# design 1

--- config.mk ---
export PLATFORM = sky130hd
export DESIGN_NAME = riscv_divider
export DESIGN_NICKNAME = d
export VERILOG_FILES = /design/src/rtl/riscv_divider.sv
export SDC_FILE = /design/constraint.sdc
export NUM_CORES = 1
export LEC_CHECK = 0
export ABC_AREA = 1
export CELL_PAD_IN_SITES_DETAIL_PLACEMENT = 1
export CELL_PAD_IN_SITES_GLOBAL_PLACEMENT = 2
export CORE_MARGIN = 3
export CORE_UTILIZATION = 35
export CTS_CLUSTER_SIZE = 20
export DETAILED_ROUTE_END_ITERATION = 16
export PLACE_DENSITY_LB_ADDON = 0.1
export SYNTH_ARGS = -nofsm -noshare
export SYNTH_HDL_FRONTEND = slang
export SYNTH_SLANG_ARGS = --single-unit
--- constraint.sdc ---
create_clock -name clk -period 6 [get_ports clk]
set_clock_uncertainty 0.2 [all_clocks]
set_input_delay 0.6 -clock clk [delete_from_list [all_inputs] [get_ports clk]]
set_output_delay 0.6 -clock clk [all_outputs]
set_load 0.01 [all_outputs]
--- src/rtl/riscv_divider.sv ---
// Iterative restoring divide/remainder unit for DIV, DIVU, REM and REMU.
// Retires BITS_PER_CYCLE quotient bits per cycle; the zero-divisor and signed-overflow cases skip the iterations.
module riscv_divider #(
  parameter int WIDTH          = 32,
  parameter int BITS_PER_CYCLE = 1,
  parameter int TAG_W          = 5
) (
  input  logic             clk,
  input  logic             rst_n,
  input  logic             flush,
  input  logic             in_valid,
  output logic             in_ready,
  input  logic [1:0]       in_op,
  input  logic [WIDTH-1:0] in_a,
  input  logic [WIDTH-1:0] in_b,
  input  logic [TAG_W-1:0] in_tag,
  output logic             out_valid,
  input  logic             out_ready,
  output logic [WIDTH-1:0] out_result,
  output logic [TAG_W-1:0] out_tag,
  output logic             busy
);

  localparam int ITERS = WIDTH / BITS_PER_CYCLE;
  localparam int CNT_W = $clog2(ITERS);
  localparam logic [CNT_W-1:0] LAST = CNT_W'(ITERS - 1);
  localparam logic [WIDTH-1:0] MIN_VAL = {1'b1, {(WIDTH-1){1'b0}}};

  if (!(BITS_PER_CYCLE == 1 || BITS_PER_CYCLE == 2 || BITS_PER_CYCLE == 4) ||
      (WIDTH % BITS_PER_CYCLE) != 0 || WIDTH < 8) begin : g_bad_param
    $error("riscv_divider: unsupported WIDTH/BITS_PER_CYCLE combination");
  end

  typedef enum logic [1:0] {IDLE, CALC, DONE} state_e;

  function automatic logic [WIDTH-1:0] negate(input logic [WIDTH-1:0] v);
    return ~v + 1'b1;
  endfunction

  function automatic logic [WIDTH-1:0] fix_sign(input logic [WIDTH-1:0] v, input logic neg);
    return neg ? negate(v) : v;
  endfunction

  state_e            state;
  logic [CNT_W-1:0]  cnt;
  logic              rem_sel;
  logic              neg_quo;
  logic              neg_rem;
  logic              special;
  logic [WIDTH-1:0]  special_res;
  logic [WIDTH:0]    part_rem;
  logic [WIDTH-1:0]  quo_sr;
  logic [WIDTH-1:0]  divisor;

  logic              accept;
  logic              is_signed;
  logic              sign_a;
  logic              sign_b;
  logic [WIDTH-1:0]  mag_a;
  logic [WIDTH-1:0]  mag_b;
  logic              b_zero;
  logic              ovf;
  logic [WIDTH-1:0]  spec_val;
  logic [WIDTH:0]    r_nx;
  logic [WIDTH-1:0]  q_nx;
  logic [WIDTH-1:0]  result_val;

  assign in_ready  = (state == IDLE) || (state == DONE && out_ready);
  assign out_valid = (state == DONE);
  assign busy      = (state != IDLE);
  assign accept    = in_valid && in_ready && !flush;

  assign is_signed = ~in_op[0];
  assign sign_a    = is_signed & in_a[WIDTH-1];
  assign sign_b    = is_signed & in_b[WIDTH-1];
  assign mag_a     = sign_a ? negate(in_a) : in_a;
  assign mag_b     = sign_b ? negate(in_b) : in_b;
  assign b_zero    = (in_b == '0);
  assign ovf       = is_signed && (in_a == MIN_VAL) && (in_b == '1);
  assign spec_val  = b_zero ? (in_op[1] ? in_a : '1) : (in_op[1] ? '0 : MIN_VAL);

  // Restoring steps chained combinationally within one cycle
  always_comb begin
    r_nx = part_rem;
    q_nx = quo_sr;
    for (int i = 0; i < BITS_PER_CYCLE; i++) begin
      r_nx = {r_nx[WIDTH-1:0], q_nx[WIDTH-1]};
      q_nx = {q_nx[WIDTH-2:0], 1'b0};
      if (r_nx >= {1'b0, divisor}) begin
        r_nx    = r_nx - {1'b0, divisor};
        q_nx[0] = 1'b1;
      end
    end
  end

  assign result_val = special ? special_res
                    : (rem_sel ? fix_sign(r_nx[WIDTH-1:0], neg_rem) : fix_sign(q_nx, neg_quo));

  // Control and output registers; special cases enter CALC at the last count so they finish in one cycle
  always_ff @(posedge clk or negedge rst_n) begin
    if (!rst_n) begin
      state      <= IDLE;
      cnt        <= '0;
      out_result <= '0;
      out_tag    <= '0;
    end else if (flush) begin
      state <= IDLE;
      cnt   <= '0;
    end else begin
      case (state)
        CALC: begin
          cnt <= cnt + 1'b1;
          if (cnt == LAST) begin
            state      <= DONE;
            cnt        <= '0;
            out_result <= result_val;
          end
        end
        DONE: if (out_ready) state <= IDLE;
        default: ;
      endcase
      if (accept) begin
        state   <= CALC;
        cnt     <= (b_zero || ovf) ? LAST : '0;
        out_tag <= in_tag;
      end
    end
  end

  // Datapath registers need no reset; they are always loaded on accept
  always_ff @(posedge clk) begin
    if (accept) begin
      rem_sel     <= in_op[1];
      neg_quo     <= sign_a ^ sign_b;
      neg_rem     <= sign_a;
      special     <= b_zero || ovf;
      special_res <= spec_val;
      part_rem    <= '0;
      quo_sr      <= mag_a;
      divisor     <= mag_b;
    end else if (state == CALC) begin
      part_rem <= r_nx;
      quo_sr   <= q_nx;
    end
  end

endmodule
# design 2

--- config.mk ---
export PLATFORM = sky130hd
export DESIGN_NAME = ls_down_counter
export DESIGN_NICKNAME = d
export VERILOG_FILES = /design/src/rtl/ls_counter_pkg.sv /design/src/rtl/ls_down_counter.sv
export SDC_FILE = /design/constraint.sdc
export NUM_CORES = 1
export LEC_CHECK = 0
export CORE_AREA = 2 2 39 41
export DETAILED_ROUTE_END_ITERATION = 16
export DIE_AREA = 0 0 41 43
export PLACE_DENSITY = 0.53
export SYNTH_ARGS = -nofsm -noshare
export SYNTH_HDL_FRONTEND = slang
export SYNTH_SLANG_ARGS = --single-unit
--- constraint.sdc ---
create_clock -name CLK -period 1.95 [get_ports CLK]
set_input_delay 0.585 -clock CLK [delete_from_list [all_inputs] [get_ports CLK]]
set_output_delay 0.585 -clock CLK [all_outputs]
set_load 0.03 [all_outputs]
--- src/rtl/ls_counter_pkg.sv ---
// ---------------------------------------------------------------------------
// ls_counter_pkg
//   Shared definitions for the LS-style counter family.
//   LS_CNT_WIDTH : default counter/preset width
//   ls_cnt_op_t  : per-edge operation chosen by the next-state decode
//     OP_HOLD - keep Q
//     OP_LOAD - parallel load of Q and preset from D
//     OP_DEC  - Q decrements by one
//     OP_WRAP - Q was zero while enabled: reload preset or wrap to all-ones
// ---------------------------------------------------------------------------
package ls_counter_pkg;

    localparam int unsigned LS_CNT_WIDTH = 4;

    typedef enum logic [1:0] {
        OP_HOLD,
        OP_LOAD,
        OP_DEC,
        OP_WRAP
    } ls_cnt_op_t;

endpackage

--- src/rtl/ls_down_counter.sv ---
// ---------------------------------------------------------------------------
// ls_down_counter
//   Presettable synchronous binary down counter with cascade enables and a
//   combinational borrow (terminal-zero) output. With AUTO_RELOAD=1 the
//   stored preset is reloaded at zero, giving a divide-by-(PRE+1) tick on
//   ZERO_STB. Stages cascade by wiring RCO of the lower stage to ENT of the
//   next.
//
// Parameters
//   WIDTH        counter/preset width in bits (>=2)
//   AUTO_RELOAD  0: wrap 0 -> all-ones, 1: reload stored preset at zero
//
// Ports
//   CLK       in   rising-edge clock
//   CLR_n     in   asynchronous active-low clear (Q, preset, ZERO_STB)
//   D         in   parallel preset value, sampled only on load
//   LOAD_n    in   synchronous active-low parallel load (highest priority)
//   ENP       in   parallel count enable
//   ENT       in   trickle count enable (cascade input)
//   Q         out  registered counter value
//   RCO       out  borrow: (Q==0) & ENT, combinational
//   ZERO_STB  out  registered one-cycle pulse per enabled zero crossing
// ---------------------------------------------------------------------------
module ls_down_counter
    import ls_counter_pkg::*;
#(
    parameter int unsigned WIDTH       = LS_CNT_WIDTH,
    parameter bit          AUTO_RELOAD = 1'b0
) (
    input  logic             CLK,
    input  logic             CLR_n,
    input  logic [WIDTH-1:0] D,
    input  logic             LOAD_n,
    input  logic             ENP,
    input  logic             ENT,
    output logic [WIDTH-1:0] Q,
    output logic             RCO,
    output logic             ZERO_STB
);

    logic [WIDTH-1:0] r_q;
    logic [WIDTH-1:0] r_pre;
    logic             r_zero_stb;
    logic             w_q_zero;
    ls_cnt_op_t       w_op;

    assign w_q_zero = (r_q == '0);

    // Load beats counting, so a load on the terminal-zero edge suppresses
    // both the reload/wrap and the strobe.
    always_comb begin
        w_op = OP_HOLD;
        if (!LOAD_n) begin
            w_op = OP_LOAD;
        end else if (ENP && ENT) begin
            w_op = w_q_zero ? OP_WRAP : OP_DEC;
        end
    end

    always_ff @(posedge CLK or negedge CLR_n) begin
        if (!CLR_n) begin
            r_q        <= '0;
            r_pre      <= '0;
            r_zero_stb <= 1'b0;
        end else begin
            unique case (w_op)
                OP_LOAD: begin
                    r_q        <= D;
                    r_pre      <= D;
                    r_zero_stb <= 1'b0;
                end
                OP_DEC: begin
                    r_q        <= r_q - 1'b1;
                    r_zero_stb <= 1'b0;
                end
                OP_WRAP: begin
                    r_q        <= AUTO_RELOAD ? r_pre : '1;
                    r_zero_stb <= 1'b1;
                end
                default: begin
                    r_zero_stb <= 1'b0;
                end
            endcase
        end
    end

    assign Q        = r_q;
    // Gated by ENT only so a held upper stage still propagates the borrow;
    // kept combinational so cascaded stages step on the same edge.
    assign RCO      = w_q_zero & ENT;
    assign ZERO_STB = r_zero_stb;

endmodule

==> notes/layouts.md <==
Pictures saved along the way, in no particular order.

Clock distribution.
Plate I
Bar = 50 um.
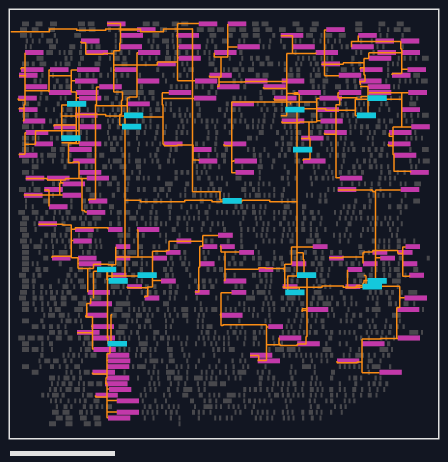
Plate II
Bar = 10 um.
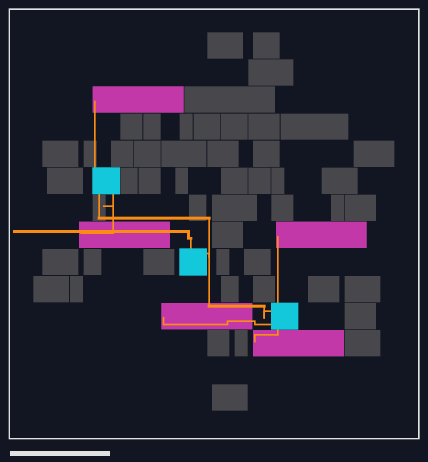
- Plate I = design 1
- Plate II = design 2

Fig. 1: design 1, clock wiring as the flow saved it
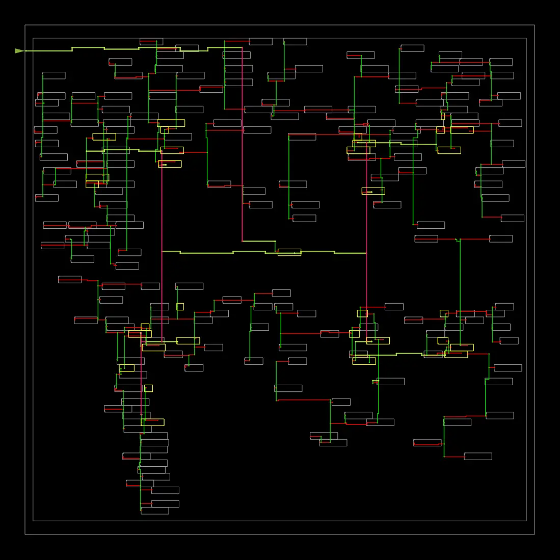
total clock sinks: 176
CTS buffer count: 17
clock network power: 1.19 mW

==> Changelog: implementation, design 1 <==
### Physical design

- Wire length of the first global-routing pass: 80,000 um
- Share of total power in combinational logic: 0.558
- GPL Wtd Cong: 0.936
- GRT Total Usage: 0.249
- Total length of routed met2 wires: between 20,000 and 25,000 um
- Result of the run: completed
- Length of the first detailed-routing pass in iterations: 5
- Max-slew violation total from the final report: 0
- Netlist area before placement: about 14,000 um^2
- Met1 GRT Util: 0.360
- Most frequent cells after synthesis: nand2_1 (631), inv_1 (307), nor2_1 (230)
- Warning count from the yosys run: 0
- Die area: 41,500 um^2
- Top Consumer: combinational logic
- Buffer count from post-CTS setup fixing: 0
- Standby leakage power: 7.68 nW
- Fraction of power consumed by the clock network: 0.188
- Worst EP required: between 6 and 7 ns
- Most numerous logic cell after layout: nand2_1
- Ao+oa area frac: 0.113
- Number of antenna violations at the first check in global routing: 9
- Pin count of the biggest net entering global routing: 57
- Inverter count: 327
- GR met2 Demand/Resource: 0.404
- Clock period minus worst slack: 4.94 ns
- Area of combinational cells with multiple inputs: 7440 um^2
- Vias/cell: just over 5
- Termination of the worst setup path: out_result[26]
- Antenna-violating nets left: 0
[design 1: registers in the layout (all words and copies together), names as in the netlist]
name and cells:
neg_quo 1, neg_rem 1, part_rem 32, quo_sr 32
special_res 32, rem_sel 1, divisor 32, out_tag 5
state 2, out_result 32, cnt 5, special 1
[design 1: worst max-delay path: cells and delay by family (launching register included)]
family	cells	cell delay, ns
adders and majority gates	2	0.50
buffers and inverters	10	0.99
DFF	1	0.38
and+or+nand+nor	18	2.43
AOI/OAI and AO/OA	3	0.33
Fig. 2: design 2, placement density heat map
Bar = 10 um. The die is cut into 8 by 9 equal tiles; dark blue is low, red is high, 0 to 100% covered.
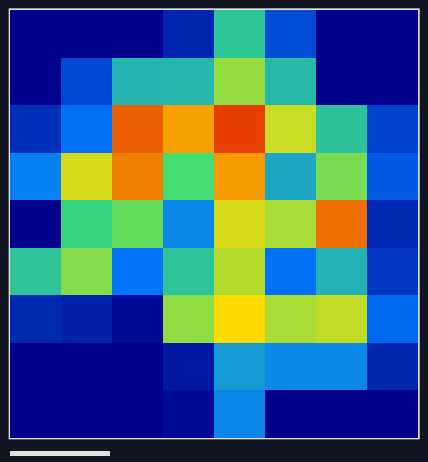
fullest tile: 93%
emptiest ninth of the die: lower left
mean over tiles: 31%
tiles over 75% full: 9.7%
nearly empty tiles: 25%

==> Changelog: implementation, design 2 <==
### Physical design

- Setup ws final: 0.0173 ns
- Placement Setup Slack: ~0.014 ns
- Final instance area: 567 um^2
- Share of the synthesized area in the top cell type: 0.391
- Register-to-register path setup slack: 0.59 ns
- Buffer share of cell area: 0.313
- Detailed Place HPWL: approximately 630 um
- Result of the run: completed
- Fill cell total of the finished layout: 153
- Max-slew violation total from the final report: 0
- Design Power: between 300 and 400 uW
- Async SR Flop Fraction: 1.00
- Late-Pin Clk Latency: 0.24 ns
- Worst EP required: ~1.4 ns
- Post-detailed-placement cell area: 507 um^2
- Met1 wire length: 373 um
- Termination of the worst setup path: RCO
- Vias/cell: 4.64
- Total detailed-routing wirelength: 848 um
- Mean instance size in the synthesized netlist: 8.90 um^2
- Number of remaining DRC errors: 0
- Post-synth net total: 47
- Die X-Extent: ~40 um
[design 2: flip-flops by register name (all words and copies together), names as in the netlist]
register	flops
Q	4
ZERO_STB	1
[design 2: layer usage]
metal,vias up,GRT usage
met1,154,0.139
met4,0,0.0600
met3,0,0.0628
li1,173,-
met5,-,0
met2,16,0.153
[design 2: critical path: cells and delay by family, from the launching register on]
family | cells | cell delay [ns]
DFF | 1 | 0.42
and+or+nand+nor | 2 | 0.35
buffers and inverters | 2 | 0.22
adders and majority gates | 1 | 0.13

# design 3

Fig. 3: design 3, clock distribution
Bar = 20 um.
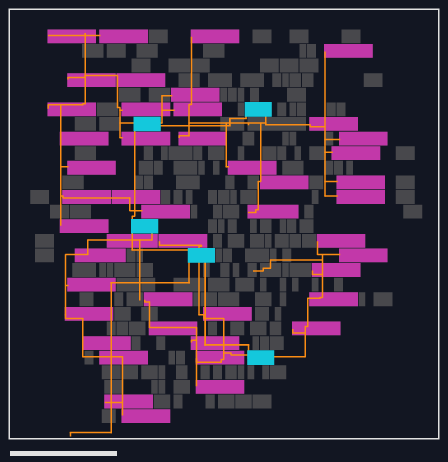

[config.mk]
export PLATFORM = sky130hd
export DESIGN_NAME = joybus_rx
export DESIGN_NICKNAME = d
export VERILOG_FILES = /design/src/rtl/joybus_rx.sv
export SDC_FILE = /design/constraint.sdc
export NUM_CORES = 1
export LEC_CHECK = 0
export CAP_MARGIN = 10
export CORE_MARGIN = 2
export CORE_UTILIZATION = 40
export DETAILED_ROUTE_END_ITERATION = 10
export GPL_ROUTABILITY_DRIVEN = 0
export PLACE_DENSITY = 0.66
export SLEW_MARGIN = 40
export SYNTH_ARGS = -nofsm -noshare
export SYNTH_HDL_FRONTEND = slang
export SYNTH_SLANG_ARGS = --single-unit
[constraint.sdc]
create_clock -name clk -period 3.27 [get_ports clk]
set_clock_uncertainty 0.2 [all_clocks]
set_input_delay 0.4905 -clock clk [delete_from_list [all_inputs] [get_ports clk]]
set_output_delay 0.4905 -clock clk [all_outputs]
set_load 0.05 [all_outputs]
[src/rtl/joybus_rx.sv]
// Joybus receive stage: decodes controller response bit cells into bytes after the
// transmitter arms it, then reports completion, framing errors and no-response timeouts.
module joybus_rx #(
    parameter int SAMPLE_CYC       = 48,
    parameter int END_CYC          = 96,
    parameter int LOW_MAX_CYC      = 96,
    parameter int RESP_TIMEOUT_CYC = 2400,
    parameter int MAX_BYTES        = 33
) (
    input  logic       clk,
    input  logic       rst_n,
    input  logic       JB_RX,
    input  logic       tx_done,
    output logic [7:0] rx_data,
    output logic       rx_byte_vld,
    output logic [5:0] rx_byte_cnt,
    output logic       rx_done,
    output logic       rx_err,
    output logic       rx_timeout
);

    localparam int CNT_W = $clog2(RESP_TIMEOUT_CYC + 1);

    typedef enum logic [2:0] {
        IDLE,
        WAIT_START,
        BIT_LOW,
        WAIT_HIGH,
        GAP,
        DONE
    } state_t;

    state_t           state, state_nxt;
    logic [CNT_W-1:0] cnt;
    logic             jb_meta, jb_sync, jb_prev;
    logic             tx_done_q;
    logic [7:0]       shift_q;
    logic [2:0]       bit_cnt;

    logic fe, arm;
    logic sample, byte_done, set_err, set_to;

    assign fe      = jb_prev & ~jb_sync;
    assign arm     = tx_done & ~tx_done_q;
    assign rx_done = (state == DONE);

    // Line is idle high, so the synchronizer resets to 1 to avoid a false edge.
    always_ff @(posedge clk or negedge rst_n) begin
        if (!rst_n) begin
            jb_meta   <= 1'b1;
            jb_sync   <= 1'b1;
            jb_prev   <= 1'b1;
            tx_done_q <= 1'b0;
        end else begin
            jb_meta   <= JB_RX;
            jb_sync   <= jb_meta;
            jb_prev   <= jb_sync;
            tx_done_q <= tx_done;
        end
    end

    // NOTE: every variable gets a default before the case so no latch is inferred.
    always_comb begin
        state_nxt = state;
        sample    = 1'b0;
        byte_done = 1'b0;
        set_err   = 1'b0;
        set_to    = 1'b0;
        case (state)
            IDLE: begin
                if (arm) state_nxt = WAIT_START;
            end
            WAIT_START: begin
                if (fe) begin
                    state_nxt = BIT_LOW;
                end else if (cnt == CNT_W'(RESP_TIMEOUT_CYC - 1)) begin
                    state_nxt = DONE;
                    set_to    = 1'b1;
                end
            end
            BIT_LOW: begin
                if (cnt == CNT_W'(SAMPLE_CYC - 1)) begin
                    if (bit_cnt == 3'd7 && rx_byte_cnt == 6'(MAX_BYTES)) begin
                        state_nxt = DONE;
                        set_err   = 1'b1;
                    end else begin
                        sample    = 1'b1;
                        byte_done = (bit_cnt == 3'd7);
                        state_nxt = jb_sync ? GAP : WAIT_HIGH;
                    end
                end
            end
            WAIT_HIGH: begin
                // WAIT_HIGH starts SAMPLE_CYC+1 cycles after the edge; this bounds total low time.
                if (jb_sync) begin
                    state_nxt = GAP;
                end else if (cnt == CNT_W'(LOW_MAX_CYC - SAMPLE_CYC)) begin
                    state_nxt = DONE;
                    set_err   = 1'b1;
                end
            end
            GAP: begin
                if (fe) begin
                    state_nxt = BIT_LOW;
                end else if (cnt == CNT_W'(END_CYC - 1)) begin
                    state_nxt = DONE;
                    // A good frame ends with exactly the stop bit beyond whole bytes.
                    set_err   = (bit_cnt != 3'd1) || (rx_byte_cnt == 6'd0);
                end
            end
            DONE: begin
                state_nxt = IDLE;
            end
            default: begin
                state_nxt = IDLE;
            end
        endcase
    end

    // NOTE: sequential state uses non-blocking assignments so all registers update together.
    always_ff @(posedge clk or negedge rst_n) begin
        if (!rst_n) begin
            state       <= IDLE;
            cnt         <= '0;
            shift_q     <= '0;
            bit_cnt     <= '0;
            rx_data     <= '0;
            rx_byte_vld <= 1'b0;
            rx_byte_cnt <= '0;
            rx_err      <= 1'b0;
            rx_timeout  <= 1'b0;
        end else begin
            state       <= state_nxt;
            rx_byte_vld <= byte_done;

            if (state_nxt != state || state == IDLE) cnt <= '0;
            else                                     cnt <= cnt + CNT_W'(1);

            if (state == IDLE && arm) begin
                rx_err      <= 1'b0;
                rx_timeout  <= 1'b0;
                rx_byte_cnt <= '0;
                bit_cnt     <= '0;
            end

            if (sample) begin
                shift_q <= {shift_q[6:0], jb_sync};
                bit_cnt <= bit_cnt + 3'd1;
            end

            if (byte_done) begin
                rx_data     <= {shift_q[6:0], jb_sync};
                rx_byte_cnt <= rx_byte_cnt + 6'd1;
            end

            if (set_err) rx_err     <= 1'b1;
            if (set_to)  rx_timeout <= 1'b1;
        end
    end

endmodule

# design 4

===== config.mk =====
export PLATFORM = sky130hd
export DESIGN_NAME = cia_multiword_adder
export DESIGN_NICKNAME = d
export VERILOG_FILES = /design/src/rtl/cia_pkg.sv /design/src/rtl/CIA_Var_Size.sv /design/src/rtl/cia_multiword_adder.sv
export SDC_FILE = /design/constraint.sdc
export NUM_CORES = 2
export LEC_CHECK = 0
export CAP_MARGIN = 20
export CORE_AREA = 2 2 304 306
export DETAILED_ROUTE_END_ITERATION = 10
export DIE_AREA = 0 0 306 308
export PLACE_DENSITY_LB_ADDON = 0.12
export SLEW_MARGIN = 15
export SYNTH_ARGS = -nofsm -noshare
export SYNTH_HDL_FRONTEND = slang
export SYNTH_SLANG_ARGS = --single-unit

===== constraint.sdc =====
create_clock -name clk -period 7.59 [get_ports clk]
set_clock_uncertainty 0.15 [all_clocks]
set_input_delay 0.759 -clock clk [delete_from_list [all_inputs] [get_ports clk]]
set_output_delay 0.759 -clock clk [all_outputs]
set_load 0.02 [all_outputs]

===== src/rtl/cia_pkg.sv =====
// cia_pkg: shared state encoding, default chunk width and index sizing for the multiword adder
package cia_pkg;
    typedef enum logic [1:0] {IDLE, BUSY, DONE} state_t;
    localparam int N_DEF = 64;
    function automatic int clog2(input int v);
        int r;
        r = 0;
        while ((1 << r) < v) r++;
        return (r < 1) ? 1 : r;
    endfunction
endpackage


===== src/rtl/CIA_Var_Size.sv =====
// CIA_Var_Size: combinational carry-increment adder, 1-based vectors, 4-bit increment groups
module CIA_Var_Size #(
    parameter int N = 64
) (
    output logic [N:1] sum,
    output logic       cout,
    input  logic [N:1] a,
    input  logic [N:1] b,
    input  logic       cin
);
    localparam int G  = 4;
    localparam int NG = (N + G - 1) / G;
    logic [NG:0] c;
    assign c[0] = cin;
    assign cout = c[NG];
    for (genvar g = 0; g < NG; g++) begin : grp
        localparam int LO = g * G + 1;
        localparam int HI = (LO + G - 1 > N) ? N : LO + G - 1;
        localparam int WD = HI - LO + 1;
        logic [WD:0] r;
        // each group adds with zero carry-in, then the incoming carry is applied as an increment
        assign r = {1'b0, a[HI:LO]} + {1'b0, b[HI:LO]};
        assign sum[HI:LO] = r[WD-1:0] + WD'(c[g]);
        assign c[g+1] = r[WD] | (c[g] & (&r[WD-1:0]));
    end
endmodule


===== src/rtl/cia_multiword_adder.sv =====
// cia_multiword_adder: sequential W-bit adder feeding one N-bit chunk per cycle through CIA_Var_Size,
// carrying between chunks only through a register
module cia_multiword_adder
    import cia_pkg::*;
#(
    parameter int  N      = N_DEF,
    parameter int  CHUNKS = 4,
    localparam int W      = N * CHUNKS
) (
    input  logic         clk,
    input  logic         rst_n,
    input  logic         in_valid,
    output logic         in_ready,
    input  logic [W-1:0] a,
    input  logic [W-1:0] b,
    input  logic         cin,
    output logic         out_valid,
    input  logic         out_ready,
    output logic [W-1:0] sum,
    output logic         cout,
    output logic         busy
);
    localparam int IW = clog2(CHUNKS);
    state_t state, state_nx;
    logic [IW-1:0] idx;
    logic carry, last;
    logic [W-1:0] a_reg, b_reg;
    logic [N:1] add_a, add_b, add_s;
    logic add_c;
    assign add_a = a_reg[int'(idx)*N +: N];
    assign add_b = b_reg[int'(idx)*N +: N];
    assign last = idx == IW'(CHUNKS - 1);
    assign in_ready = state == IDLE;
    assign out_valid = state == DONE;
    assign busy = state != IDLE;
    CIA_Var_Size #(.N(N)) u_add (
        .sum  (add_s),
        .cout (add_c),
        .a    (add_a),
        .b    (add_b),
        .cin  (carry)
    );
    always_comb begin
        state_nx = state;
        unique case (state)
            IDLE:    state_nx = in_valid ? BUSY : IDLE;
            BUSY:    state_nx = last ? DONE : BUSY;
            DONE:    state_nx = out_ready ? IDLE : DONE;
            default: state_nx = IDLE;
        endcase
    end
    always_ff @(posedge clk or negedge rst_n) begin
        if (!rst_n) begin
            state <= IDLE;
            idx   <= '0;
            carry <= 1'b0;
            a_reg <= '0;
            b_reg <= '0;
            sum   <= '0;
            cout  <= 1'b0;
        end else begin
            state <= state_nx;
            if (state == IDLE && in_valid) begin
                a_reg <= a;
                b_reg <= b;
                carry <= cin;
                idx   <= '0;
            end
            if (state == BUSY) begin
                sum[int'(idx)*N +: N] <= add_s;
                carry <= add_c;
                // idx parks on the last chunk so it never leaves 0..CHUNKS-1
                if (last) cout <= add_c;
                else idx <= idx + 1'b1;
            end
        end
    end
endmodule


# design 5

## src/rtl/exp_pkg.sv

```systemverilog
// Shared types and constants for the exp job dispatcher and its
// hold/watchdog counter.
package exp_pkg;

    typedef enum logic [1:0] {
        ST_IDLE = 2'd0,
        ST_LOAD = 2'd1,
        ST_WAIT = 2'd2,
        ST_OUT  = 2'd3
    } exp_state_e;

    localparam int EXP_DW_DEF         = 16;
    localparam int EXP_START_HOLD_MIN = 2;
    localparam int EXP_START_HOLD_MAX = 15;
    localparam int EXP_HOLD_W         = 4;

    // Keeps the start pulse inside what the 4-bit hold counter and the
    // accelerator's Idle->Init->load sequence can support.
    function automatic int exp_clamp_hold(input int v);
        if (v < EXP_START_HOLD_MIN) begin
            return EXP_START_HOLD_MIN;
        end
        if (v > EXP_START_HOLD_MAX) begin
            return EXP_START_HOLD_MAX;
        end
        return v;
    endfunction

endpackage

```

## src/rtl/exp_hold_counter.sv

```systemverilog
// Loadable down-counter with a zero flag; saturates at zero.
// Used for the start-hold countdown and the WAIT watchdog.
module exp_hold_counter #(
    parameter int W = 4
) (
    input  logic         clk,
    input  logic         rst,
    input  logic         load_i,
    input  logic [W-1:0] load_val_i,
    input  logic         dec_i,
    output logic         zero_o
);

    localparam logic [W-1:0] ONE = W'(1);

    logic [W-1:0] cnt_q;
    logic [W-1:0] cnt_d;

    always_comb begin
        cnt_d = cnt_q;
        if (load_i) begin
            cnt_d = load_val_i;
        end else if (dec_i && (cnt_q != '0)) begin
            cnt_d = cnt_q - ONE;
        end
    end

    always_ff @(posedge clk) begin
        if (rst) begin
            cnt_q <= '0;
        end else begin
            cnt_q <= cnt_d;
        end
    end

    assign zero_o = (cnt_q == '0);

endmodule

```

## src/rtl/exp_job_dispatcher.sv

```systemverilog
// Start/done initiator for the series-evaluation accelerator.
// Optional WAIT watchdog: define EXP_DISPATCH_TIMEOUT_EN.
module exp_job_dispatcher
    import exp_pkg::*;
#(
    parameter int DW         = EXP_DW_DEF,
    parameter int START_HOLD = 2,
    parameter int CNT_W      = 8,
    parameter int TIMEOUT    = 255
) (
    input  logic             clk,
    input  logic             rst,
    input  logic             in_valid,
    output logic             in_ready,
    input  logic [DW-1:0]    in_x,
    output logic             acc_start,
    output logic [DW-1:0]    acc_x,
    input  logic             acc_done,
    input  logic [DW-1:0]    acc_result,
    output logic             out_valid,
    input  logic             out_ready,
    output logic [DW-1:0]    out_result,
    output logic             out_err,
    output logic             busy,
    output logic [CNT_W-1:0] jobs_done
);

    localparam int HOLD_CYC = exp_clamp_hold(START_HOLD);
    localparam logic [EXP_HOLD_W-1:0] HOLD_LD =
        EXP_HOLD_W'(HOLD_CYC - 1);
    localparam logic [CNT_W-1:0] JOB_ONE = CNT_W'(1);

    exp_state_e       state_q;
    exp_state_e       state_d;
    logic [DW-1:0]    acc_x_q;
    logic [DW-1:0]    acc_x_d;
    logic [DW-1:0]    res_q;
    logic [DW-1:0]    res_d;
    logic             err_q;
    logic             err_d;
    logic [CNT_W-1:0] jobs_q;
    logic [CNT_W-1:0] jobs_d;

    logic hold_load;
    logic hold_dec;
    logic hold_zero;
    logic wd_load;
    logic wd_dec;
    logic wd_expired;

    exp_hold_counter #(
        .W (EXP_HOLD_W)
    ) u_hold (
        .clk        (clk),
        .rst        (rst),
        .load_i     (hold_load),
        .load_val_i (HOLD_LD),
        .dec_i      (hold_dec),
        .zero_o     (hold_zero)
    );

`ifdef EXP_DISPATCH_TIMEOUT_EN
    localparam int WD_CYC = (TIMEOUT < 1) ? 1 : TIMEOUT;
    localparam int WD_W   = $clog2(WD_CYC + 1);
    localparam logic [WD_W-1:0] WD_LD = WD_W'(WD_CYC - 1);

    logic wd_zero;

    // Loaded on WAIT entry, so it expires on the TIMEOUT-th WAIT cycle.
    exp_hold_counter #(
        .W (WD_W)
    ) u_wd (
        .clk        (clk),
        .rst        (rst),
        .load_i     (wd_load),
        .load_val_i (WD_LD),
        .dec_i      (wd_dec),
        .zero_o     (wd_zero)
    );

    assign wd_expired = wd_zero;
`else
    logic unused_wd;

    assign unused_wd  = wd_load ^ wd_dec ^ (TIMEOUT != 0);
    assign wd_expired = 1'b0;
`endif

    always_comb begin
        state_d   = state_q;
        acc_x_d   = acc_x_q;
        res_d     = res_q;
        err_d     = err_q;
        jobs_d    = jobs_q;
        hold_load = 1'b0;
        hold_dec  = 1'b0;
        wd_load   = 1'b0;
        wd_dec    = 1'b0;
        unique case (state_q)
            ST_IDLE: begin
                if (in_valid) begin
                    acc_x_d   = in_x;
                    hold_load = 1'b1;
                    state_d   = ST_LOAD;
                end
            end
            ST_LOAD: begin
                if (hold_zero) begin
                    wd_load = 1'b1;
                    state_d = ST_WAIT;
                end else begin
                    hold_dec = 1'b1;
                end
            end
            ST_WAIT: begin
                // A done on the expiry cycle still counts as a result.
                if (acc_done) begin
                    res_d   = acc_result;
                    err_d   = 1'b0;
                    state_d = ST_OUT;
                end else if (wd_expired) begin
                    res_d   = '0;
                    err_d   = 1'b1;
                    state_d = ST_OUT;
                end else begin
                    wd_dec = 1'b1;
                end
            end
            ST_OUT: begin
                if (out_ready) begin
                    jobs_d  = jobs_q + JOB_ONE;
                    state_d = ST_IDLE;
                end
            end
            default: begin
                state_d = ST_IDLE;
            end
        endcase
    end

    always_ff @(posedge clk) begin
        if (rst) begin
            state_q <= ST_IDLE;
            acc_x_q <= '0;
            res_q   <= '0;
            err_q   <= 1'b0;
            jobs_q  <= '0;
        end else begin
            state_q <= state_d;
            acc_x_q <= acc_x_d;
            res_q   <= res_d;
            err_q   <= err_d;
            jobs_q  <= jobs_d;
        end
    end

    assign in_ready   = (state_q == ST_IDLE);
    assign busy       = (state_q != ST_IDLE);
    assign acc_start  = (state_q == ST_LOAD);
    assign out_valid  = (state_q == ST_OUT);
    assign acc_x      = acc_x_q;
    assign out_result = res_q;
    assign out_err    = err_q;
    assign jobs_done  = jobs_q;

endmodule

```

## config.mk

```make
export PLATFORM = sky130hd
export DESIGN_NAME = exp_job_dispatcher
export DESIGN_NICKNAME = d
export VERILOG_FILES = /design/src/rtl/exp_pkg.sv /design/src/rtl/exp_hold_counter.sv /design/src/rtl/exp_job_dispatcher.sv
export SDC_FILE = /design/constraint.sdc
export NUM_CORES = 1
export LEC_CHECK = 0
export CAP_MARGIN = 0
export CORE_AREA = 2 2 71 73
export CTS_CLUSTER_DIAMETER = 30
export DETAILED_ROUTE_END_ITERATION = 7
export DIE_AREA = 0 0 73 75
export HOLD_SLACK_MARGIN = 0.06
export PLACE_DENSITY = 0.85
export RECOVER_POWER = 100
export SETUP_SLACK_MARGIN = 0.15
export SLEW_MARGIN = 20
export SYNTH_ARGS = -nofsm -noshare
export SYNTH_HDL_FRONTEND = slang
export SYNTH_SLANG_ARGS = --single-unit
export TNS_END_PERCENT = 20
```

## constraint.sdc

```tcl
create_clock -name clk -period 2.07 [get_ports clk]
set_input_delay 0.5175 -clock clk [delete_from_list [all_inputs] [get_ports clk]]
set_output_delay 0.5175 -clock clk [all_outputs]
set_load 0.02 [all_outputs]
```

# design 6

### config.mk
export PLATFORM = sky130hd
export DESIGN_NAME = cc_speedcounter
export DESIGN_NICKNAME = d
export VERILOG_FILES = /design/src/rtl/cc_speedcounter.sv
export SDC_FILE = /design/constraint.sdc
export NUM_CORES = 1
export LEC_CHECK = 0
export CAP_MARGIN = 20
export CORE_MARGIN = 3
export CORE_UTILIZATION = 51
export DETAILED_ROUTE_END_ITERATION = 16
export GPL_ROUTABILITY_DRIVEN = 1
export HOLD_SLACK_MARGIN = 0.15
export PLACE_DENSITY_LB_ADDON = 0.08
export SYNTH_ARGS = -nofsm -noshare
export SYNTH_HDL_FRONTEND = slang
export SYNTH_SLANG_ARGS = --single-unit
### constraint.sdc
create_clock -name CC_SPEEDCOUNTER_CLOCK_50 -period 2.9 [get_ports CC_SPEEDCOUNTER_CLOCK_50]
set_input_delay 0.725 -clock CC_SPEEDCOUNTER_CLOCK_50 [delete_from_list [all_inputs] [get_ports CC_SPEEDCOUNTER_CLOCK_50]]
set_output_delay 0.725 -clock CC_SPEEDCOUNTER_CLOCK_50 [all_outputs]
set_load 0.01 [all_outputs]
### src/rtl/cc_speedcounter.sv
// rtl/cc_speedcounter.sv - period counter restarted by the speed comparator, with tick pulse and tick count
// Optional watchdog wrap on an all-ones count is built when CC_SPEEDCOUNTER_WATCHDOG_EN is defined.
`timescale 1ns/1ps
module cc_speedcounter #(
  parameter int SPEEDCOUNTER_DATAWIDTH = 28,
  parameter int SPEEDCOUNTER_TICKWIDTH = 8
) (
  input  logic                              CC_SPEEDCOUNTER_CLOCK_50,
  input  logic                              CC_SPEEDCOUNTER_RESET_InLow,
  input  logic                              CC_SPEEDCOUNTER_start_InLow,
  input  logic                              CC_SPEEDCOUNTER_pause_InLow,
  input  logic                              CC_SPEEDCOUNTER_clear_InLow,
  output logic [SPEEDCOUNTER_DATAWIDTH-1:0] CC_SPEEDCOUNTER_data_OutBUS,
  output logic                              CC_SPEEDCOUNTER_tick_Out,
  output logic [SPEEDCOUNTER_TICKWIDTH-1:0] CC_SPEEDCOUNTER_tickCount_OutBUS,
  output logic                              CC_SPEEDCOUNTER_running_Out,
  output logic                              CC_SPEEDCOUNTER_timeout_Out
);

  typedef enum logic [1:0] {IDLE, RUN, PAUSE} stateType;

  localparam logic [SPEEDCOUNTER_DATAWIDTH-1:0] countMax = '1;
  localparam logic [SPEEDCOUNTER_DATAWIDTH-1:0] countOne = 1;
  localparam logic [SPEEDCOUNTER_TICKWIDTH-1:0] tickOne  = 1;

  stateType state;

`ifdef CC_SPEEDCOUNTER_WATCHDOG_EN
  logic timeoutFlag;
  assign CC_SPEEDCOUNTER_timeout_Out = timeoutFlag;
`else
  assign CC_SPEEDCOUNTER_timeout_Out = 1'b0;
`endif

  always_ff @(posedge CC_SPEEDCOUNTER_CLOCK_50 or negedge CC_SPEEDCOUNTER_RESET_InLow) begin
    if (!CC_SPEEDCOUNTER_RESET_InLow) begin
      state                            <= IDLE;
      CC_SPEEDCOUNTER_data_OutBUS      <= '0;
      CC_SPEEDCOUNTER_tick_Out         <= 1'b0;
      CC_SPEEDCOUNTER_tickCount_OutBUS <= '0;
      CC_SPEEDCOUNTER_running_Out      <= 1'b0;
`ifdef CC_SPEEDCOUNTER_WATCHDOG_EN
      timeoutFlag                      <= 1'b0;
`endif
    end else if (!CC_SPEEDCOUNTER_start_InLow) begin
      // Start wins over everything else in every state and never produces a tick.
      state                            <= RUN;
      CC_SPEEDCOUNTER_data_OutBUS      <= '0;
      CC_SPEEDCOUNTER_tick_Out         <= 1'b0;
      CC_SPEEDCOUNTER_tickCount_OutBUS <= '0;
      CC_SPEEDCOUNTER_running_Out      <= 1'b1;
`ifdef CC_SPEEDCOUNTER_WATCHDOG_EN
      timeoutFlag                      <= 1'b0;
`endif
    end else begin
      CC_SPEEDCOUNTER_tick_Out <= 1'b0;
      case (state)
        IDLE: begin
          CC_SPEEDCOUNTER_data_OutBUS <= '0;
          CC_SPEEDCOUNTER_running_Out <= 1'b0;
        end
        RUN: begin
          if (!CC_SPEEDCOUNTER_clear_InLow) begin
            CC_SPEEDCOUNTER_data_OutBUS      <= '0;
            CC_SPEEDCOUNTER_tick_Out         <= 1'b1;
            CC_SPEEDCOUNTER_tickCount_OutBUS <= CC_SPEEDCOUNTER_tickCount_OutBUS + tickOne;
          end else if (!CC_SPEEDCOUNTER_pause_InLow) begin
            CC_SPEEDCOUNTER_data_OutBUS <= CC_SPEEDCOUNTER_data_OutBUS;
          end else if (CC_SPEEDCOUNTER_data_OutBUS == countMax) begin
`ifdef CC_SPEEDCOUNTER_WATCHDOG_EN
            // Comparator never fired over a full count range: wrap and flag it.
            CC_SPEEDCOUNTER_data_OutBUS <= '0;
            timeoutFlag                 <= 1'b1;
`else
            CC_SPEEDCOUNTER_data_OutBUS <= countMax;
`endif
          end else begin
            CC_SPEEDCOUNTER_data_OutBUS <= CC_SPEEDCOUNTER_data_OutBUS + countOne;
          end
          // A simultaneous clear still lets the pause request take the FSM out of RUN.
          if (!CC_SPEEDCOUNTER_pause_InLow) begin
            state                       <= PAUSE;
            CC_SPEEDCOUNTER_running_Out <= 1'b0;
          end
        end
        PAUSE: begin
          if (CC_SPEEDCOUNTER_pause_InLow) begin
            state                       <= RUN;
            CC_SPEEDCOUNTER_running_Out <= 1'b1;
          end
        end
        default: begin
          state                       <= IDLE;
          CC_SPEEDCOUNTER_running_Out <= 1'b0;
        end
      endcase
    end
  end

endmodule

# design 7

### src/rtl/aes_frame_tx.sv
// Serial byte-load initiator for the AES core: captures block, key and mode in one cycle,
// then streams sync, data, key-size, key and operation beats with ready back-pressure.
module aes_frame_tx #(
    parameter int unsigned GAP = 0
) (
    input  logic         clk,
    input  logic         reset,
    input  logic         start,
    input  logic [127:0] blk_in,
    input  logic [255:0] key_in,
    input  logic [1:0]   key_sel,
    input  logic         encrypt,
    output logic         tx_we,
    output logic [7:0]   tx_data,
    input  logic         tx_ready,
    output logic         busy,
    output logic         done,
    output logic         err
);

    localparam logic [2:0] IDLE  = 3'd0;
    localparam logic [2:0] SYNC  = 3'd1;
    localparam logic [2:0] DATA  = 3'd2;
    localparam logic [2:0] KSIZE = 3'd3;
    localparam logic [2:0] KEY   = 3'd4;
    localparam logic [2:0] OP    = 3'd5;
    localparam logic [2:0] GAPW  = 3'd6;
    localparam logic [2:0] FIN   = 3'd7;

    localparam logic [3:0] GAP_LD = (GAP > 0) ? 4'(GAP - 1) : 4'd0;

    logic [2:0] state;
    logic [2:0] resume;
    logic [2:0] beat_next;
    logic [5:0] cnt;
    logic [5:0] cnt_next;
    logic [5:0] nb;
    logic [3:0] gap_cnt;
    logic [1:0] key_sel_r;
    logic       enc_r;
    logic [7:0] blk_b [16];
    logic [7:0] key_b [32];
    logic [3:0] bidx;
    logic [4:0] kidx;
    logic       xfer;

    assign nb    = (key_sel_r == 2'd0) ? 6'd16 :
                   (key_sel_r == 2'd1) ? 6'd24 : 6'd32;
    assign bidx  = 4'd15 - cnt[3:0];
    // 5-bit wrap makes NB=32 index from 31 down without a sixth bit
    assign kidx  = nb[4:0] - 5'd1 - cnt[4:0];
    assign tx_we = state inside {SYNC, DATA, KSIZE, KEY, OP};
    assign xfer  = tx_we & tx_ready;
    assign busy  = (state != IDLE) && (state != FIN);
    assign done  = (state == FIN);

    always_comb begin
        tx_data = 8'h00;
        case (state)
            DATA:    tx_data = blk_b[bidx];
            KSIZE:   tx_data = {2'b00, nb};
            KEY:     tx_data = key_b[kidx];
            OP:      tx_data = {7'b0, enc_r};
            default: tx_data = 8'h00;
        endcase
    end

    always_comb begin
        beat_next = state;
        cnt_next  = cnt;
        case (state)
            SYNC: begin
                beat_next = DATA;
                cnt_next  = '0;
            end
            DATA: begin
                if (cnt == 6'd15) begin
                    beat_next = KSIZE;
                    cnt_next  = '0;
                end else begin
                    cnt_next = cnt + 6'd1;
                end
            end
            KSIZE: begin
                beat_next = KEY;
                cnt_next  = '0;
            end
            KEY: begin
                if (cnt == nb - 6'd1) begin
                    beat_next = OP;
                    cnt_next  = '0;
                end else begin
                    cnt_next = cnt + 6'd1;
                end
            end
            OP:      beat_next = FIN;
            default: beat_next = state;
        endcase
    end

    always_ff @(posedge clk or posedge reset) begin
        if (reset) begin
            state     <= IDLE;
            resume    <= IDLE;
            cnt       <= '0;
            gap_cnt   <= '0;
            key_sel_r <= '0;
            enc_r     <= 1'b0;
            err       <= 1'b0;
            for (int unsigned i = 0; i < 16; i++) blk_b[i] <= '0;
            for (int unsigned i = 0; i < 32; i++) key_b[i] <= '0;
        end else begin
            err <= 1'b0;
            case (state)
                IDLE: begin
                    if (start) begin
                        if (key_sel == 2'd3) begin
                            err <= 1'b1;
                        end else begin
                            for (int unsigned i = 0; i < 16; i++) blk_b[i] <= blk_in[8*i +: 8];
                            for (int unsigned i = 0; i < 32; i++) key_b[i] <= key_in[8*i +: 8];
                            key_sel_r <= key_sel;
                            enc_r     <= encrypt;
                            cnt       <= '0;
                            state     <= SYNC;
                        end
                    end
                end
                GAPW: begin
                    if (gap_cnt == 4'd0) begin
                        state <= resume;
                    end else begin
                        gap_cnt <= gap_cnt - 4'd1;
                    end
                end
                FIN: state <= IDLE;
                default: begin
                    if (xfer) begin
                        cnt <= cnt_next;
                        if (GAP == 0) begin
                            state <= beat_next;
                        end else begin
                            state   <= GAPW;
                            resume  <= beat_next;
                            gap_cnt <= GAP_LD;
                        end
                    end
                end
            endcase
        end
    end

endmodule

### config.mk
export PLATFORM = sky130hd
export DESIGN_NAME = aes_frame_tx
export DESIGN_NICKNAME = d
export VERILOG_FILES = /design/src/rtl/aes_frame_tx.sv
export SDC_FILE = /design/constraint.sdc
export NUM_CORES = 1
export LEC_CHECK = 0
export CORE_UTILIZATION = 45
export DETAILED_ROUTE_END_ITERATION = 16
export GPL_ROUTABILITY_DRIVEN = 0
export GPL_TIMING_DRIVEN = 0
export PLACE_DENSITY = 0.73
export SKIP_CTS_REPAIR_TIMING = 1
export SYNTH_ARGS = -nofsm -noshare
export SYNTH_HDL_FRONTEND = slang
export SYNTH_SLANG_ARGS = --single-unit
### constraint.sdc
create_clock -name clk -period 17.5 [get_ports clk]
set_clock_uncertainty 0.05 [all_clocks]
set_input_delay 3.5 -clock clk [delete_from_list [all_inputs] [get_ports clk]]
set_output_delay 3.5 -clock clk [all_outputs]
set_load 0.01 [all_outputs]
Fig. 4: design 4, the metal 4 layer
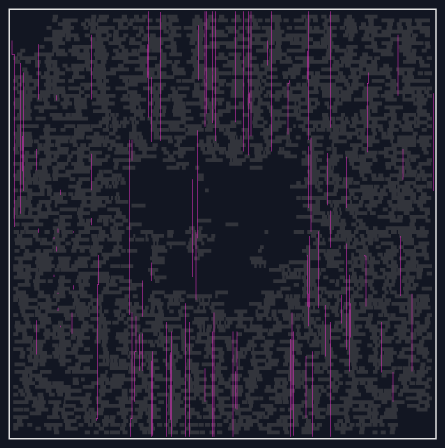
nets with wire on the layer: 69
wire length on this layer: 4,840 um
longest straight run: 126 um

==> Changelog: implementation, design 4 <==
### Physical design

- Most frequent cells after synthesis: dfrtp_1 (774), mux2_2 (515), a22o_1 (192)
- Register-to-register path setup slack: roughly 1.4 ns
- Transition time at the pin with the least slew margin: 1.18 ns
- Core ar.: a little over 90,000 um^2
- Top Consumer: combinational logic
- Routed wire length per instance: 27.3 um
- Post-detailed-placement cell area: 43,300 um^2
- Source of the worst register-to-register timing path: idx[1]
- Start-to-end type of the worst setup path: reg -> reg
- Number of setup violations in the final report: 0
- Setup repair after global routing missed its margin: false
- Main area contributors: dfrtp_1 (57%), mux2_2 (17%), mux4_2 (8.4%), a22o_1 (4.9%), ha_1 (3.7%)
- Async SR Flop Fraction: 1.00
- Result of the run: completed
- Share of the yosys chip area belonging to registers: 0.565
- Share of cell area taken by muxes after synthesis: 0.254
- Longest Clk Path Bufs: 3
- Count of state elements after synthesis: 774
- H-tree depth: 3
- Worst EP required: 7.91 ns
- Termination of the worst setup path: sum[254]
- Length of the first detailed-routing pass in iterations: 5
- Final net count: 3,663
-- design 4: per-stage QoR --
step                setup WS (ns)   util  hold slack [ns]  std cells
finish                       1.41  0.510           0.0911       4288
global route                 1.05  0.510            0.163       4284
floorplan                    2.31      -            0.313       2272
detailed placement           1.35  0.476            0.319       4122
global placement             1.45  0.476            0.313       4122
CTS                          1.32  0.509            0.105       4273
-- design 4: metal layers --
layer | track usage | up-vias | wire length [um]
met1 | 0.289 | 12000 | 44900
li1 | - | 10000 | -
met2 | 0.416 | 828 | 57600
met3 | 0.0770 | 225 | 9410
met5 | 0 | - | 191
met4 | 0.102 | 28 | 4840
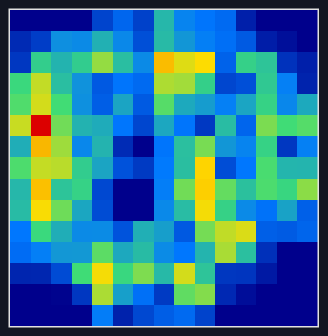
Fig. 5. Routed metal per tile (design 5).
The die is cut into 15 by 15 equal tiles; dark blue is low, red is high, scaled to the fullest tile. Values are wire area over tile area, all layers added.
densest ninth of the die: middle left
nearly empty tiles: 14%
mean over tiles: 0.13
tiles over half the peak: 20%
emptiest ninth of the die: lower right
fullest tile: 0.41

Fig. 6: design 5, clock distribution
Bar = 20 um.
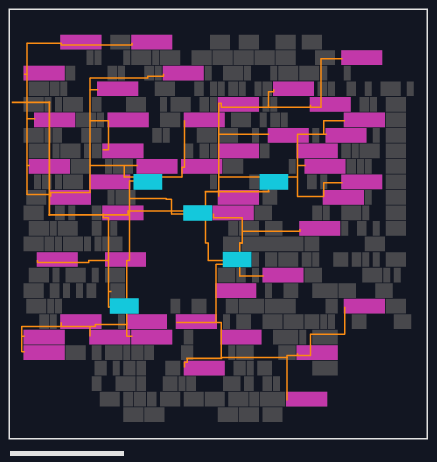
[magenta] flip-flops | count: 46
[orange] clock wires | length: 540 um
[cyan] clock drivers | count: 5
routed clock nets: 6

==> Changelog: implementation, design 5 <==
### Physical design

- Buffer count from post-CTS setup fixing: 0
- Longest Clk Path Bufs: 2
- Share of total power in combinational logic: 0.350
- Die area: 5480 um^2
- Count of state elements after synthesis: 46
- Tightest slew margin relative to the limit: 0.552
- Most numerous logic cell after layout: nand2_1
- Max-cap violations: 0
- Total length of routed met3 wires: 290 um
- Total length of routed met2 wires: between 2000 and 2500 um
- Adder Area Share: 0.0402
- Worst EP required: between 1.5 and 2 ns
- Fill cell total of the finished layout: 421
- Multi-input gate count: 159
- Endpoint, Worst Hold: acc_x[5]
- Share of cells above drive strength 1: 0.0556
- Source of the worst register-to-register timing path: u_hold.cnt_q[0]
- Result of the run: completed
- H-tree depth: 2
- Start-to-end type of the worst setup path: reg -> out
- Core ar.: around 4700 um^2
- Clock transition at the registers of the reported paths: ~0.09 ns
- Via count of the first global-routing pass: 1,675
- Top Consumer: sequential cells
- Switching power total: 896 uW
- Share of cell area taken by flip-flops and latches: 0.329
design 5: through the flow:
step | cell area, um^2 | std cells | util | setup WS [ns]
after CTS | 2830 | 360 | 0.606 | 0.167
after global routing | 2800 | 360 | 0.600 | 0.0709
after floorplan | 1870 | 225 | - | 0.476
after global placement | 2720 | 352 | 0.584 | 0.180
after detailed placement | 2720 | 352 | 0.584 | 0.136
final | 2800 | 360 | 0.600 | 0.162
design 5: Yosys cell counts (3+ instances only):
library cell  count
nor2_1            3
nand2_1          69
o21ai_0           4
inv_1             7
ha_1              6
nand3_1           3
clkbuf_1         10
a21oi_1          40
dfxtp_1          46
or3_1             4
Fig. 7: design 6, clock distribution
Bar = 20 um.
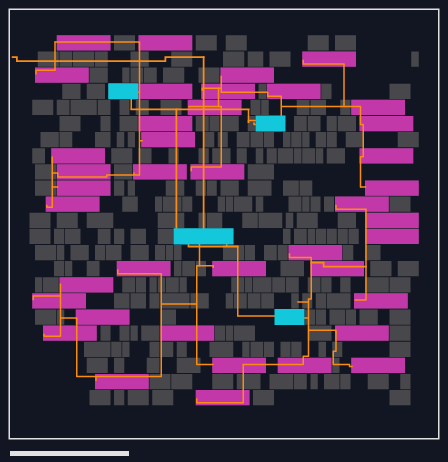
[cyan] clock drivers | count: 5
[magenta] flip-flops | count: 40
[orange] clock wires | length: 520 um
routed clock nets: 6

==> Changelog: implementation, design 6 <==
### Physical design

- Standby leakage power: 1.13 nW
- Crit-path max FO: 8
- Highest routing layer actually used: met4
- Start-to-end type of the worst setup path: in -> reg
- Inverter count: 7
- Number of antenna violations at the first check in global routing: 0
- Share of total power in combinational logic: 0.087
- Result of the run: completed
- Start point of the worst min-delay path: CC_SPEEDCOUNTER_data_OutBUS[18]
- Buffer count from post-CTS setup fixing: 0
- Worst Reg-to-Reg Cells: 7
- Largest cell class by area: multi-input combinational cells
- Source of the worst register-to-register timing path: CC_SPEEDCOUNTER_data_OutBUS[0]
- Total length of routed met2 wires: around 2800 um
- CTS resizes: 0
- Clock root buffer: clkbuf_8
- Type of element capturing the critical path: register
- Cell count after placement: 329
- Finished Core Util: 0.680
- Count of state elements after synthesis: 40
- Data arrival at the endpoint of the critical path: 2.61 ns
- Share of the yosys chip area belonging to registers: 0.448
- Worst EP required: 3.04 ns
- GRT Total Usage: 0.243
- Post-synth net total: 246
- Worst ir drop on vdd: 0.214 mV
- Flip-flops with a built-in enable: 0
- Post-Syn Instances: approximately 240
## design 6: synth_stat cells (all sizes together), types with 3 or more instances
cell type  number  area [um^2]
o21ai           7         35.0
a31oi           5         31.3
nand3          18         90.1
nand2          21         78.8
and3            7         46.3
xnor2           5         43.8
dfrtp          40         1000
a21oi          23          115
and4            7         66.3
inv             7         26.3
a211oi          5         37.5
clkbuf          3         11.3
nor2b           4         25.0
nor3           11         60.1
nor2           12         45.0
nand4          10         62.6
buf             6         43.8
o221a           7         78.8
nor4            3         25.0
and2           10         65.1
a311oi          4         35.0
Fig. 8: design 7, the metal 4 layer
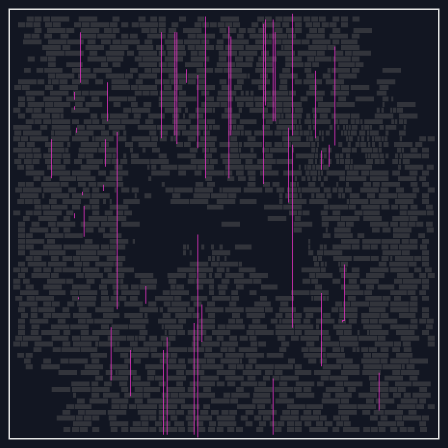
nets with wire on the layer: 35
longest straight run: 96.6 um
share of all routed wire: 2.5%
main direction: vertical

Fig. 9: design 7, cell classes on the final placement
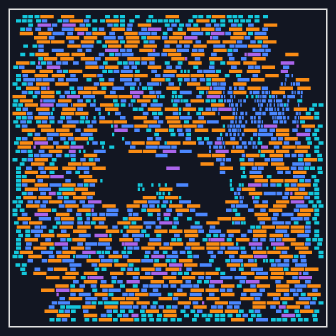
[purple] clock drivers and dummy loads | cells: 77 | share of their area: 5.8%
[blue] combinational and other logic | cells: 679 | share of their area: 34%
[orange] flops | cells: 401 | share of their area: 42%
[cyan] other buffers and delay cells | cells: 480 | share of their area: 19%

==> Changelog: implementation, design 7 <==
### Physical design

- Max-cap violations: 0
- Library cells used by synthesis: 49
- Cell mode on critical path: clkbuf_1
- GRT Total Usage: 0.286
- Setup tns final: 0 ns
- Result of the run: completed
- Delay of the slowest critical-path stage: 0.89 ns
- Clock root buffer: clkbuf_16
- Placement Setup Slack: 9.23 ns
- Highest routing layer actually used: met5
- Cell count after placement: between 2,000 and 2,500
- Top Consumer: combinational logic
- H-tree depth: 2
- Share of the synthesized area in the top cell type: 0.545
- Most flops, register: key_b
- Start point of the worst min-delay path: key_b[89]
design 7: logic make-up (layout without fill, tap and decap cells):
group	Yosys count	in the layout
other cells	0	13
compound gates	70	70
fa+ha+maj	6	6
mux	512	512
flops	401	401
xor+xnor	4	4
simple gates	71	71
buf+inv	91	573
design 7: final cells by class:
cell class / count / share of cell area
Sequential cell: 401 / 0.408
Tap cell: 525 / 0.0267
Buffer: 75 / 0.0147
Timing Repair Buffer: 405 / 0.167
Clock inverter: 10 / 0.00315
Antenna cell: 13 / 0.00132
Inverter: 16 / 0.00275
Clock buffer: 67 / 0.0532
Multi-Input combinational cell: 663 / 0.323
Fig. 10: design 3, routed metal per tile
The die is cut into 16 by 16 equal tiles; dark blue is low, red is high, scaled to the fullest tile. Values are wire area over tile area, all layers added.
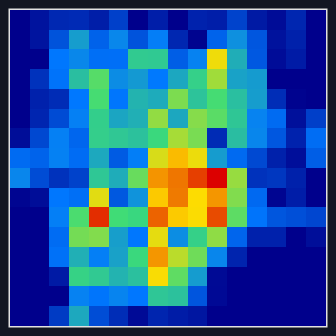
emptiest ninth of the die: lower right
tiles over half the peak: 17%
densest ninth of the die: centre

Fig. 11: design 3, clock wiring as the flow saved it
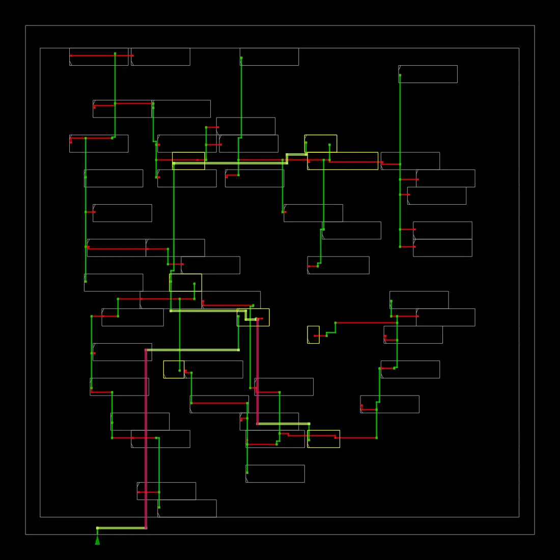
tally of clock buffers in the finished layout: 5
CTS buffer count: 5
flop count: 46
clock network power: 431 uW

About Fig. 3:
[orange] clock wires | length: 581 um
[cyan] clock drivers | count: 5
[magenta] flip-flops | count: 46
routed clock nets: 6
flops lie: all over the die

==> Changelog: implementation, design 3 <==
### Physical design

- Detailed Place HPWL: about 3100 um
- Inverter count: 14
- Antenna Cells: 0
- Clock period minus worst slack: 2.68 ns
- Area of the synthesized netlist per yosys stat: 2290 um^2
- Final instance area: 2680 um^2
- Leading area contributor after synthesis: dfrtp_1
- Largest regs: cnt x12, rx_data x8, shift_q x7
- Tool warnings: 30
- Crit-path max FO: 14
- Via count of the first global-routing pass: around 1,600
- Share of the synthesized area in the top cell type: 0.469
- Non-clk bufs: 24
- Final net count: 253
- Fraction of area in clock buffers and inverters: 0.0421
- Result of the run: completed
- Fmax achieved: 373 MHz
- Core ar.: 5510 um^2
- Transition time at the pin with the least slew margin: ~0.57 ns
- Cell at the slowest stage of the critical path: clkdlybuf4s50_1
- Internal power of the cells: 989 uW
- Wire length of the first global-routing pass: between 7000 and 8000 um
- Critical path, cell by cell: nor3b_1 -> clkdlybuf4s50_1
- Non-Filler Instances: 314
- Top cells excl fill/tap: dfrtp_1 (43), clkdlybuf4s50_1 (20), nor2_1 (17), nand3_1 (16), nor3_1 (16)
- Fraction of power consumed by the clock network: 0.286
- Synth Flop Type: dfrtp_1
## design 3: path summary, 6_finish.rpt
check,cells after the start,to,slack [ns]
setup / recovery,2,rx_done,0.59
min in group asynchronous,2,cnt[7],0.52
setup reg to reg,5,rx_data[6],0.68
max in group asynchronous,2,jb_prev,1.96
hold reg to reg,0,jb_sync,0.16
hold / removal,0,jb_sync,0.16
## design 3: per-layer routing
metal,track usage,vias to the layer above,share of wire
li1,-,816,-
met3,0.0317,4,0.034
met5,0,-,0
met2,0.229,26,0.45
met1,0.214,795,0.50
met4,0.0517,0,0.010

# design 8

**src/rtl/uu_acmac_tx_pkg.sv**
```systemverilog
// Shared definitions for the ACMAC transmit memory controller.
//   TX_MEM_DEPTH  : number of bytes in the attached frame memory
//   TX_FIFO_DEPTH : entries in the transmit output buffer
//   tx_state_t    : controller state encoding
//   addr_wrap_inc : next read address, wrapping at the end of memory
package uu_acmac_tx_pkg;

    localparam int TX_MEM_DEPTH  = 208;
    localparam int TX_FIFO_DEPTH = 2;

    typedef enum logic [1:0] {
        ST_IDLE  = 2'd0,
        ST_FETCH = 2'd1,
        ST_DRAIN = 2'd2
    } tx_state_t;

    function automatic logic [7:0] addr_wrap_inc(input logic [7:0] addr, input int depth);
        if (32'(addr) >= depth - 1)
            return 8'd0;
        return addr + 8'd1;
    endfunction

endpackage

```
**src/rtl/uu_acmac_tx_byte_fifo.sv**
```systemverilog
// Small show-ahead byte FIFO used as the transmit output buffer.
//   clk, rst_n        : clock, asynchronous active-low reset (empties the FIFO)
//   push, push_data   : write strobe and data (ignored when full unless popping)
//   pop, pop_data     : read strobe and head-of-queue data (pop ignored when empty)
//   full, empty, count: occupancy status
module uu_acmac_tx_byte_fifo
    import uu_acmac_tx_pkg::*;
#(
    parameter  int WIDTH = 8,
    parameter  int DEPTH = TX_FIFO_DEPTH,
    localparam int PTR_W = (DEPTH > 1) ? $clog2(DEPTH) : 1,
    localparam int CNT_W = $clog2(DEPTH + 1)
) (
    input  logic             clk,
    input  logic             rst_n,
    input  logic             push,
    input  logic [WIDTH-1:0] push_data,
    input  logic             pop,
    output logic [WIDTH-1:0] pop_data,
    output logic             full,
    output logic             empty,
    output logic [CNT_W-1:0] count
);

    logic [WIDTH-1:0] mem_reg [DEPTH];
    logic [PTR_W-1:0] wr_ptr_reg;
    logic [PTR_W-1:0] rd_ptr_reg;
    logic [CNT_W-1:0] count_reg;
    logic             do_push;
    logic             do_pop;

    assign full    = (count_reg == CNT_W'(DEPTH));
    assign empty   = (count_reg == '0);
    assign count   = count_reg;
    assign do_pop  = pop & ~empty;
    // A pop frees a slot in the same cycle, so a push into a full FIFO is legal then.
    assign do_push = push & (~full | do_pop);
    assign pop_data = mem_reg[rd_ptr_reg];

    always_ff @(posedge clk) begin
        if (do_push)
            mem_reg[wr_ptr_reg] <= push_data;
    end

    always_ff @(posedge clk or negedge rst_n) begin
        if (!rst_n) begin
            wr_ptr_reg <= '0;
            rd_ptr_reg <= '0;
            count_reg  <= '0;
        end else begin
            if (do_push)
                wr_ptr_reg <= (wr_ptr_reg == PTR_W'(DEPTH - 1)) ? '0 : wr_ptr_reg + PTR_W'(1);
            if (do_pop)
                rd_ptr_reg <= (rd_ptr_reg == PTR_W'(DEPTH - 1)) ? '0 : rd_ptr_reg + PTR_W'(1);
            case ({do_push, do_pop})
                2'b10:   count_reg <= count_reg + CNT_W'(1);
                2'b01:   count_reg <= count_reg - CNT_W'(1);
                default: count_reg <= count_reg;
            endcase
        end
    end

endmodule

```
**src/rtl/uu_acmac_tx_mem_ctrl.sv**
```systemverilog
// Transmit memory controller: shares one single-port frame memory between
// host byte writes and a frame fetch engine that streams tx_len bytes starting
// at tx_base out through a valid/ready byte interface.
//   clk, rst_n                : clock, asynchronous active-low reset
//   host_wr_*                 : host write request/ack/out-of-range error
//   tx_start/base/len         : frame start command; tx_busy/done/err status
//   tx_data/valid/ready/last  : outgoing byte stream
//   mem_*                     : memory port, read data valid the cycle after issue
module uu_acmac_tx_mem_ctrl
    import uu_acmac_tx_pkg::*;
#(
    parameter int MEM_DEPTH  = TX_MEM_DEPTH,
    parameter int FIFO_DEPTH = TX_FIFO_DEPTH
) (
    input  logic       clk,
    input  logic       rst_n,
    input  logic       host_wr_req,
    input  logic [7:0] host_wr_addr,
    input  logic [7:0] host_wr_data,
    output logic       host_wr_ack,
    output logic       host_wr_err,
    input  logic       tx_start,
    input  logic [7:0] tx_base,
    input  logic [7:0] tx_len,
    output logic       tx_busy,
    output logic       tx_done,
    output logic       tx_err,
    output logic [7:0] tx_data,
    output logic       tx_valid,
    input  logic       tx_ready,
    output logic       tx_last,
    output logic       mem_en,
    output logic       mem_wen,
    output logic [7:0] mem_addr,
    output logic [7:0] mem_wdata,
    input  logic [7:0] mem_rdata
);

    localparam int CNT_W = $clog2(FIFO_DEPTH + 1);

    tx_state_t        state_reg;
    logic [7:0]       rd_addr_reg;
    logic [7:0]       len_reg;
    logic [7:0]       issued_reg;
    logic [7:0]       popped_reg;
    logic             inflight_reg;
    logic             last_host_reg;
    logic [7:0]       addr_hold_reg;
    logic [7:0]       wdata_hold_reg;
    logic             tx_done_reg;
    logic             tx_err_reg;

    logic [7:0]       fifo_data;
    logic             fifo_full;
    logic             fifo_empty;
    logic [CNT_W-1:0] fifo_count;

    logic             host_req;
    logic             host_bad;
    logic             fetch_elig;
    logic             host_gnt;
    logic             fetch_gnt;
    logic             start_ok;
    logic             pop;

    // Gating with rst_n keeps the memory port quiet while reset is held even
    // if a host request is pending.
    assign host_req   = host_wr_req & rst_n;
    assign host_bad   = (32'(host_wr_addr) >= MEM_DEPTH);
    // Eligibility uses registered occupancy only, so tx_ready never reaches mem_en.
    assign fetch_elig = (state_reg == ST_FETCH) && !fifo_full &&
                        ((32'(fifo_count) + 32'(inflight_reg)) < FIFO_DEPTH);
    // On contention the requester granted most recently yields.
    assign host_gnt   = host_req & (~fetch_elig | ~last_host_reg);
    assign fetch_gnt  = fetch_elig & ~host_gnt;

    assign mem_en     = fetch_gnt | (host_gnt & ~host_bad);
    assign mem_wen    = host_gnt & ~host_bad;
    assign mem_addr   = fetch_gnt ? rd_addr_reg : (mem_wen ? host_wr_addr : addr_hold_reg);
    assign mem_wdata  = mem_wen ? host_wr_data : wdata_hold_reg;
    assign host_wr_ack = host_gnt;
    assign host_wr_err = host_gnt & host_bad;

    assign tx_valid   = ~fifo_empty;
    assign tx_data    = fifo_empty ? 8'd0 : fifo_data;
    assign tx_last    = tx_valid && (popped_reg == len_reg - 8'd1);
    assign tx_busy    = (state_reg != ST_IDLE);
    assign tx_done    = tx_done_reg;
    assign tx_err     = tx_err_reg;
    assign pop        = tx_valid & tx_ready;

    assign start_ok   = (tx_len != 8'd0) && (32'(tx_len) <= MEM_DEPTH) &&
                        (32'(tx_base) < MEM_DEPTH);

    // Read data is pushed the cycle after issue; inflight_reg marks that cycle.
    uu_acmac_tx_byte_fifo #(
        .WIDTH (8),
        .DEPTH (FIFO_DEPTH)
    ) u_fifo (
        .clk       (clk),
        .rst_n     (rst_n),
        .push      (inflight_reg),
        .push_data (mem_rdata),
        .pop       (pop),
        .pop_data  (fifo_data),
        .full      (fifo_full),
        .empty     (fifo_empty),
        .count     (fifo_count)
    );

    always_ff @(posedge clk or negedge rst_n) begin
        if (!rst_n) begin
            state_reg      <= ST_IDLE;
            rd_addr_reg    <= 8'd0;
            len_reg        <= 8'd0;
            issued_reg     <= 8'd0;
            popped_reg     <= 8'd0;
            inflight_reg   <= 1'b0;
            last_host_reg  <= 1'b1;   // fetch wins the first contended slot
            addr_hold_reg  <= 8'd0;
            wdata_hold_reg <= 8'd0;
            tx_done_reg    <= 1'b0;
            tx_err_reg     <= 1'b0;
        end else begin
            tx_done_reg  <= 1'b0;
            tx_err_reg   <= 1'b0;
            inflight_reg <= fetch_gnt;
            if (host_gnt || fetch_gnt)
                last_host_reg <= host_gnt;
            if (mem_en) begin
                addr_hold_reg  <= mem_addr;
                wdata_hold_reg <= mem_wdata;
            end
            if (pop)
                popped_reg <= popped_reg + 8'd1;

            case (state_reg)
                ST_IDLE: begin
                    if (tx_start) begin
                        if (start_ok) begin
                            rd_addr_reg <= tx_base;
                            len_reg     <= tx_len;
                            issued_reg  <= 8'd0;
                            popped_reg  <= 8'd0;
                            state_reg   <= ST_FETCH;
                        end else begin
                            tx_err_reg  <= 1'b1;
                        end
                    end
                end
                ST_FETCH: begin
                    if (fetch_gnt) begin
                        rd_addr_reg <= addr_wrap_inc(rd_addr_reg, MEM_DEPTH);
                        issued_reg  <= issued_reg + 8'd1;
                        if (issued_reg == len_reg - 8'd1)
                            state_reg <= ST_DRAIN;
                    end
                end
                ST_DRAIN: begin
                    if (fifo_empty && !inflight_reg) begin
                        state_reg   <= ST_IDLE;
                        tx_done_reg <= 1'b1;
                    end
                end
                default: state_reg <= ST_IDLE;
            endcase
        end
    end

endmodule

```
**config.mk**
```make
export PLATFORM = sky130hd
export DESIGN_NAME = uu_acmac_tx_mem_ctrl
export DESIGN_NICKNAME = d
export VERILOG_FILES = /design/src/rtl/uu_acmac_tx_pkg.sv /design/src/rtl/uu_acmac_tx_byte_fifo.sv /design/src/rtl/uu_acmac_tx_mem_ctrl.sv
export SDC_FILE = /design/constraint.sdc
export NUM_CORES = 1
export LEC_CHECK = 0
export CORE_UTILIZATION = 45
export CTS_BUF_LIST = sky130_fd_sc_hd__clkbuf_2 sky130_fd_sc_hd__clkbuf_4 sky130_fd_sc_hd__clkbuf_8
export DETAILED_ROUTE_END_ITERATION = 10
export PLACE_DENSITY_LB_ADDON = 0.25
export SYNTH_ARGS = -nofsm -noshare
export SYNTH_HDL_FRONTEND = slang
export SYNTH_SLANG_ARGS = --single-unit
```
**constraint.sdc**
```tcl
create_clock -name clk -period 1.95 [get_ports clk]
set_clock_uncertainty 0.15 [all_clocks]
set_input_delay 0.39 -clock clk [delete_from_list [all_inputs] [get_ports clk]]
set_output_delay 0.39 -clock clk [all_outputs]
set_load 0.01 [all_outputs]
```
# design 9

**src/rtl/alu_pkg.sv**
```systemverilog
// Shared definitions for the multi-cycle ALU units.
// Provides the IDLE/RUN/DONE state encoding and a counter-width helper.
package alu_pkg;

    // Common three-phase handshake FSM encoding for multi-cycle ALU units
    typedef enum logic [1:0] {
        ST_IDLE = 2'd0,
        ST_RUN  = 2'd1,
        ST_DONE = 2'd2
    } alu_state_e;

    // Width of a counter that must hold values 0..w inclusive
    function automatic int alu_cnt_width(input int w);
        return (w < 1) ? 1 : $clog2(w + 1);
    endfunction

endpackage

```
**src/rtl/fa_cell.sv**
```systemverilog
// Single-bit full adder cell: sum and carry-out from a, b and carry-in.
module fa_cell (
    input  logic a_i,
    input  logic b_i,
    input  logic cin_i,
    output logic sum_o,
    output logic cout_o
);

    // Plain combinational full adder
    always_comb begin
        sum_o  = a_i ^ b_i ^ cin_i;
        cout_o = (a_i & b_i) | (a_i & cin_i) | (b_i & cin_i);
    end

endmodule

```
**src/rtl/serial_subtractor.sv**
```systemverilog
// Bit-serial two's-complement subtractor: diff = a - b, one bit per clock,
// LSB first, computed as a + ~b + 1 through a single fa_cell.
// Optional macro SUB_SIGNED_FLAGS_EN adds the signed ovf/neg flag outputs.
module serial_subtractor
    import alu_pkg::*;
#(
    parameter int WIDTH = 8
) (
    input  logic             clk,
    input  logic             rst,
    input  logic             in_valid,
    output logic             in_ready,
    input  logic [WIDTH-1:0] a,
    input  logic [WIDTH-1:0] b,
    output logic             out_valid,
    input  logic             out_ready,
    output logic [WIDTH-1:0] diff,
    output logic             borrow,
    output logic             zero
`ifdef SUB_SIGNED_FLAGS_EN
    ,
    output logic             ovf,
    output logic             neg
`endif
);

    localparam int               CNT_W    = alu_cnt_width(WIDTH);
    localparam logic [CNT_W-1:0] LAST_BIT = CNT_W'(WIDTH - 1);
    localparam logic [CNT_W-1:0] CNT_ONE  = CNT_W'(1);

    alu_state_e       state_q;
    logic [WIDTH-1:0] a_sr_q;
    logic [WIDTH-1:0] b_sr_q;
    logic [WIDTH-1:0] diff_q;
    logic [WIDTH-1:0] diff_d;
    logic             carry_q;
    logic [CNT_W-1:0] cnt_q;
    logic             in_ready_q;
    logic             out_valid_q;
    logic             borrow_q;
    logic             zero_q;
`ifdef SUB_SIGNED_FLAGS_EN
    logic             ovf_q;
    logic             neg_q;
`endif

    logic cell_sum;
    logic cell_cout;

    // The only arithmetic in the block: one full adder with b inverted
    fa_cell u_fa (
        .a_i    (a_sr_q[0]),
        .b_i    (~b_sr_q[0]),
        .cin_i  (carry_q),
        .sum_o  (cell_sum),
        .cout_o (cell_cout)
    );

    // Next diff shift value: new sum bit enters at the MSB, older bits move down
    always_comb begin
        diff_d            = diff_q >> 1;
        diff_d[WIDTH-1]   = cell_sum;
    end

    // FSM, operand/result shift registers, bit counter and registered flags
    always_ff @(posedge clk or posedge rst) begin
        if (rst) begin
            state_q     <= ST_IDLE;
            a_sr_q      <= '0;
            b_sr_q      <= '0;
            diff_q      <= '0;
            carry_q     <= 1'b1;
            cnt_q       <= '0;
            in_ready_q  <= 1'b1;
            out_valid_q <= 1'b0;
            borrow_q    <= 1'b0;
            zero_q      <= 1'b0;
`ifdef SUB_SIGNED_FLAGS_EN
            ovf_q       <= 1'b0;
            neg_q       <= 1'b0;
`endif
        end else begin
            case (state_q)
                ST_IDLE: begin
                    if (in_valid && in_ready_q) begin
                        a_sr_q     <= a;
                        b_sr_q     <= b;
                        diff_q     <= '0;
                        carry_q    <= 1'b1;   // the +1 of a + ~b + 1
                        cnt_q      <= '0;
                        in_ready_q <= 1'b0;
                        state_q    <= ST_RUN;
                    end
                end
                ST_RUN: begin
                    diff_q  <= diff_d;
                    a_sr_q  <= a_sr_q >> 1;
                    b_sr_q  <= b_sr_q >> 1;
                    carry_q <= cell_cout;
                    cnt_q   <= cnt_q + CNT_ONE;
                    if (cnt_q == LAST_BIT) begin
                        // Final bit: latch flags alongside the completed result.
                        // carry_q here is still the carry into the MSB.
                        borrow_q    <= ~cell_cout;
                        zero_q      <= (diff_d == '0);
`ifdef SUB_SIGNED_FLAGS_EN
                        ovf_q       <= carry_q ^ cell_cout;
                        neg_q       <= cell_sum;
`endif
                        out_valid_q <= 1'b1;
                        state_q     <= ST_DONE;
                    end
                end
                ST_DONE: begin
                    if (out_ready) begin
                        out_valid_q <= 1'b0;
                        in_ready_q  <= 1'b1;
                        state_q     <= ST_IDLE;
                    end
                end
                default: begin
                    out_valid_q <= 1'b0;
                    in_ready_q  <= 1'b1;
                    state_q     <= ST_IDLE;
                end
            endcase
        end
    end

    // All outputs come straight from registers
    always_comb begin
        in_ready  = in_ready_q;
        out_valid = out_valid_q;
        diff      = diff_q;
        borrow    = borrow_q;
        zero      = zero_q;
`ifdef SUB_SIGNED_FLAGS_EN
        ovf       = ovf_q;
        neg       = neg_q;
`endif
    end

endmodule
```
**config.mk**
```make
export PLATFORM = sky130hd
export DESIGN_NAME = serial_subtractor
export DESIGN_NICKNAME = d
export VERILOG_FILES = /design/src/rtl/alu_pkg.sv /design/src/rtl/fa_cell.sv /design/src/rtl/serial_subtractor.sv
export SDC_FILE = /design/constraint.sdc
export NUM_CORES = 1
export LEC_CHECK = 0
export CAP_MARGIN = 20
export CORE_AREA = 2 2 56 58
export DETAILED_ROUTE_END_ITERATION = 8
export DIE_AREA = 0 0 58 60
export GPL_ROUTABILITY_DRIVEN = 0
export PLACE_DENSITY = 0.88
export SLEW_MARGIN = 10
export SYNTH_ARGS = -nofsm -noshare
export SYNTH_HDL_FRONTEND = slang
export SYNTH_HIERARCHICAL = 1
export SYNTH_SLANG_ARGS = --single-unit
```
**constraint.sdc**
```tcl
create_clock -name clk -period 3.7 [get_ports clk]
set_clock_uncertainty 0.2 [all_clocks]
set_input_delay 0.555 -clock clk [delete_from_list [all_inputs] [get_ports clk]]
set_output_delay 0.555 -clock clk [all_outputs]
set_load 0.02 [all_outputs]
```
Fig. 12: design 9, sequential cells coloured by netlist name
Other sequential cells in the stronger grey, the rest of the logic in the fainter grey.
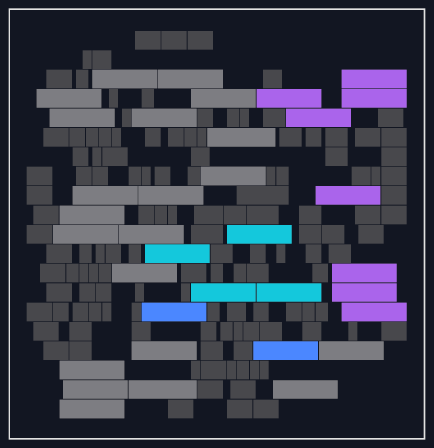
[cyan] cnt_q | flops: 4 | where: centre
[purple] diff | flops: 8
[blue] state_q | flops: 2
not coloured: 21

==> Changelog: implementation, design 9 <==
### Physical design

- Final instance area: 1840 um^2
- Wire length of the first global-routing pass: approximately 4700 um
- Finished Core Util: 0.634
- Result of the run: completed
- Buffers and inverters on the worst path: 1
- Share of power burned in registers: 0.487
- Setup repair after global routing missed its margin: false
- Vias/cell: around 5.6
- Top Consumer: sequential cells
- Warning count from the yosys run: 6
- Synth Flop Type: dfrtp_1
- CTS buffer count: 5
- Leading area contributor after synthesis: dfrtp_1
- Layout area overhead: 23.8%
- Clock period minus worst slack: approximately 2.3 ns
- Seq. pwr: 648 uW
- Internal power of the cells: 854 uW
- Tightest slew margin relative to the limit: 0.446
- Post-Synth Simple-Gate Area: 0.0682
- Tool warnings: 26
- Starting Density: 0.512
- Met1 GRT Util: 0.214
design 9: area by class of cell:
| cell class | count | area share |
|---|---|---|
| clock inverter | 1 | 0.00272 |
| timing repair buffer | 32 | 0.173 |
| multi-input combinational | 71 | 0.263 |
| clock buffer | 7 | 0.0245 |
| tap | 33 | 0.0224 |
| sequential | 35 | 0.478 |
| inverter | 18 | 0.0367 |
design 9: stage by stage:
step	power [mW]	setup slack (ns)
global placement	1.12	1.31
finish	1.33	1.42
CTS	1.35	1.39
global route	1.42	1.35
floorplan	0.974	2.01
detailed placement	1.15	1.25
Fig. 13: design 8, clock distribution
Bar = 20 um.
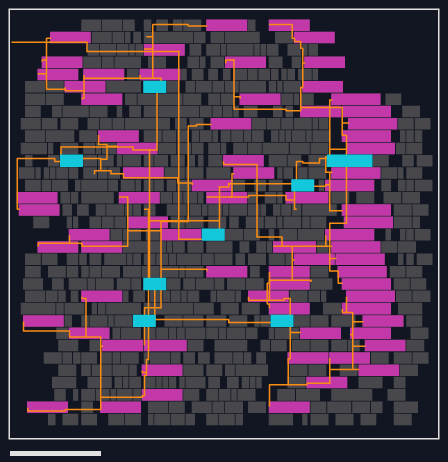
[cyan] clock drivers | count: 9
[orange] clock wires | length: 1,010 um
[magenta] flip-flops | count: 74
flops lie: all over the die

Fig. 14: design 8, the metal 4 layer
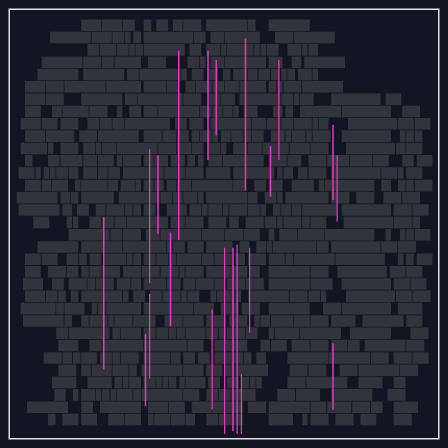
main direction: vertical
wire length on this layer: 502 um

==> Changelog: implementation, design 8 <==
### Physical design

- Internal power of the cells: 6.50 mW
- Late-Pin Clk Latency: 0.36 ns
- Reg area: 1940 um^2
- Pin count of the biggest net entering global routing: 35
- Number of setup violations in the final report: between 60 and 70
- Delay of the slowest critical-path stage: 0.57 ns
- Share of cells above drive strength 1: 0.491
- Buffer count from post-CTS setup fixing: 47
- Buffer share of cell area: 0.294
- Worst Hold Path Cells: 2
- Share of the synthesized area in the top cell type: 0.371
- Setup ws final: -0.893 ns
- Layout area overhead: 71.5%
- Result of the run: finished with violations
- Share of cell area taken by flip-flops and latches: 0.293
- Most numerous cell in the Yosys netlist: dfrtp_1
- Max-cap violations: 0
- GR met2 Demand/Resource: 0.473
- Non-clk bufs: 208
- Most congested layer reported by global routing: met2
- Vias/cell: 5.45
- Violated checks: setup timing
- Kind of cell adding the most delay to the critical path: simple AND/OR/NAND/NOR gates
- Critical path, cell by cell: or4_4 -> buf_6 -> buf_6 -> nor2_4 -> xnor2_4 -> xnor2_2 -> nor4_4 -> buf_2
- Synth Flop Type: dfrtp_1
- Antenna-violating nets left: 0
- Power per unit of standard cell area: 1630 nW/um^2
-- design 8: final timing paths --
check                             startpoint                 to  slack [ns]
max                               len_reg[1]            tx_last       -0.89
min                                tx_len[2]         len_reg[2]        0.21
max reg2reg                  u_fifo.count[0]       state_reg[0]       -0.56
min reg2reg                wdata_hold_reg[3]  wdata_hold_reg[3]        0.36
max in group asynchronous              rst_n         len_reg[1]        0.79
min in group asynchronous              rst_n     rd_addr_reg[7]        0.48

==> gallery <==
Routed metal per tile.
(a)
The die is cut into 19 by 19 equal tiles; dark blue is low, red is high, scaled to the fullest tile. Values are wire area over tile area, all layers added.
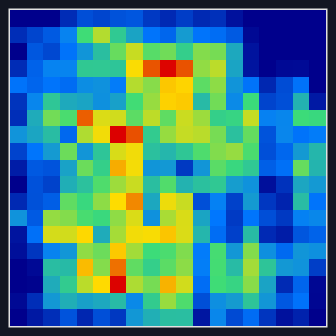
(b)
The die is cut into 12 by 12 equal tiles; dark blue is low, red is high, scaled to the fullest tile. Values are wire area over tile area, all layers added.
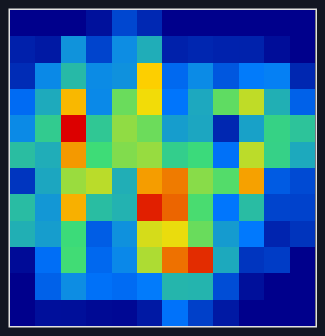
(a): design 8
(b): design 9

Key to (b):
mean over tiles: 0.13
tiles over half the peak: 22%
emptiest ninth of the die: lower right


# design 10

Fig. 15: design 10, routed metal per tile
The die is cut into 9 by 9 equal tiles; dark blue is low, red is high, scaled to the fullest tile. Values are wire area over tile area, all layers added.
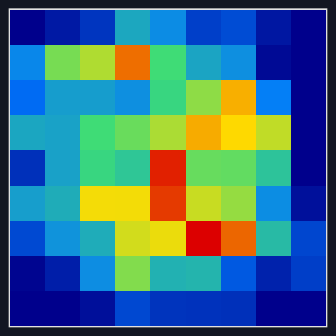

**config.mk**
```make
export PLATFORM = sky130hd
export DESIGN_NAME = mag_search_sar
export DESIGN_NICKNAME = d
export VERILOG_FILES = /design/src/rtl/mag_search_sar.sv
export SDC_FILE = /design/constraint.sdc
export NUM_CORES = 1
export LEC_CHECK = 0
export CORE_UTILIZATION = 49
export CTS_CLUSTER_SIZE = 10
export DETAILED_ROUTE_END_ITERATION = 6
export GPL_TIMING_DRIVEN = 1
export PLACE_DENSITY = 0.77
export SYNTH_ARGS = -nofsm -noshare
export SYNTH_HDL_FRONTEND = slang
export SYNTH_SLANG_ARGS = --single-unit
```
**constraint.sdc**
```tcl
create_clock -name clk_i -period 1.94 [get_ports clk_i]
set_clock_uncertainty 0.1 [all_clocks]
set_input_delay 0.194 -clock clk_i [delete_from_list [all_inputs] [get_ports clk_i]]
set_output_delay 0.194 -clock clk_i [all_outputs]
set_load 0.02 [all_outputs]
```
**src/rtl/mag_search_sar.sv**
```systemverilog
// mag_search_sar: successive-approximation searcher for a magnitude comparator.
// It drives the comparator A input (probe_o) and reads back its less/greater/equal
// flags. From those it finds the value on the comparator B input, deciding one bit
// per clock from the MSB down. It stops early as soon as the comparator reports
// equality.
//
// Ports:
//   clk_i        system clock, all state on rising edge
//   rst_i        synchronous active-high reset
//   start_i      request a search, accepted only when idle
//   cmp_less_i   comparator A_less_B  (probe < target)
//   cmp_great_i  comparator A_great_B (probe > target)
//   cmp_equal_i  comparator A_equal_B (probe == target)
//   probe_o      drives comparator A input
//   busy_o       high while probing or verifying
//   done_o       one-cycle completion pulse
//   result_o     discovered target value
//   found_o      result verified equal to target
//   err_o        illegal flag combination seen during last search
module mag_search_sar #(
  parameter int unsigned WIDTH = 4
) (
  input  logic             clk_i,
  input  logic             rst_i,
  input  logic             start_i,
  input  logic             cmp_less_i,
  input  logic             cmp_great_i,
  input  logic             cmp_equal_i,
  output logic [WIDTH-1:0] probe_o,
  output logic             busy_o,
  output logic             done_o,
  output logic [WIDTH-1:0] result_o,
  output logic             found_o,
  output logic             err_o
);

  localparam int unsigned     IdxW       = $clog2(WIDTH);
  localparam logic [IdxW-1:0] IdxTop     = IdxW'(WIDTH - 1);
  localparam logic [WIDTH-1:0] ProbeFirst = {1'b1, {(WIDTH - 1){1'b0}}};

  typedef enum logic [1:0] {StIdle, StProbe, StVerify, StDone} state_e;

  state_e           state_q;
  logic [IdxW-1:0]  idx_q;
  logic [WIDTH-1:0] probe_q;
  logic [WIDTH-1:0] result_q;
  logic             busy_q;
  logic             done_q;
  logic             found_q;
  logic             err_q;

  logic             flags_ok;
  logic [WIDTH-1:0] probe_step;

  // The comparator must assert exactly one flag. Anything else means the
  // comparator path is broken.
  always_comb begin
    flags_ok = ( cmp_less_i & ~cmp_great_i & ~cmp_equal_i) |
               (~cmp_less_i &  cmp_great_i & ~cmp_equal_i) |
               (~cmp_less_i & ~cmp_great_i &  cmp_equal_i);
  end

  // Decide the bit under test, then arm the next lower bit as a trial 1.
  always_comb begin
    probe_step = probe_q;
    if (cmp_great_i) begin
      probe_step[idx_q] = 1'b0;
    end
    if (idx_q != '0) begin
      probe_step[idx_q - IdxW'(1)] = 1'b1;
    end
  end

  always_ff @(posedge clk_i) begin
    if (rst_i) begin
      state_q  <= StIdle;
      idx_q    <= IdxTop;
      probe_q  <= '0;
      result_q <= '0;
      busy_q   <= 1'b0;
      done_q   <= 1'b0;
      found_q  <= 1'b0;
      err_q    <= 1'b0;
    end else begin
      done_q <= 1'b0;
      unique case (state_q)
        StIdle: begin
          if (start_i) begin
            state_q <= StProbe;
            probe_q <= ProbeFirst;
            idx_q   <= IdxTop;
            found_q <= 1'b0;
            err_q   <= 1'b0;
            busy_q  <= 1'b1;
          end
        end
        StProbe: begin
          if (!flags_ok) begin
            result_q <= probe_q;
            found_q  <= 1'b0;
            err_q    <= 1'b1;
            busy_q   <= 1'b0;
            done_q   <= 1'b1;
            state_q  <= StDone;
          end else if (cmp_equal_i) begin
            result_q <= probe_q;
            found_q  <= 1'b1;
            busy_q   <= 1'b0;
            done_q   <= 1'b1;
            state_q  <= StDone;
          end else if (idx_q == '0) begin
            probe_q <= probe_step;
            state_q <= StVerify;
          end else begin
            probe_q <= probe_step;
            idx_q   <= idx_q - IdxW'(1);
          end
        end
        StVerify: begin
          // found stays low only if the target moved mid-search.
          result_q <= probe_q;
          found_q  <= flags_ok & cmp_equal_i;
          err_q    <= ~flags_ok;
          busy_q   <= 1'b0;
          done_q   <= 1'b1;
          state_q  <= StDone;
        end
        StDone: begin
          state_q <= StIdle;
        end
        default: begin
          state_q <= StIdle;
        end
      endcase
    end
  end

  assign probe_o  = probe_q;
  assign busy_o   = busy_q;
  assign done_o   = done_q;
  assign result_o = result_q;
  assign found_o  = found_q;
  assign err_o    = err_q;

endmodule
```
# design 11

==> config.mk <==
export PLATFORM = sky130hd
export DESIGN_NAME = param_pipelined_shifter
export DESIGN_NICKNAME = d
export VERILOG_FILES = /design/src/rtl/param_pipelined_shifter.sv
export SDC_FILE = /design/constraint.sdc
export NUM_CORES = 1
export LEC_CHECK = 0
export ABC_AREA = 1
export CAP_MARGIN = 10
export CELL_PAD_IN_SITES_DETAIL_PLACEMENT = 1
export CELL_PAD_IN_SITES_GLOBAL_PLACEMENT = 1
export CORE_ASPECT_RATIO = 0.9
export CORE_UTILIZATION = 41
export CTS_BUF_LIST = sky130_fd_sc_hd__clkbuf_8 sky130_fd_sc_hd__clkbuf_16
export DETAILED_ROUTE_END_ITERATION = 8
export PLACE_DENSITY_LB_ADDON = 0.1
export SYNTH_ARGS = -nofsm -noshare
export SYNTH_HDL_FRONTEND = slang
export SYNTH_SLANG_ARGS = --single-unit
==> constraint.sdc <==
create_clock -name clk -period 2.6 [get_ports clk]
set_input_delay 0.26 -clock clk [delete_from_list [all_inputs] [get_ports clk]]
set_output_delay 0.26 -clock clk [all_outputs]
set_load 0.01 [all_outputs]
==> src/rtl/param_pipelined_shifter.sv <==
// Pipelined barrel shifter: 2^N-bit operand, one register stage per shift-amount bit.
// Stage k conditionally shifts by 2^k, so the critical path is a single 2:1 shift mux
// level per stage. Valid/ready handshakes on both ends; the whole pipe advances or
// holds as one unit, driven by the output side.
module param_pipelined_shifter #(
  parameter int N = 3
) (
  input  logic              clk,
  input  logic              reset_n,
  input  logic              in_valid,
  output logic              in_ready,
  input  logic [2**N-1:0]   num,
  input  logic [N-1:0]      shift,
  input  logic [1:0]        mode,
  output logic              out_valid,
  input  logic              out_ready,
  output logic [2**N-1:0]   result
);

  localparam int W = 2**N;

  localparam logic [1:0] MODE_LSL = 2'b00;
  localparam logic [1:0] MODE_LSR = 2'b01;
  localparam logic [1:0] MODE_ASR = 2'b10;
  localparam logic [1:0] MODE_ROL = 2'b11;

  // One fixed-distance shift step. For ASR the fill comes from the current MSB:
  // every earlier ASR step preserved the MSB, so it still equals the original sign.
  function automatic logic [W-1:0] shift_stage(input logic [W-1:0] d,
                                               input logic [1:0]   m,
                                               input int           amt);
    logic [W-1:0] ones;
    logic [W-1:0] sign_fill;
    ones      = '1;
    sign_fill = {W{d[W-1]}} & ~(ones >> amt);
    case (m)
      MODE_LSL: shift_stage = d << amt;
      MODE_LSR: shift_stage = d >> amt;
      MODE_ASR: shift_stage = (d >> amt) | sign_fill;
      MODE_ROL: shift_stage = (d << amt) | (d >> (W - amt));
      default:  shift_stage = d;
    endcase
  endfunction

  // Per-stage registers and the values feeding each stage.
  logic [W-1:0] data_reg  [N];
  logic [N-1:0] shift_reg [N];
  logic [1:0]   mode_reg  [N];
  logic         valid_reg [N];

  logic [W-1:0] data_in   [N];
  logic [N-1:0] shift_in  [N];
  logic [1:0]   mode_in   [N];
  logic         valid_in  [N];

  logic advance;

  // The pipe moves whenever the output slot is empty or being drained this cycle.
  assign out_valid = valid_reg[N-1];
  assign result    = data_reg[N-1];
  assign advance   = out_ready || !out_valid;
  assign in_ready  = advance;

  genvar gi;
  generate
    for (gi = 0; gi < N; gi++) begin : g_stage
      // Shift-amount bit gi is consumed here; later stages see it cleared.
      localparam logic [N-1:0] KEEP_MASK = ~(N'(1) << gi);

      if (gi == 0) begin : g_head
        assign data_in[gi]  = num;
        assign shift_in[gi] = shift;
        assign mode_in[gi]  = mode;
        assign valid_in[gi] = in_valid;
      end else begin : g_link
        assign data_in[gi]  = data_reg[gi-1];
        assign shift_in[gi] = shift_reg[gi-1];
        assign mode_in[gi]  = mode_reg[gi-1];
        assign valid_in[gi] = valid_reg[gi-1];
      end

      // Stage register: apply a 2^gi shift if requested, then hand everything on.
      always_ff @(posedge clk or negedge reset_n) begin
        if (!reset_n) begin
          data_reg[gi]  <= '0;
          shift_reg[gi] <= '0;
          mode_reg[gi]  <= '0;
          valid_reg[gi] <= 1'b0;
        end else if (advance) begin
          data_reg[gi]  <= shift_in[gi][gi] ? shift_stage(data_in[gi], mode_in[gi], 1 << gi)
                                            : data_in[gi];
          shift_reg[gi] <= shift_in[gi] & KEEP_MASK;
          mode_reg[gi]  <= mode_in[gi];
          valid_reg[gi] <= valid_in[gi];
        end
      end
    end
  endgenerate

endmodule

Fig. 16: design 10, cell classes on the final placement
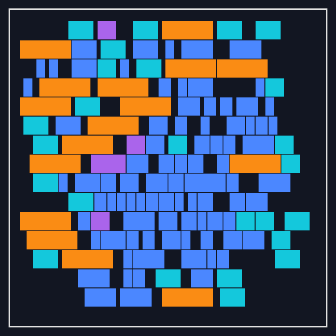
[purple] clock drivers and dummy loads | cells: 4 | share of their area: 3.1%
[cyan] other buffers and delay cells | cells: 25 | share of their area: 20%
[orange] flops | cells: 16 | share of their area: 28%
[blue] combinational and other logic | cells: 85 | share of their area: 49%

## Picture notes: Fig. 15
fullest tile: 0.44
nearly empty tiles: 14%
mean over tiles: 0.15
densest ninth of the die: centre

==> Changelog: implementation, design 10 <==
### Physical design

- Result of the run: completed
- Data arrival at the endpoint of the critical path: 1.96 ns
- Setup tns final: 0 ns
- Number of hold buffers added after cts: 0
- Total stage count of the critical path: 7
- Non-clk bufs: 25
- Worst reg2reg path endpoint: probe_o[2]
- Post-detailed-placement cell area: roughly 1200 um^2
- CTS buffer count: 3
- Reg area: 320 um^2
- Period utilisation layout: 0.948
- Late-Pin Clk Latency: 0.29 ns
- Crit-path max FO: 7
- Most numerous cell in the Yosys netlist: dfxtp_1
- Buffer share of cell area: 0.194
- Worst EP required: 2.06 ns
- Critical path, cell by cell: inv_1 -> ha_1 -> buf_4 -> and3b_1 -> a31oi_1 -> o21ai_0 -> a21oi_1
- H-tree depth: 1
- Standby leakage power: 0.507 nW
- Vias/cell: about 5.3
- Number of remaining DRC errors: 0
- Worst slack on hold paths: 0.396 ns
- Library cells used by synthesis: 34
- Total count of hold-check failures in the final report: 0
## design 10: layer usage
metal / track usage / part of all wire / vias to the layer above
met5: 0 / 0 / -
met4: 0.0909 / 0.010 / 0
met3: 0.0360 / 0.046 / 4
met2: 0.336 / 0.46 / 23
met1: 0.307 / 0.49 / 370
li1: - / - / 419
## design 10: where the power goes
part	switching [mW]	internal, mW	total [mW]
sequential	0.0367	0.384	0.420
clock	0.114	0.114	0.228
combinational	0.357	0.285	0.642
total	0.507	0.783	1.29
Fig. 17: design 11, routed metal per tile
The die is cut into 14 by 13 equal tiles; dark blue is low, red is high, scaled to the fullest tile. Values are wire area over tile area, all layers added.
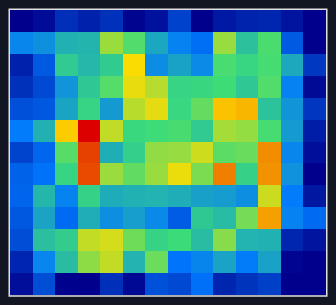
mean over tiles: 0.15
nearly empty tiles: 7.1%
tiles over half the peak: 28%

==> Changelog: implementation, design 11 <==
### Physical design

- Multi-input gate count: 176
- Result of the run: completed
- Share of cell area taken by flip-flops and latches: 0.380
- Tightest slew margin relative to the limit: 0.675
- Cell at the slowest stage of the critical path: clkdlybuf4s50_1
- Final net count: 302
- Nature of the critical path startpoint: input pin
- Transition time at the pin with the least slew margin: 0.485 ns
- Share of the synthesized area in the top cell type: 0.467
- Starting Density: 0.438
- GRT Total Usage: 0.211
- Late-Pin Clk Latency: a little under 0.3 ns
- Power per unit of standard cell area: 1000 nW/um^2
- # Cells Yosys: 257
- Antenna Cells: 0
- Clk_skew: 0.00508 ns
- Main logic family after synthesis: simple AND/OR/NAND/NOR gates
- Share of the yosys chip area belonging to registers: 0.467
- Share of cell area taken by muxes after synthesis: 0
- Type of element capturing the critical path: output port
- Finished Core Util: 0.539
- Post-synth net total: 274
- Vias/cell: between 4 and 5
- Most numerous logic cell after layout: nand2_1
==> design 11: power breakdown <==
group	switching [mW]	internal, mW
combinational	0.502	0.371
sequential	0.171	0.739
clock	0.190	0.267
==> design 11: worst paths after layout <==
kind / startpoint / end / slack [ns] / cells past startpoint
max: out_ready / in_ready / 0.96 / 4
min: reset_n / mode_in[3] / 0.38 / 2
max reg2reg: mode_in[2] / data_in[6] / 1.19 / 6
min reg2reg: valid_in[0] / out_valid / 0.46 / 2
max in group asynchronous: reset_n / data_in[3] / 1.90 / 2
min in group clk: valid_in[0] / out_valid / 0.46 / 2

==> screenshots <==
Sequential cells coloured by netlist name.
Other sequential cells in the stronger grey, the rest of the logic in the fainter grey.
panel A
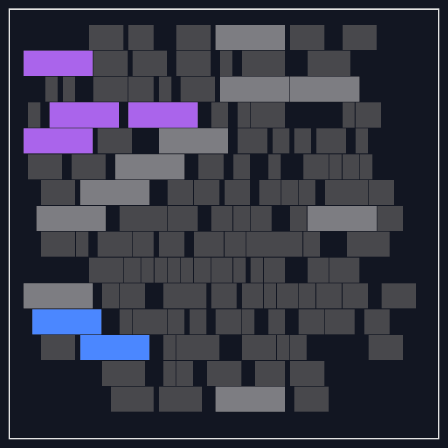
panel B
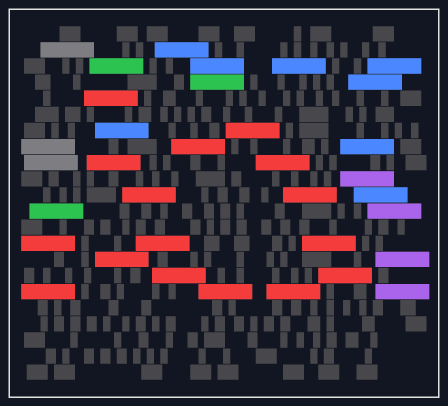
Of these, most sequential cells: panel B
Of these, most cells: panel B
design 11 -> panel B
design 10 -> panel A

Key to panel A:
[purple] result_o | flops: 4 | where: upper left
[blue] state_q | flops: 2
not coloured: 10


# design 12

Fig. 18: design 12, placement density heat map
Bar = 10 um. The die is cut into 9 by 9 equal tiles; dark blue is low, red is high, 0 to 100% covered.
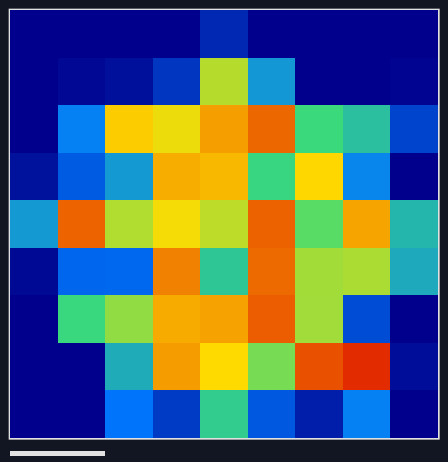

--- src/rtl/axil_ic_pkg.sv ---
// Shared types, constants and helpers for the AXI-Lite interconnect arbiters.
package axil_ic_pkg;

  typedef enum logic [1:0] {
    ARB_IDLE  = 2'd0,
    ARB_GRANT = 2'd1,
    ARB_RESP  = 2'd2
  } axil_arb_state_t;

  localparam logic [1:0] AXIL_RESP_OKAY   = 2'b00;
  localparam logic [1:0] AXIL_RESP_SLVERR = 2'b10;

  // Encodes a one-hot vector of up to 16 masters into its binary index.
  function automatic logic [3:0] onehot_to_bin(input logic [15:0] onehot);
    logic [3:0] bin;
    bin = '0;
    for (int i = 0; i < 16; i++) begin
      if (onehot[i]) bin = bin | 4'(i);
    end
    return bin;
  endfunction

endpackage

--- src/rtl/axil_rr_pick.sv ---
// Rotating-priority picker: first set request at or after ptr_i, wrapping around.
module axil_rr_pick
  import axil_ic_pkg::*;
#(
  parameter  int N     = 2,
  localparam int IDX_W = $clog2(N)
) (
  input  logic [N-1:0]     req_i,
  input  logic [IDX_W-1:0] ptr_i,
  output logic [N-1:0]     onehot_o,
  output logic [IDX_W-1:0] idx_o,
  output logic             any_o
);

  logic [2*N-1:0] req2;
  logic [2*N-1:0] masked;
  logic [2*N-1:0] first;

  // The upper copy of the requests supplies the wrapped-around candidates
  // below ptr_i, so the lowest set bit of the masked vector is the winner.
  always_comb begin
    req2     = {req_i, req_i};
    masked   = req2 & ({(2*N){1'b1}} << ptr_i);
    first    = masked & (-masked);
    onehot_o = first[N-1:0] | first[2*N-1:N];
    idx_o    = IDX_W'(onehot_to_bin(16'(onehot_o)));
    any_o    = |req_i;
  end

endmodule

--- src/rtl/axil_arbiter_rr_wr.sv ---
// Per-slave round-robin write arbiter: locks one master onto AW/W/B from grant to B handshake.
module axil_arbiter_rr_wr
  import axil_ic_pkg::*;
#(
  parameter int NUMBER_MASTER  = 2,
  parameter int TIMEOUT_CYCLES = 0
) (
  input  logic                             aclk,
  input  logic                             aresetn,
  input  logic [NUMBER_MASTER-1:0]         request_wr,
  input  logic                             s_axil_awvalid,
  input  logic                             s_axil_awready,
  input  logic                             s_axil_wvalid,
  input  logic                             s_axil_wready,
  input  logic                             s_axil_bvalid,
  input  logic [NUMBER_MASTER-1:0]         m_axil_bready,
  output logic [NUMBER_MASTER-1:0]         grant_wr,
  output logic [$clog2(NUMBER_MASTER)-1:0] grant_wr_cdr,
  output logic                             busy,
  output logic                             err_timeout
);

  localparam int               IDX_W    = $clog2(NUMBER_MASTER);
  localparam logic [IDX_W-1:0] LAST_IDX = IDX_W'(NUMBER_MASTER - 1);

  axil_arb_state_t            state_q, state_d;
  logic [NUMBER_MASTER-1:0]   grant_q, grant_d;
  logic [IDX_W-1:0]           cdr_q, cdr_d;
  logic [IDX_W-1:0]           rr_ptr_q, rr_ptr_d;
  logic                       busy_q, busy_d;
  logic                       aw_done_q, aw_done_d;
  logic                       w_done_q, w_done_d;

  logic [NUMBER_MASTER-1:0]   pick_onehot;
  logic [IDX_W-1:0]           pick_idx;
  logic                       pick_any;
  logic                       aw_hs, w_hs, b_hs;

  axil_rr_pick #(.N(NUMBER_MASTER)) u_pick (
    .req_i    (request_wr),
    .ptr_i    (rr_ptr_q),
    .onehot_o (pick_onehot),
    .idx_o    (pick_idx),
    .any_o    (pick_any)
  );

  assign aw_hs = s_axil_awvalid & s_axil_awready;
  assign w_hs  = s_axil_wvalid & s_axil_wready;
  // Only the locked master's bready can complete the response.
  assign b_hs  = s_axil_bvalid & m_axil_bready[cdr_q];

  // NOTE: sequential state uses non-blocking assignments so every flop samples pre-edge values.
  always_ff @(posedge aclk or negedge aresetn) begin
    if (!aresetn) begin
      state_q   <= ARB_IDLE;
      grant_q   <= '0;
      cdr_q     <= '0;
      rr_ptr_q  <= '0;
      busy_q    <= 1'b0;
      aw_done_q <= 1'b0;
      w_done_q  <= 1'b0;
    end else begin
      state_q   <= state_d;
      grant_q   <= grant_d;
      cdr_q     <= cdr_d;
      rr_ptr_q  <= rr_ptr_d;
      busy_q    <= busy_d;
      aw_done_q <= aw_done_d;
      w_done_q  <= w_done_d;
    end
  end

  // NOTE: every combinational output gets a default first so no latch is inferred.
  always_comb begin
    state_d = state_q;
    unique case (state_q)
      ARB_IDLE:  if (pick_any) state_d = ARB_GRANT;
      ARB_GRANT: if ((aw_done_q | aw_hs) & (w_done_q | w_hs)) state_d = ARB_RESP;
      ARB_RESP:  if (b_hs) state_d = ARB_IDLE;
      default:   state_d = ARB_IDLE;
    endcase
  end

  always_comb begin
    grant_d   = grant_q;
    cdr_d     = cdr_q;
    rr_ptr_d  = rr_ptr_q;
    aw_done_d = aw_done_q;
    w_done_d  = w_done_q;
    unique case (state_q)
      ARB_IDLE: begin
        aw_done_d = 1'b0;
        w_done_d  = 1'b0;
        if (pick_any) begin
          grant_d = pick_onehot;
          cdr_d   = pick_idx;
        end
      end
      ARB_GRANT: begin
        aw_done_d = aw_done_q | aw_hs;
        w_done_d  = w_done_q | w_hs;
      end
      ARB_RESP: begin
        if (b_hs) begin
          grant_d   = '0;
          cdr_d     = '0;
          rr_ptr_d  = (cdr_q == LAST_IDX) ? '0 : cdr_q + IDX_W'(1);
          aw_done_d = 1'b0;
          w_done_d  = 1'b0;
        end
      end
      default: begin
        grant_d = '0;
        cdr_d   = '0;
      end
    endcase
    busy_d = (state_d != ARB_IDLE);
  end

  assign grant_wr     = grant_q;
  assign grant_wr_cdr = cdr_q;
  assign busy         = busy_q;

  // The watchdog saturates one past the firing value so it pulses only once per lock.
  if (TIMEOUT_CYCLES > 0) begin : g_wdog
    localparam int                WDOG_W    = $clog2(TIMEOUT_CYCLES + 1);
    localparam logic [WDOG_W-1:0] WDOG_MAX  = WDOG_W'(TIMEOUT_CYCLES);
    localparam logic [WDOG_W-1:0] WDOG_FIRE = WDOG_W'(TIMEOUT_CYCLES - 1);

    logic [WDOG_W-1:0] wdog_q;
    logic              err_q;

    always_ff @(posedge aclk or negedge aresetn) begin
      if (!aresetn) begin
        wdog_q <= '0;
        err_q  <= 1'b0;
      end else begin
        if (state_q == ARB_IDLE)   wdog_q <= '0;
        else if (wdog_q != WDOG_MAX) wdog_q <= wdog_q + WDOG_W'(1);
        err_q <= (state_q != ARB_IDLE) && (wdog_q == WDOG_FIRE);
      end
    end

    assign err_timeout = err_q;
  end else begin : g_no_wdog
    assign err_timeout = 1'b0;
  end

endmodule

--- config.mk ---
export PLATFORM = sky130hd
export DESIGN_NAME = axil_arbiter_rr_wr
export DESIGN_NICKNAME = d
export VERILOG_FILES = /design/src/rtl/axil_ic_pkg.sv /design/src/rtl/axil_rr_pick.sv /design/src/rtl/axil_arbiter_rr_wr.sv
export SDC_FILE = /design/constraint.sdc
export NUM_CORES = 1
export LEC_CHECK = 0
export CORE_MARGIN = 2
export CORE_UTILIZATION = 25
export CTS_CLUSTER_SIZE = 28
export DETAILED_ROUTE_END_ITERATION = 10
export HOLD_SLACK_MARGIN = 0.12
export PLACE_DENSITY = 0.55
export SLEW_MARGIN = 25
export SYNTH_ARGS = -nofsm -noshare
export SYNTH_HDL_FRONTEND = slang
export SYNTH_SLANG_ARGS = --single-unit
--- constraint.sdc ---
create_clock -name aclk -period 1.1 [get_ports aclk]
set_clock_uncertainty 0.1 [all_clocks]
set_input_delay 0.22 -clock aclk [delete_from_list [all_inputs] [get_ports aclk]]
set_output_delay 0.22 -clock aclk [all_outputs]
set_load 0.1 [all_outputs]
# design 13

File: config.mk
export PLATFORM = sky130hd
export DESIGN_NAME = req_ack_responder_flat
export DESIGN_NICKNAME = d
export VERILOG_FILES = /design/src/rtl/req_ack_responder_pkg.sv /design/src/rtl/req_ack_responder_if.sv /design/src/rtl/req_ack_responder_edge_det.sv /design/src/rtl/req_ack_responder.sv /design/src/flat_wrapper.sv
export SDC_FILE = /design/constraint.sdc
export NUM_CORES = 1
export LEC_CHECK = 0
export CAP_MARGIN = 10
export CORE_AREA = 2 2 59 67
export DETAILED_ROUTE_END_ITERATION = 10
export DIE_AREA = 0 0 61 69
export HOLD_SLACK_MARGIN = 0.03
export PLACE_DENSITY = 0.72
export SLEW_MARGIN = 0
export SYNTH_ARGS = -nofsm -noshare
export SYNTH_HDL_FRONTEND = slang
export SYNTH_HIERARCHICAL = 1
export SYNTH_SLANG_ARGS = --single-unit
File: constraint.sdc
create_clock -name clk -period 1.61 [get_ports clk]
set_input_delay 0.4025 -clock clk [delete_from_list [all_inputs] [get_ports clk]]
set_output_delay 0.4025 -clock clk [all_outputs]
set_load 0.005 [all_outputs]
File: src/rtl/req_ack_responder_pkg.sv
// +--------------------------------------------------------------------+
// | req_ack_pkg : shared types and helpers for req_ack_responder       |
// | Revision    : 1.0                                                  |
// +--------------------------------------------------------------------+
`default_nettype none

package req_ack_pkg;

  localparam int LAT_W = 4;

  typedef enum logic [1:0] {
    IDLE = 2'd0,
    WAIT = 2'd1,
    ACK  = 2'd2,
    COOL = 2'd3
  } state_t;

  function automatic logic [LAT_W-1:0] clamp_lat(
    input logic [LAT_W-1:0] lat,
    input logic [LAT_W-1:0] lo,
    input logic [LAT_W-1:0] hi
  );
    logic [LAT_W-1:0] v;
    v = lat;
    if (lat < lo) begin
      v = lo;
    end else if (lat > hi) begin
      v = hi;
    end
    return v;
  endfunction

endpackage

`default_nettype wire

File: src/rtl/req_ack_responder_if.sv
// +--------------------------------------------------------------------+
// | req_ack_responder_if : initiator-facing handshake and status bus   |
// | Revision             : 1.0                                         |
// +--------------------------------------------------------------------+
`default_nettype none

interface req_ack_responder_if #(
  parameter int CNT_W = 8
);
  import req_ack_pkg::*;

  logic             req;
  logic             en;
  logic [LAT_W-1:0] lat_cfg;
  logic             ack;
  logic             busy;
  logic             overrun;
  logic [CNT_W-1:0] txn_cnt;
  logic [CNT_W-1:0] drop_cnt;

  modport master (
    output req, en, lat_cfg,
    input  ack, busy, overrun, txn_cnt, drop_cnt
  );

  modport slave (
    input  req, en, lat_cfg,
    output ack, busy, overrun, txn_cnt, drop_cnt
  );

endinterface

`default_nettype wire

File: src/rtl/req_ack_responder_edge_det.sv
// +--------------------------------------------------------------------+
// | edge_det : one-cycle delayed rise/fall detector                    |
// | Revision : 1.0                                                     |
// +--------------------------------------------------------------------+
`default_nettype none

module edge_det (
  input  logic clk,
  input  logic rst_n,
  input  logic d,
  output logic rise,
  output logic fall
);

  logic r_q;
  logic r_armed;

  // r_armed masks the first cycle after reset so a level already high is not an edge
  always_ff @(posedge clk) begin
    if (!rst_n) begin
      r_q     <= 1'b0;
      r_armed <= 1'b0;
    end else begin
      r_q     <= d;
      r_armed <= 1'b1;
    end
  end

  assign rise = r_armed & d & ~r_q;
  assign fall = r_armed & ~d & r_q;

endmodule

`default_nettype wire

File: src/rtl/req_ack_responder.sv
// +--------------------------------------------------------------------+
// | req_ack_responder : answers each req rise with a fixed ack burst   |
// | Revision          : 1.0                                            |
// +--------------------------------------------------------------------+
`default_nettype none

module req_ack_responder
  import req_ack_pkg::*;
#(
  parameter int LAT_MIN = 1,
  parameter int LAT_MAX = 5,
  parameter int ACK_LEN = 3,
  parameter int CNT_W   = 8
) (
  input  logic               clk,
  input  logic               rst_n,
  req_ack_responder_if.slave bus
);

  localparam logic [1:0]       c_st_idle  = IDLE;
  localparam logic [1:0]       c_st_wait  = WAIT;
  localparam logic [1:0]       c_st_ack   = ACK;
  localparam logic [1:0]       c_st_cool  = COOL;
  localparam logic [LAT_W-1:0] c_lat_min  = LAT_W'(LAT_MIN);
  localparam logic [LAT_W-1:0] c_lat_max  = LAT_W'(LAT_MAX);
  localparam logic [2:0]       c_ack_last = 3'(ACK_LEN - 1);

  logic             w_rise;
  logic             w_fall_en;
  logic             w_unused_req_fall;
  logic             w_unused_en_rise;

  logic [1:0]       r_state;
  logic [LAT_W-1:0] r_lat_ctr;
  logic [2:0]       r_ack_ctr;
  logic             r_ack;
  logic             r_overrun;
  logic [CNT_W-1:0] r_txn_cnt;
  logic [CNT_W-1:0] r_drop_cnt;

  logic [1:0]       w_state_nxt;
  logic [LAT_W-1:0] w_lat_nxt;
  logic [2:0]       w_ack_ctr_nxt;
  logic [LAT_W-1:0] w_lat;
  logic             w_done;
  logic             w_drop;

  edge_det u_req_edge (
    .clk   (clk),
    .rst_n (rst_n),
    .d     (bus.req),
    .rise  (w_rise),
    .fall  (w_unused_req_fall)
  );

  edge_det u_en_edge (
    .clk   (clk),
    .rst_n (rst_n),
    .d     (bus.en),
    .rise  (w_unused_en_rise),
    .fall  (w_fall_en)
  );

  always_comb begin
    w_state_nxt   = r_state;
    w_lat_nxt     = r_lat_ctr;
    w_ack_ctr_nxt = r_ack_ctr;
    w_done        = 1'b0;
    w_lat         = clamp_lat(bus.lat_cfg, c_lat_min, c_lat_max);
    case (r_state)
      c_st_idle: begin
        if (w_rise && bus.en) begin
          w_lat_nxt = w_lat - 1'b1;
          if (w_lat == LAT_W'(1)) begin
            w_state_nxt   = c_st_ack;
            w_ack_ctr_nxt = c_ack_last;
          end else begin
            w_state_nxt = c_st_wait;
          end
        end
      end
      c_st_wait: begin
        // Leaving on 1 makes the WAIT phase L-1 cycles, so ack lands L cycles after the rise
        if (w_fall_en) begin
          w_state_nxt = c_st_idle;
        end else if (r_lat_ctr == LAT_W'(1)) begin
          w_state_nxt   = c_st_ack;
          w_ack_ctr_nxt = c_ack_last;
        end else begin
          w_lat_nxt = r_lat_ctr - 1'b1;
        end
      end
      c_st_ack: begin
        if (w_fall_en) begin
          w_state_nxt = c_st_idle;
        end else if (r_ack_ctr == 3'd0) begin
          w_state_nxt = c_st_cool;
          w_done      = 1'b1;
        end else begin
          w_ack_ctr_nxt = r_ack_ctr - 1'b1;
        end
      end
      c_st_cool: begin
        w_state_nxt = c_st_idle;
      end
      default: begin
        w_state_nxt = c_st_idle;
      end
    endcase
    w_drop = w_rise && ((r_state != c_st_idle) || !bus.en);
  end

  always_ff @(posedge clk) begin
    if (!rst_n) begin
      r_state    <= c_st_idle;
      r_lat_ctr  <= '0;
      r_ack_ctr  <= '0;
      r_ack      <= 1'b0;
      r_overrun  <= 1'b0;
      r_txn_cnt  <= '0;
      r_drop_cnt <= '0;
    end else begin
      r_state   <= w_state_nxt;
      r_lat_ctr <= w_lat_nxt;
      r_ack_ctr <= w_ack_ctr_nxt;
      r_ack     <= (w_state_nxt == c_st_ack);
      if (w_done) begin
        r_txn_cnt <= r_txn_cnt + 1'b1;
      end
      if (w_drop) begin
        r_overrun <= 1'b1;
        if (r_drop_cnt != '1) begin
          r_drop_cnt <= r_drop_cnt + 1'b1;
        end
      end
    end
  end

  assign bus.ack      = r_ack;
  assign bus.busy     = (r_state != c_st_idle);
  assign bus.overrun  = r_overrun;
  assign bus.txn_cnt  = r_txn_cnt;
  assign bus.drop_cnt = r_drop_cnt;

endmodule

`default_nettype wire

File: src/flat_wrapper.sv
// flat-port wrapper written by rule: the top's interface ports become plain ports
module req_ack_responder_flat import req_ack_pkg::*;
#(
  parameter int LAT_MIN = 1,
  parameter int LAT_MAX = 5,
  parameter int ACK_LEN = 3,
  parameter int CNT_W   = 8
)
  (clk, rst_n, bus_req, bus_en, bus_lat_cfg, bus_ack, bus_busy, bus_overrun, bus_txn_cnt, bus_drop_cnt);
  req_ack_responder_if #(.CNT_W(CNT_W)) bus_i ();
  input  logic clk;
  input  logic rst_n;
  input wire logic [$bits(bus_i.req)-1:0] bus_req;
  input wire logic [$bits(bus_i.en)-1:0] bus_en;
  input wire logic [$bits(bus_i.lat_cfg)-1:0] bus_lat_cfg;
  output wire logic [$bits(bus_i.ack)-1:0] bus_ack;
  output wire logic [$bits(bus_i.busy)-1:0] bus_busy;
  output wire logic [$bits(bus_i.overrun)-1:0] bus_overrun;
  output wire logic [$bits(bus_i.txn_cnt)-1:0] bus_txn_cnt;
  output wire logic [$bits(bus_i.drop_cnt)-1:0] bus_drop_cnt;
  assign bus_i.req = bus_req;
  assign bus_i.en = bus_en;
  assign bus_i.lat_cfg = bus_lat_cfg;
  assign bus_ack = bus_i.ack;
  assign bus_busy = bus_i.busy;
  assign bus_overrun = bus_i.overrun;
  assign bus_txn_cnt = bus_i.txn_cnt;
  assign bus_drop_cnt = bus_i.drop_cnt;
  req_ack_responder #(.LAT_MIN(LAT_MIN), .LAT_MAX(LAT_MAX), .ACK_LEN(ACK_LEN), .CNT_W(CNT_W)) u_core (.clk(clk), .rst_n(rst_n), .bus(bus_i));
endmodule

## Gallery

Clock distribution.
picture 1
Bar = 10 um.
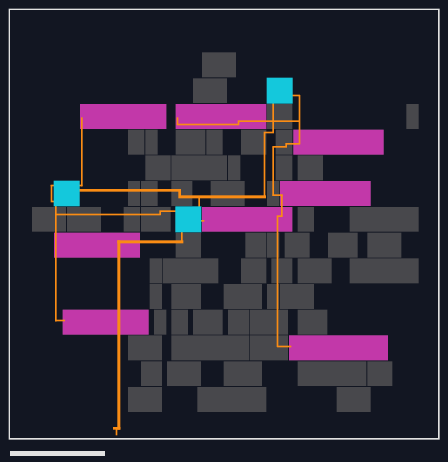
picture 2
Bar = 20 um.
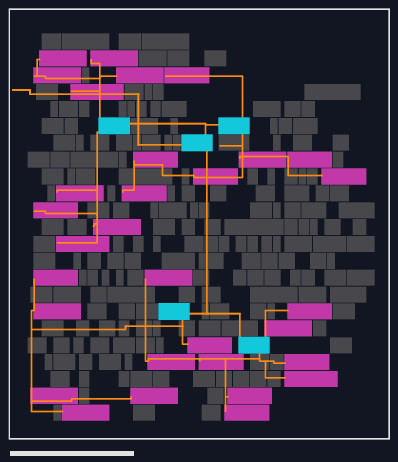
picture 1: design 12
picture 2: design 13
Of these, largest die: picture 2

Fig. 19: design 13, sequential cells coloured by netlist name
Other sequential cells in the stronger grey, the rest of the logic in the fainter grey.
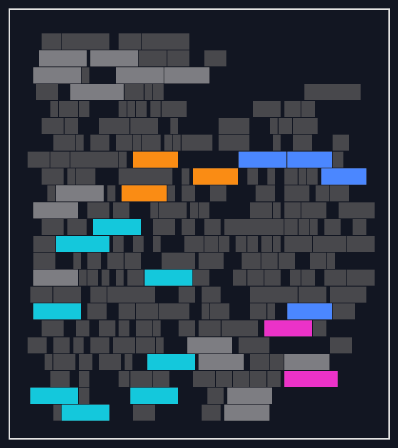
[orange] u_core/r_ack_ctr | flops: 3
[cyan] u_core/bus.drop_cnt | flops: 8
[magenta] u_core/r_state | flops: 2
[blue] u_core/r_lat_ctr | flops: 4
not coloured: 14

==> Changelog: implementation, design 13 <==
### Physical design

- Cell at the slowest stage of the critical path: or3b_4
- Share of total power in combinational logic: 0.119
- Kind of cell adding the most delay to the critical path: AND-OR/OR-AND gates
- Setup ws final: -0.0129 ns
- Start-to-end type of the worst setup path: reg -> reg
- Worst reg2reg path endpoint: u_core/r_lat_ctr[2]
- Internal power of the cells: 1.21 mW
- Fraction of power consumed by the clock network: 0.383
- Total stage count of the critical path: 5
- Result of the run: finished with violations
- Clk_skew: 0.00331 ns
- Worst EP required: 1.78 ns
- Register-to-register path setup slack: -0.01 ns
- Routed wire length per instance: 14.1 um
- Violated checks: setup timing
- Cell count after placement: 262
- Detailed Place HPWL: 2600 um
- Worst Reg-to-Reg Cells: 5
- Fmax achieved: approximately 600 MHz
- Class of the most critical hold timing path: reg -> reg
- Top cells excl fill/tap: clkdlybuf4s50_1 (18), buf_4 (17), nand2_1 (16)
- Number of setup violations in the final report: 1
design 13: final cells by class:
class,instances,area share
clock buffer,6,0.0363
clock inverter,1,0.00220
inverter,8,0.0132
multi-input combinational,130,0.457
sequential,31,0.285
tap,50,0.0275
timing repair buffer,45,0.179
design 13: per-layer routing:
metal  track usage  vias up  share of wire  wire, um
met5             0        -              0         0
met4        0.0894        0          0.028       108
met3        0.0488       12          0.039       151
met2         0.312       40           0.50      1910
met1         0.237      684           0.43      1660
li1              -      716              -         -
Fig. 20: design 12, clock wiring as the flow saved it
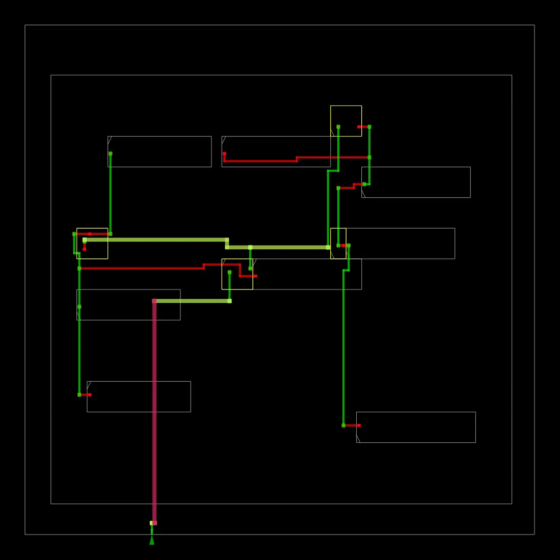
Late-Pin Clk Latency: 0.26 ns
clock network power: 255 uW
flop count: 8
tally of clock buffers in the finished layout: 4

## Picture notes: Fig. 18
tiles over 75% full: 22%
mean over tiles: 37%
fullest tile: 95%
densest ninth of the die: centre

==> Changelog: implementation, design 12 <==
### Physical design

- CTS buffer count: 3
- Design Power: 2.39 mW
- Buffer count from post-CTS setup fixing: 2
- Number of setup violations in the final report: 11
- Number of antenna violations at the first check in global routing: 0
- Max-slew violation total from the final report: 0
- Number of buffers inserted by port buffering: 14
- Clock root buffer: clkbuf_4
- Clock tree from TritonCTS: yes
- Violated checks: setup timing
- Area of the synthesized netlist per yosys stat: about 430 um^2
- Vias/cell: approximately 4.8
- Site row count: 14
- Most congested layer reported by global routing: met2
- Leading area contributor after synthesis: dfrtp_1
- Setup ws final: -0.274 ns
- IO Pins: 16
- Result of the run: finished with violations
- CTS resizes: 6
- Clock period minus worst slack: 1.37 ns
==> design 12: Yosys cell counts <==
library cell  number
dfrtp_1            8
a21oi_1            3
buf_4              3
inv_1              3
nand2_1            3
nor3_1             3
o21ai_1            3
a32oi_1            2
nor2_1             2
nor2b_1            2
o21ai_2            2
a221o_1            1
a22oi_1            1
a31oi_1            1
conb_1             1
inv_2              1
mux2i_1            1
nand2b_1           1
nand4b_1           1
nor2b_2            1
o22ai_1            1
o41ai_1            1
==> design 12: power by group <==
group	internal [mW]	switching (mW)
logic	0.713	0.826
registers	0.440	0.159
clock network	0.140	0.116


## Gallery

Routed metal per tile.
shot_01.png
The die is cut into 20 by 20 equal tiles; dark blue is low, red is high, scaled to the fullest tile. Values are wire area over tile area, all layers added.
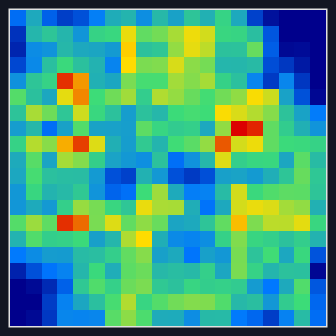
shot_02.png
The die is cut into 12 by 14 equal tiles; dark blue is low, red is high, scaled to the fullest tile. Values are wire area over tile area, all layers added.
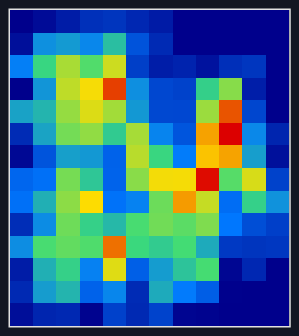
shot_03.png
The die is cut into 9 by 9 equal tiles; dark blue is low, red is high, scaled to the fullest tile. Values are wire area over tile area, all layers added.
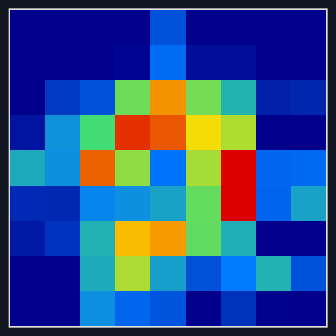
shot_04.png
The die is cut into 14 by 14 equal tiles; dark blue is low, red is high, scaled to the fullest tile. Values are wire area over tile area, all layers added.
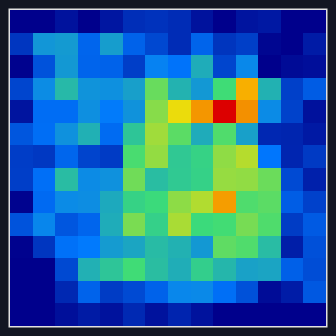
shot_05.png
The die is cut into 20 by 20 equal tiles; dark blue is low, red is high, scaled to the fullest tile. Values are wire area over tile area, all layers added.
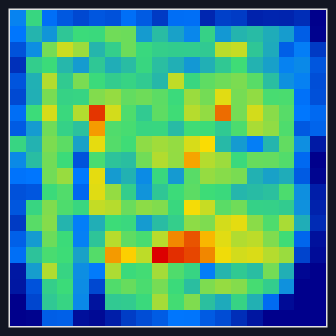
shot_06.png
The die is cut into 31 by 31 equal tiles; dark blue is low, red is high, scaled to the fullest tile. Values are wire area over tile area, all layers added.
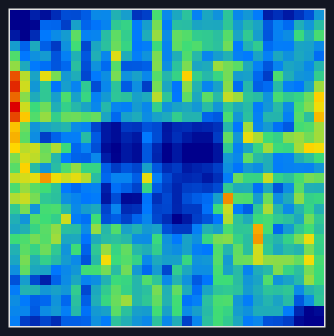
- design 12 = shot_03.png
- design 4 = shot_06.png
- design 7 = shot_01.png
- design 1 = shot_05.png
- design 6 = shot_04.png
- design 13 = shot_02.png

Key to shot_04.png:
tiles over half the peak: 16%
fullest tile: 0.68
emptiest ninth of the die: lower left


==> screenshots <==
Clock wiring as the flow saved it.
image #1
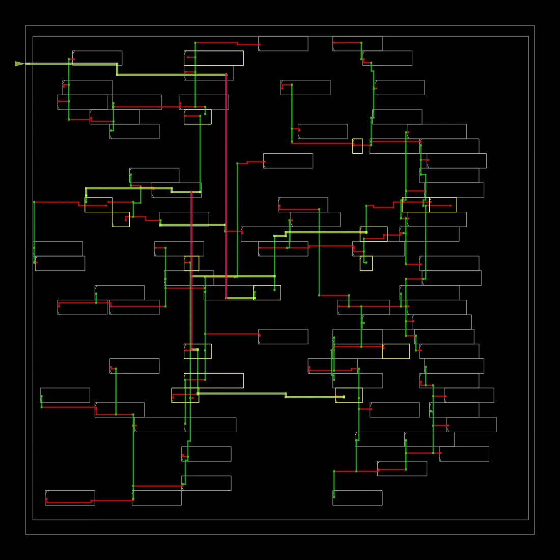
image #2
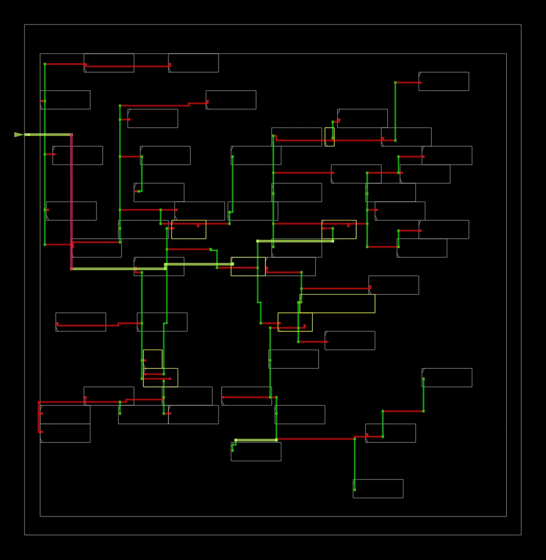
image #3
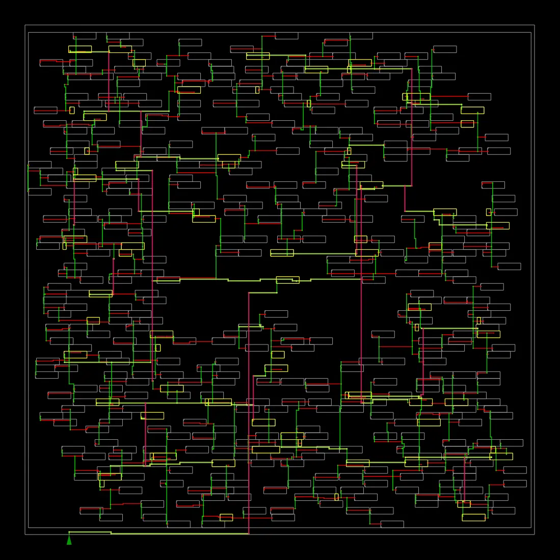
image #4
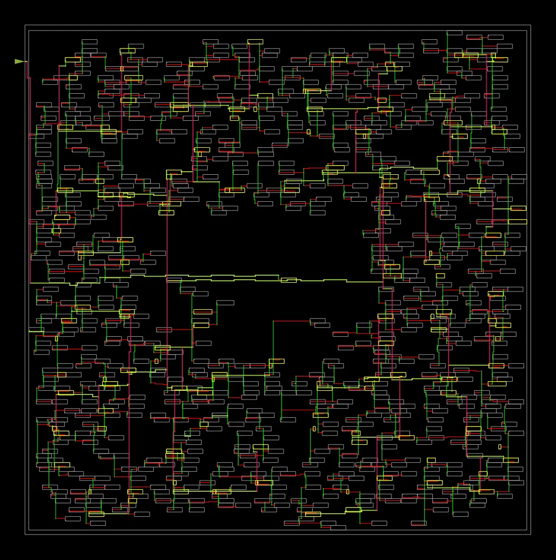
image #5
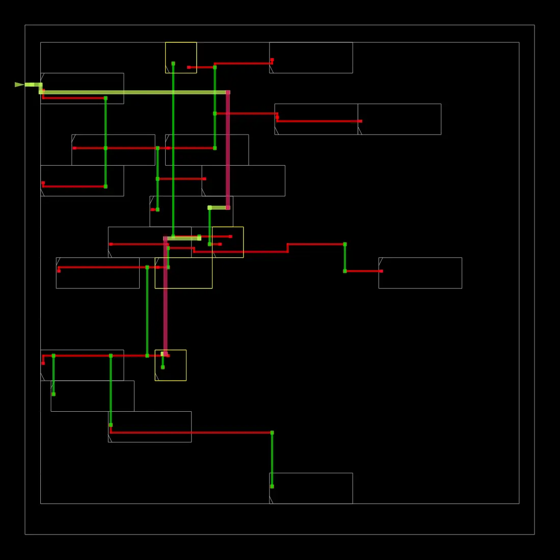
image #6
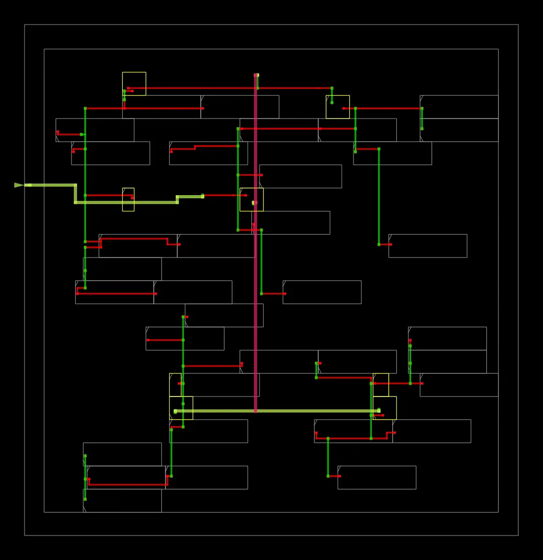
- image #1 = design 8
- image #5 = design 10
- image #3 = design 7
- image #4 = design 4
- image #2 = design 5
- image #6 = design 9

Power figures rest on the tool's default switching activity, not on a simulated workload.
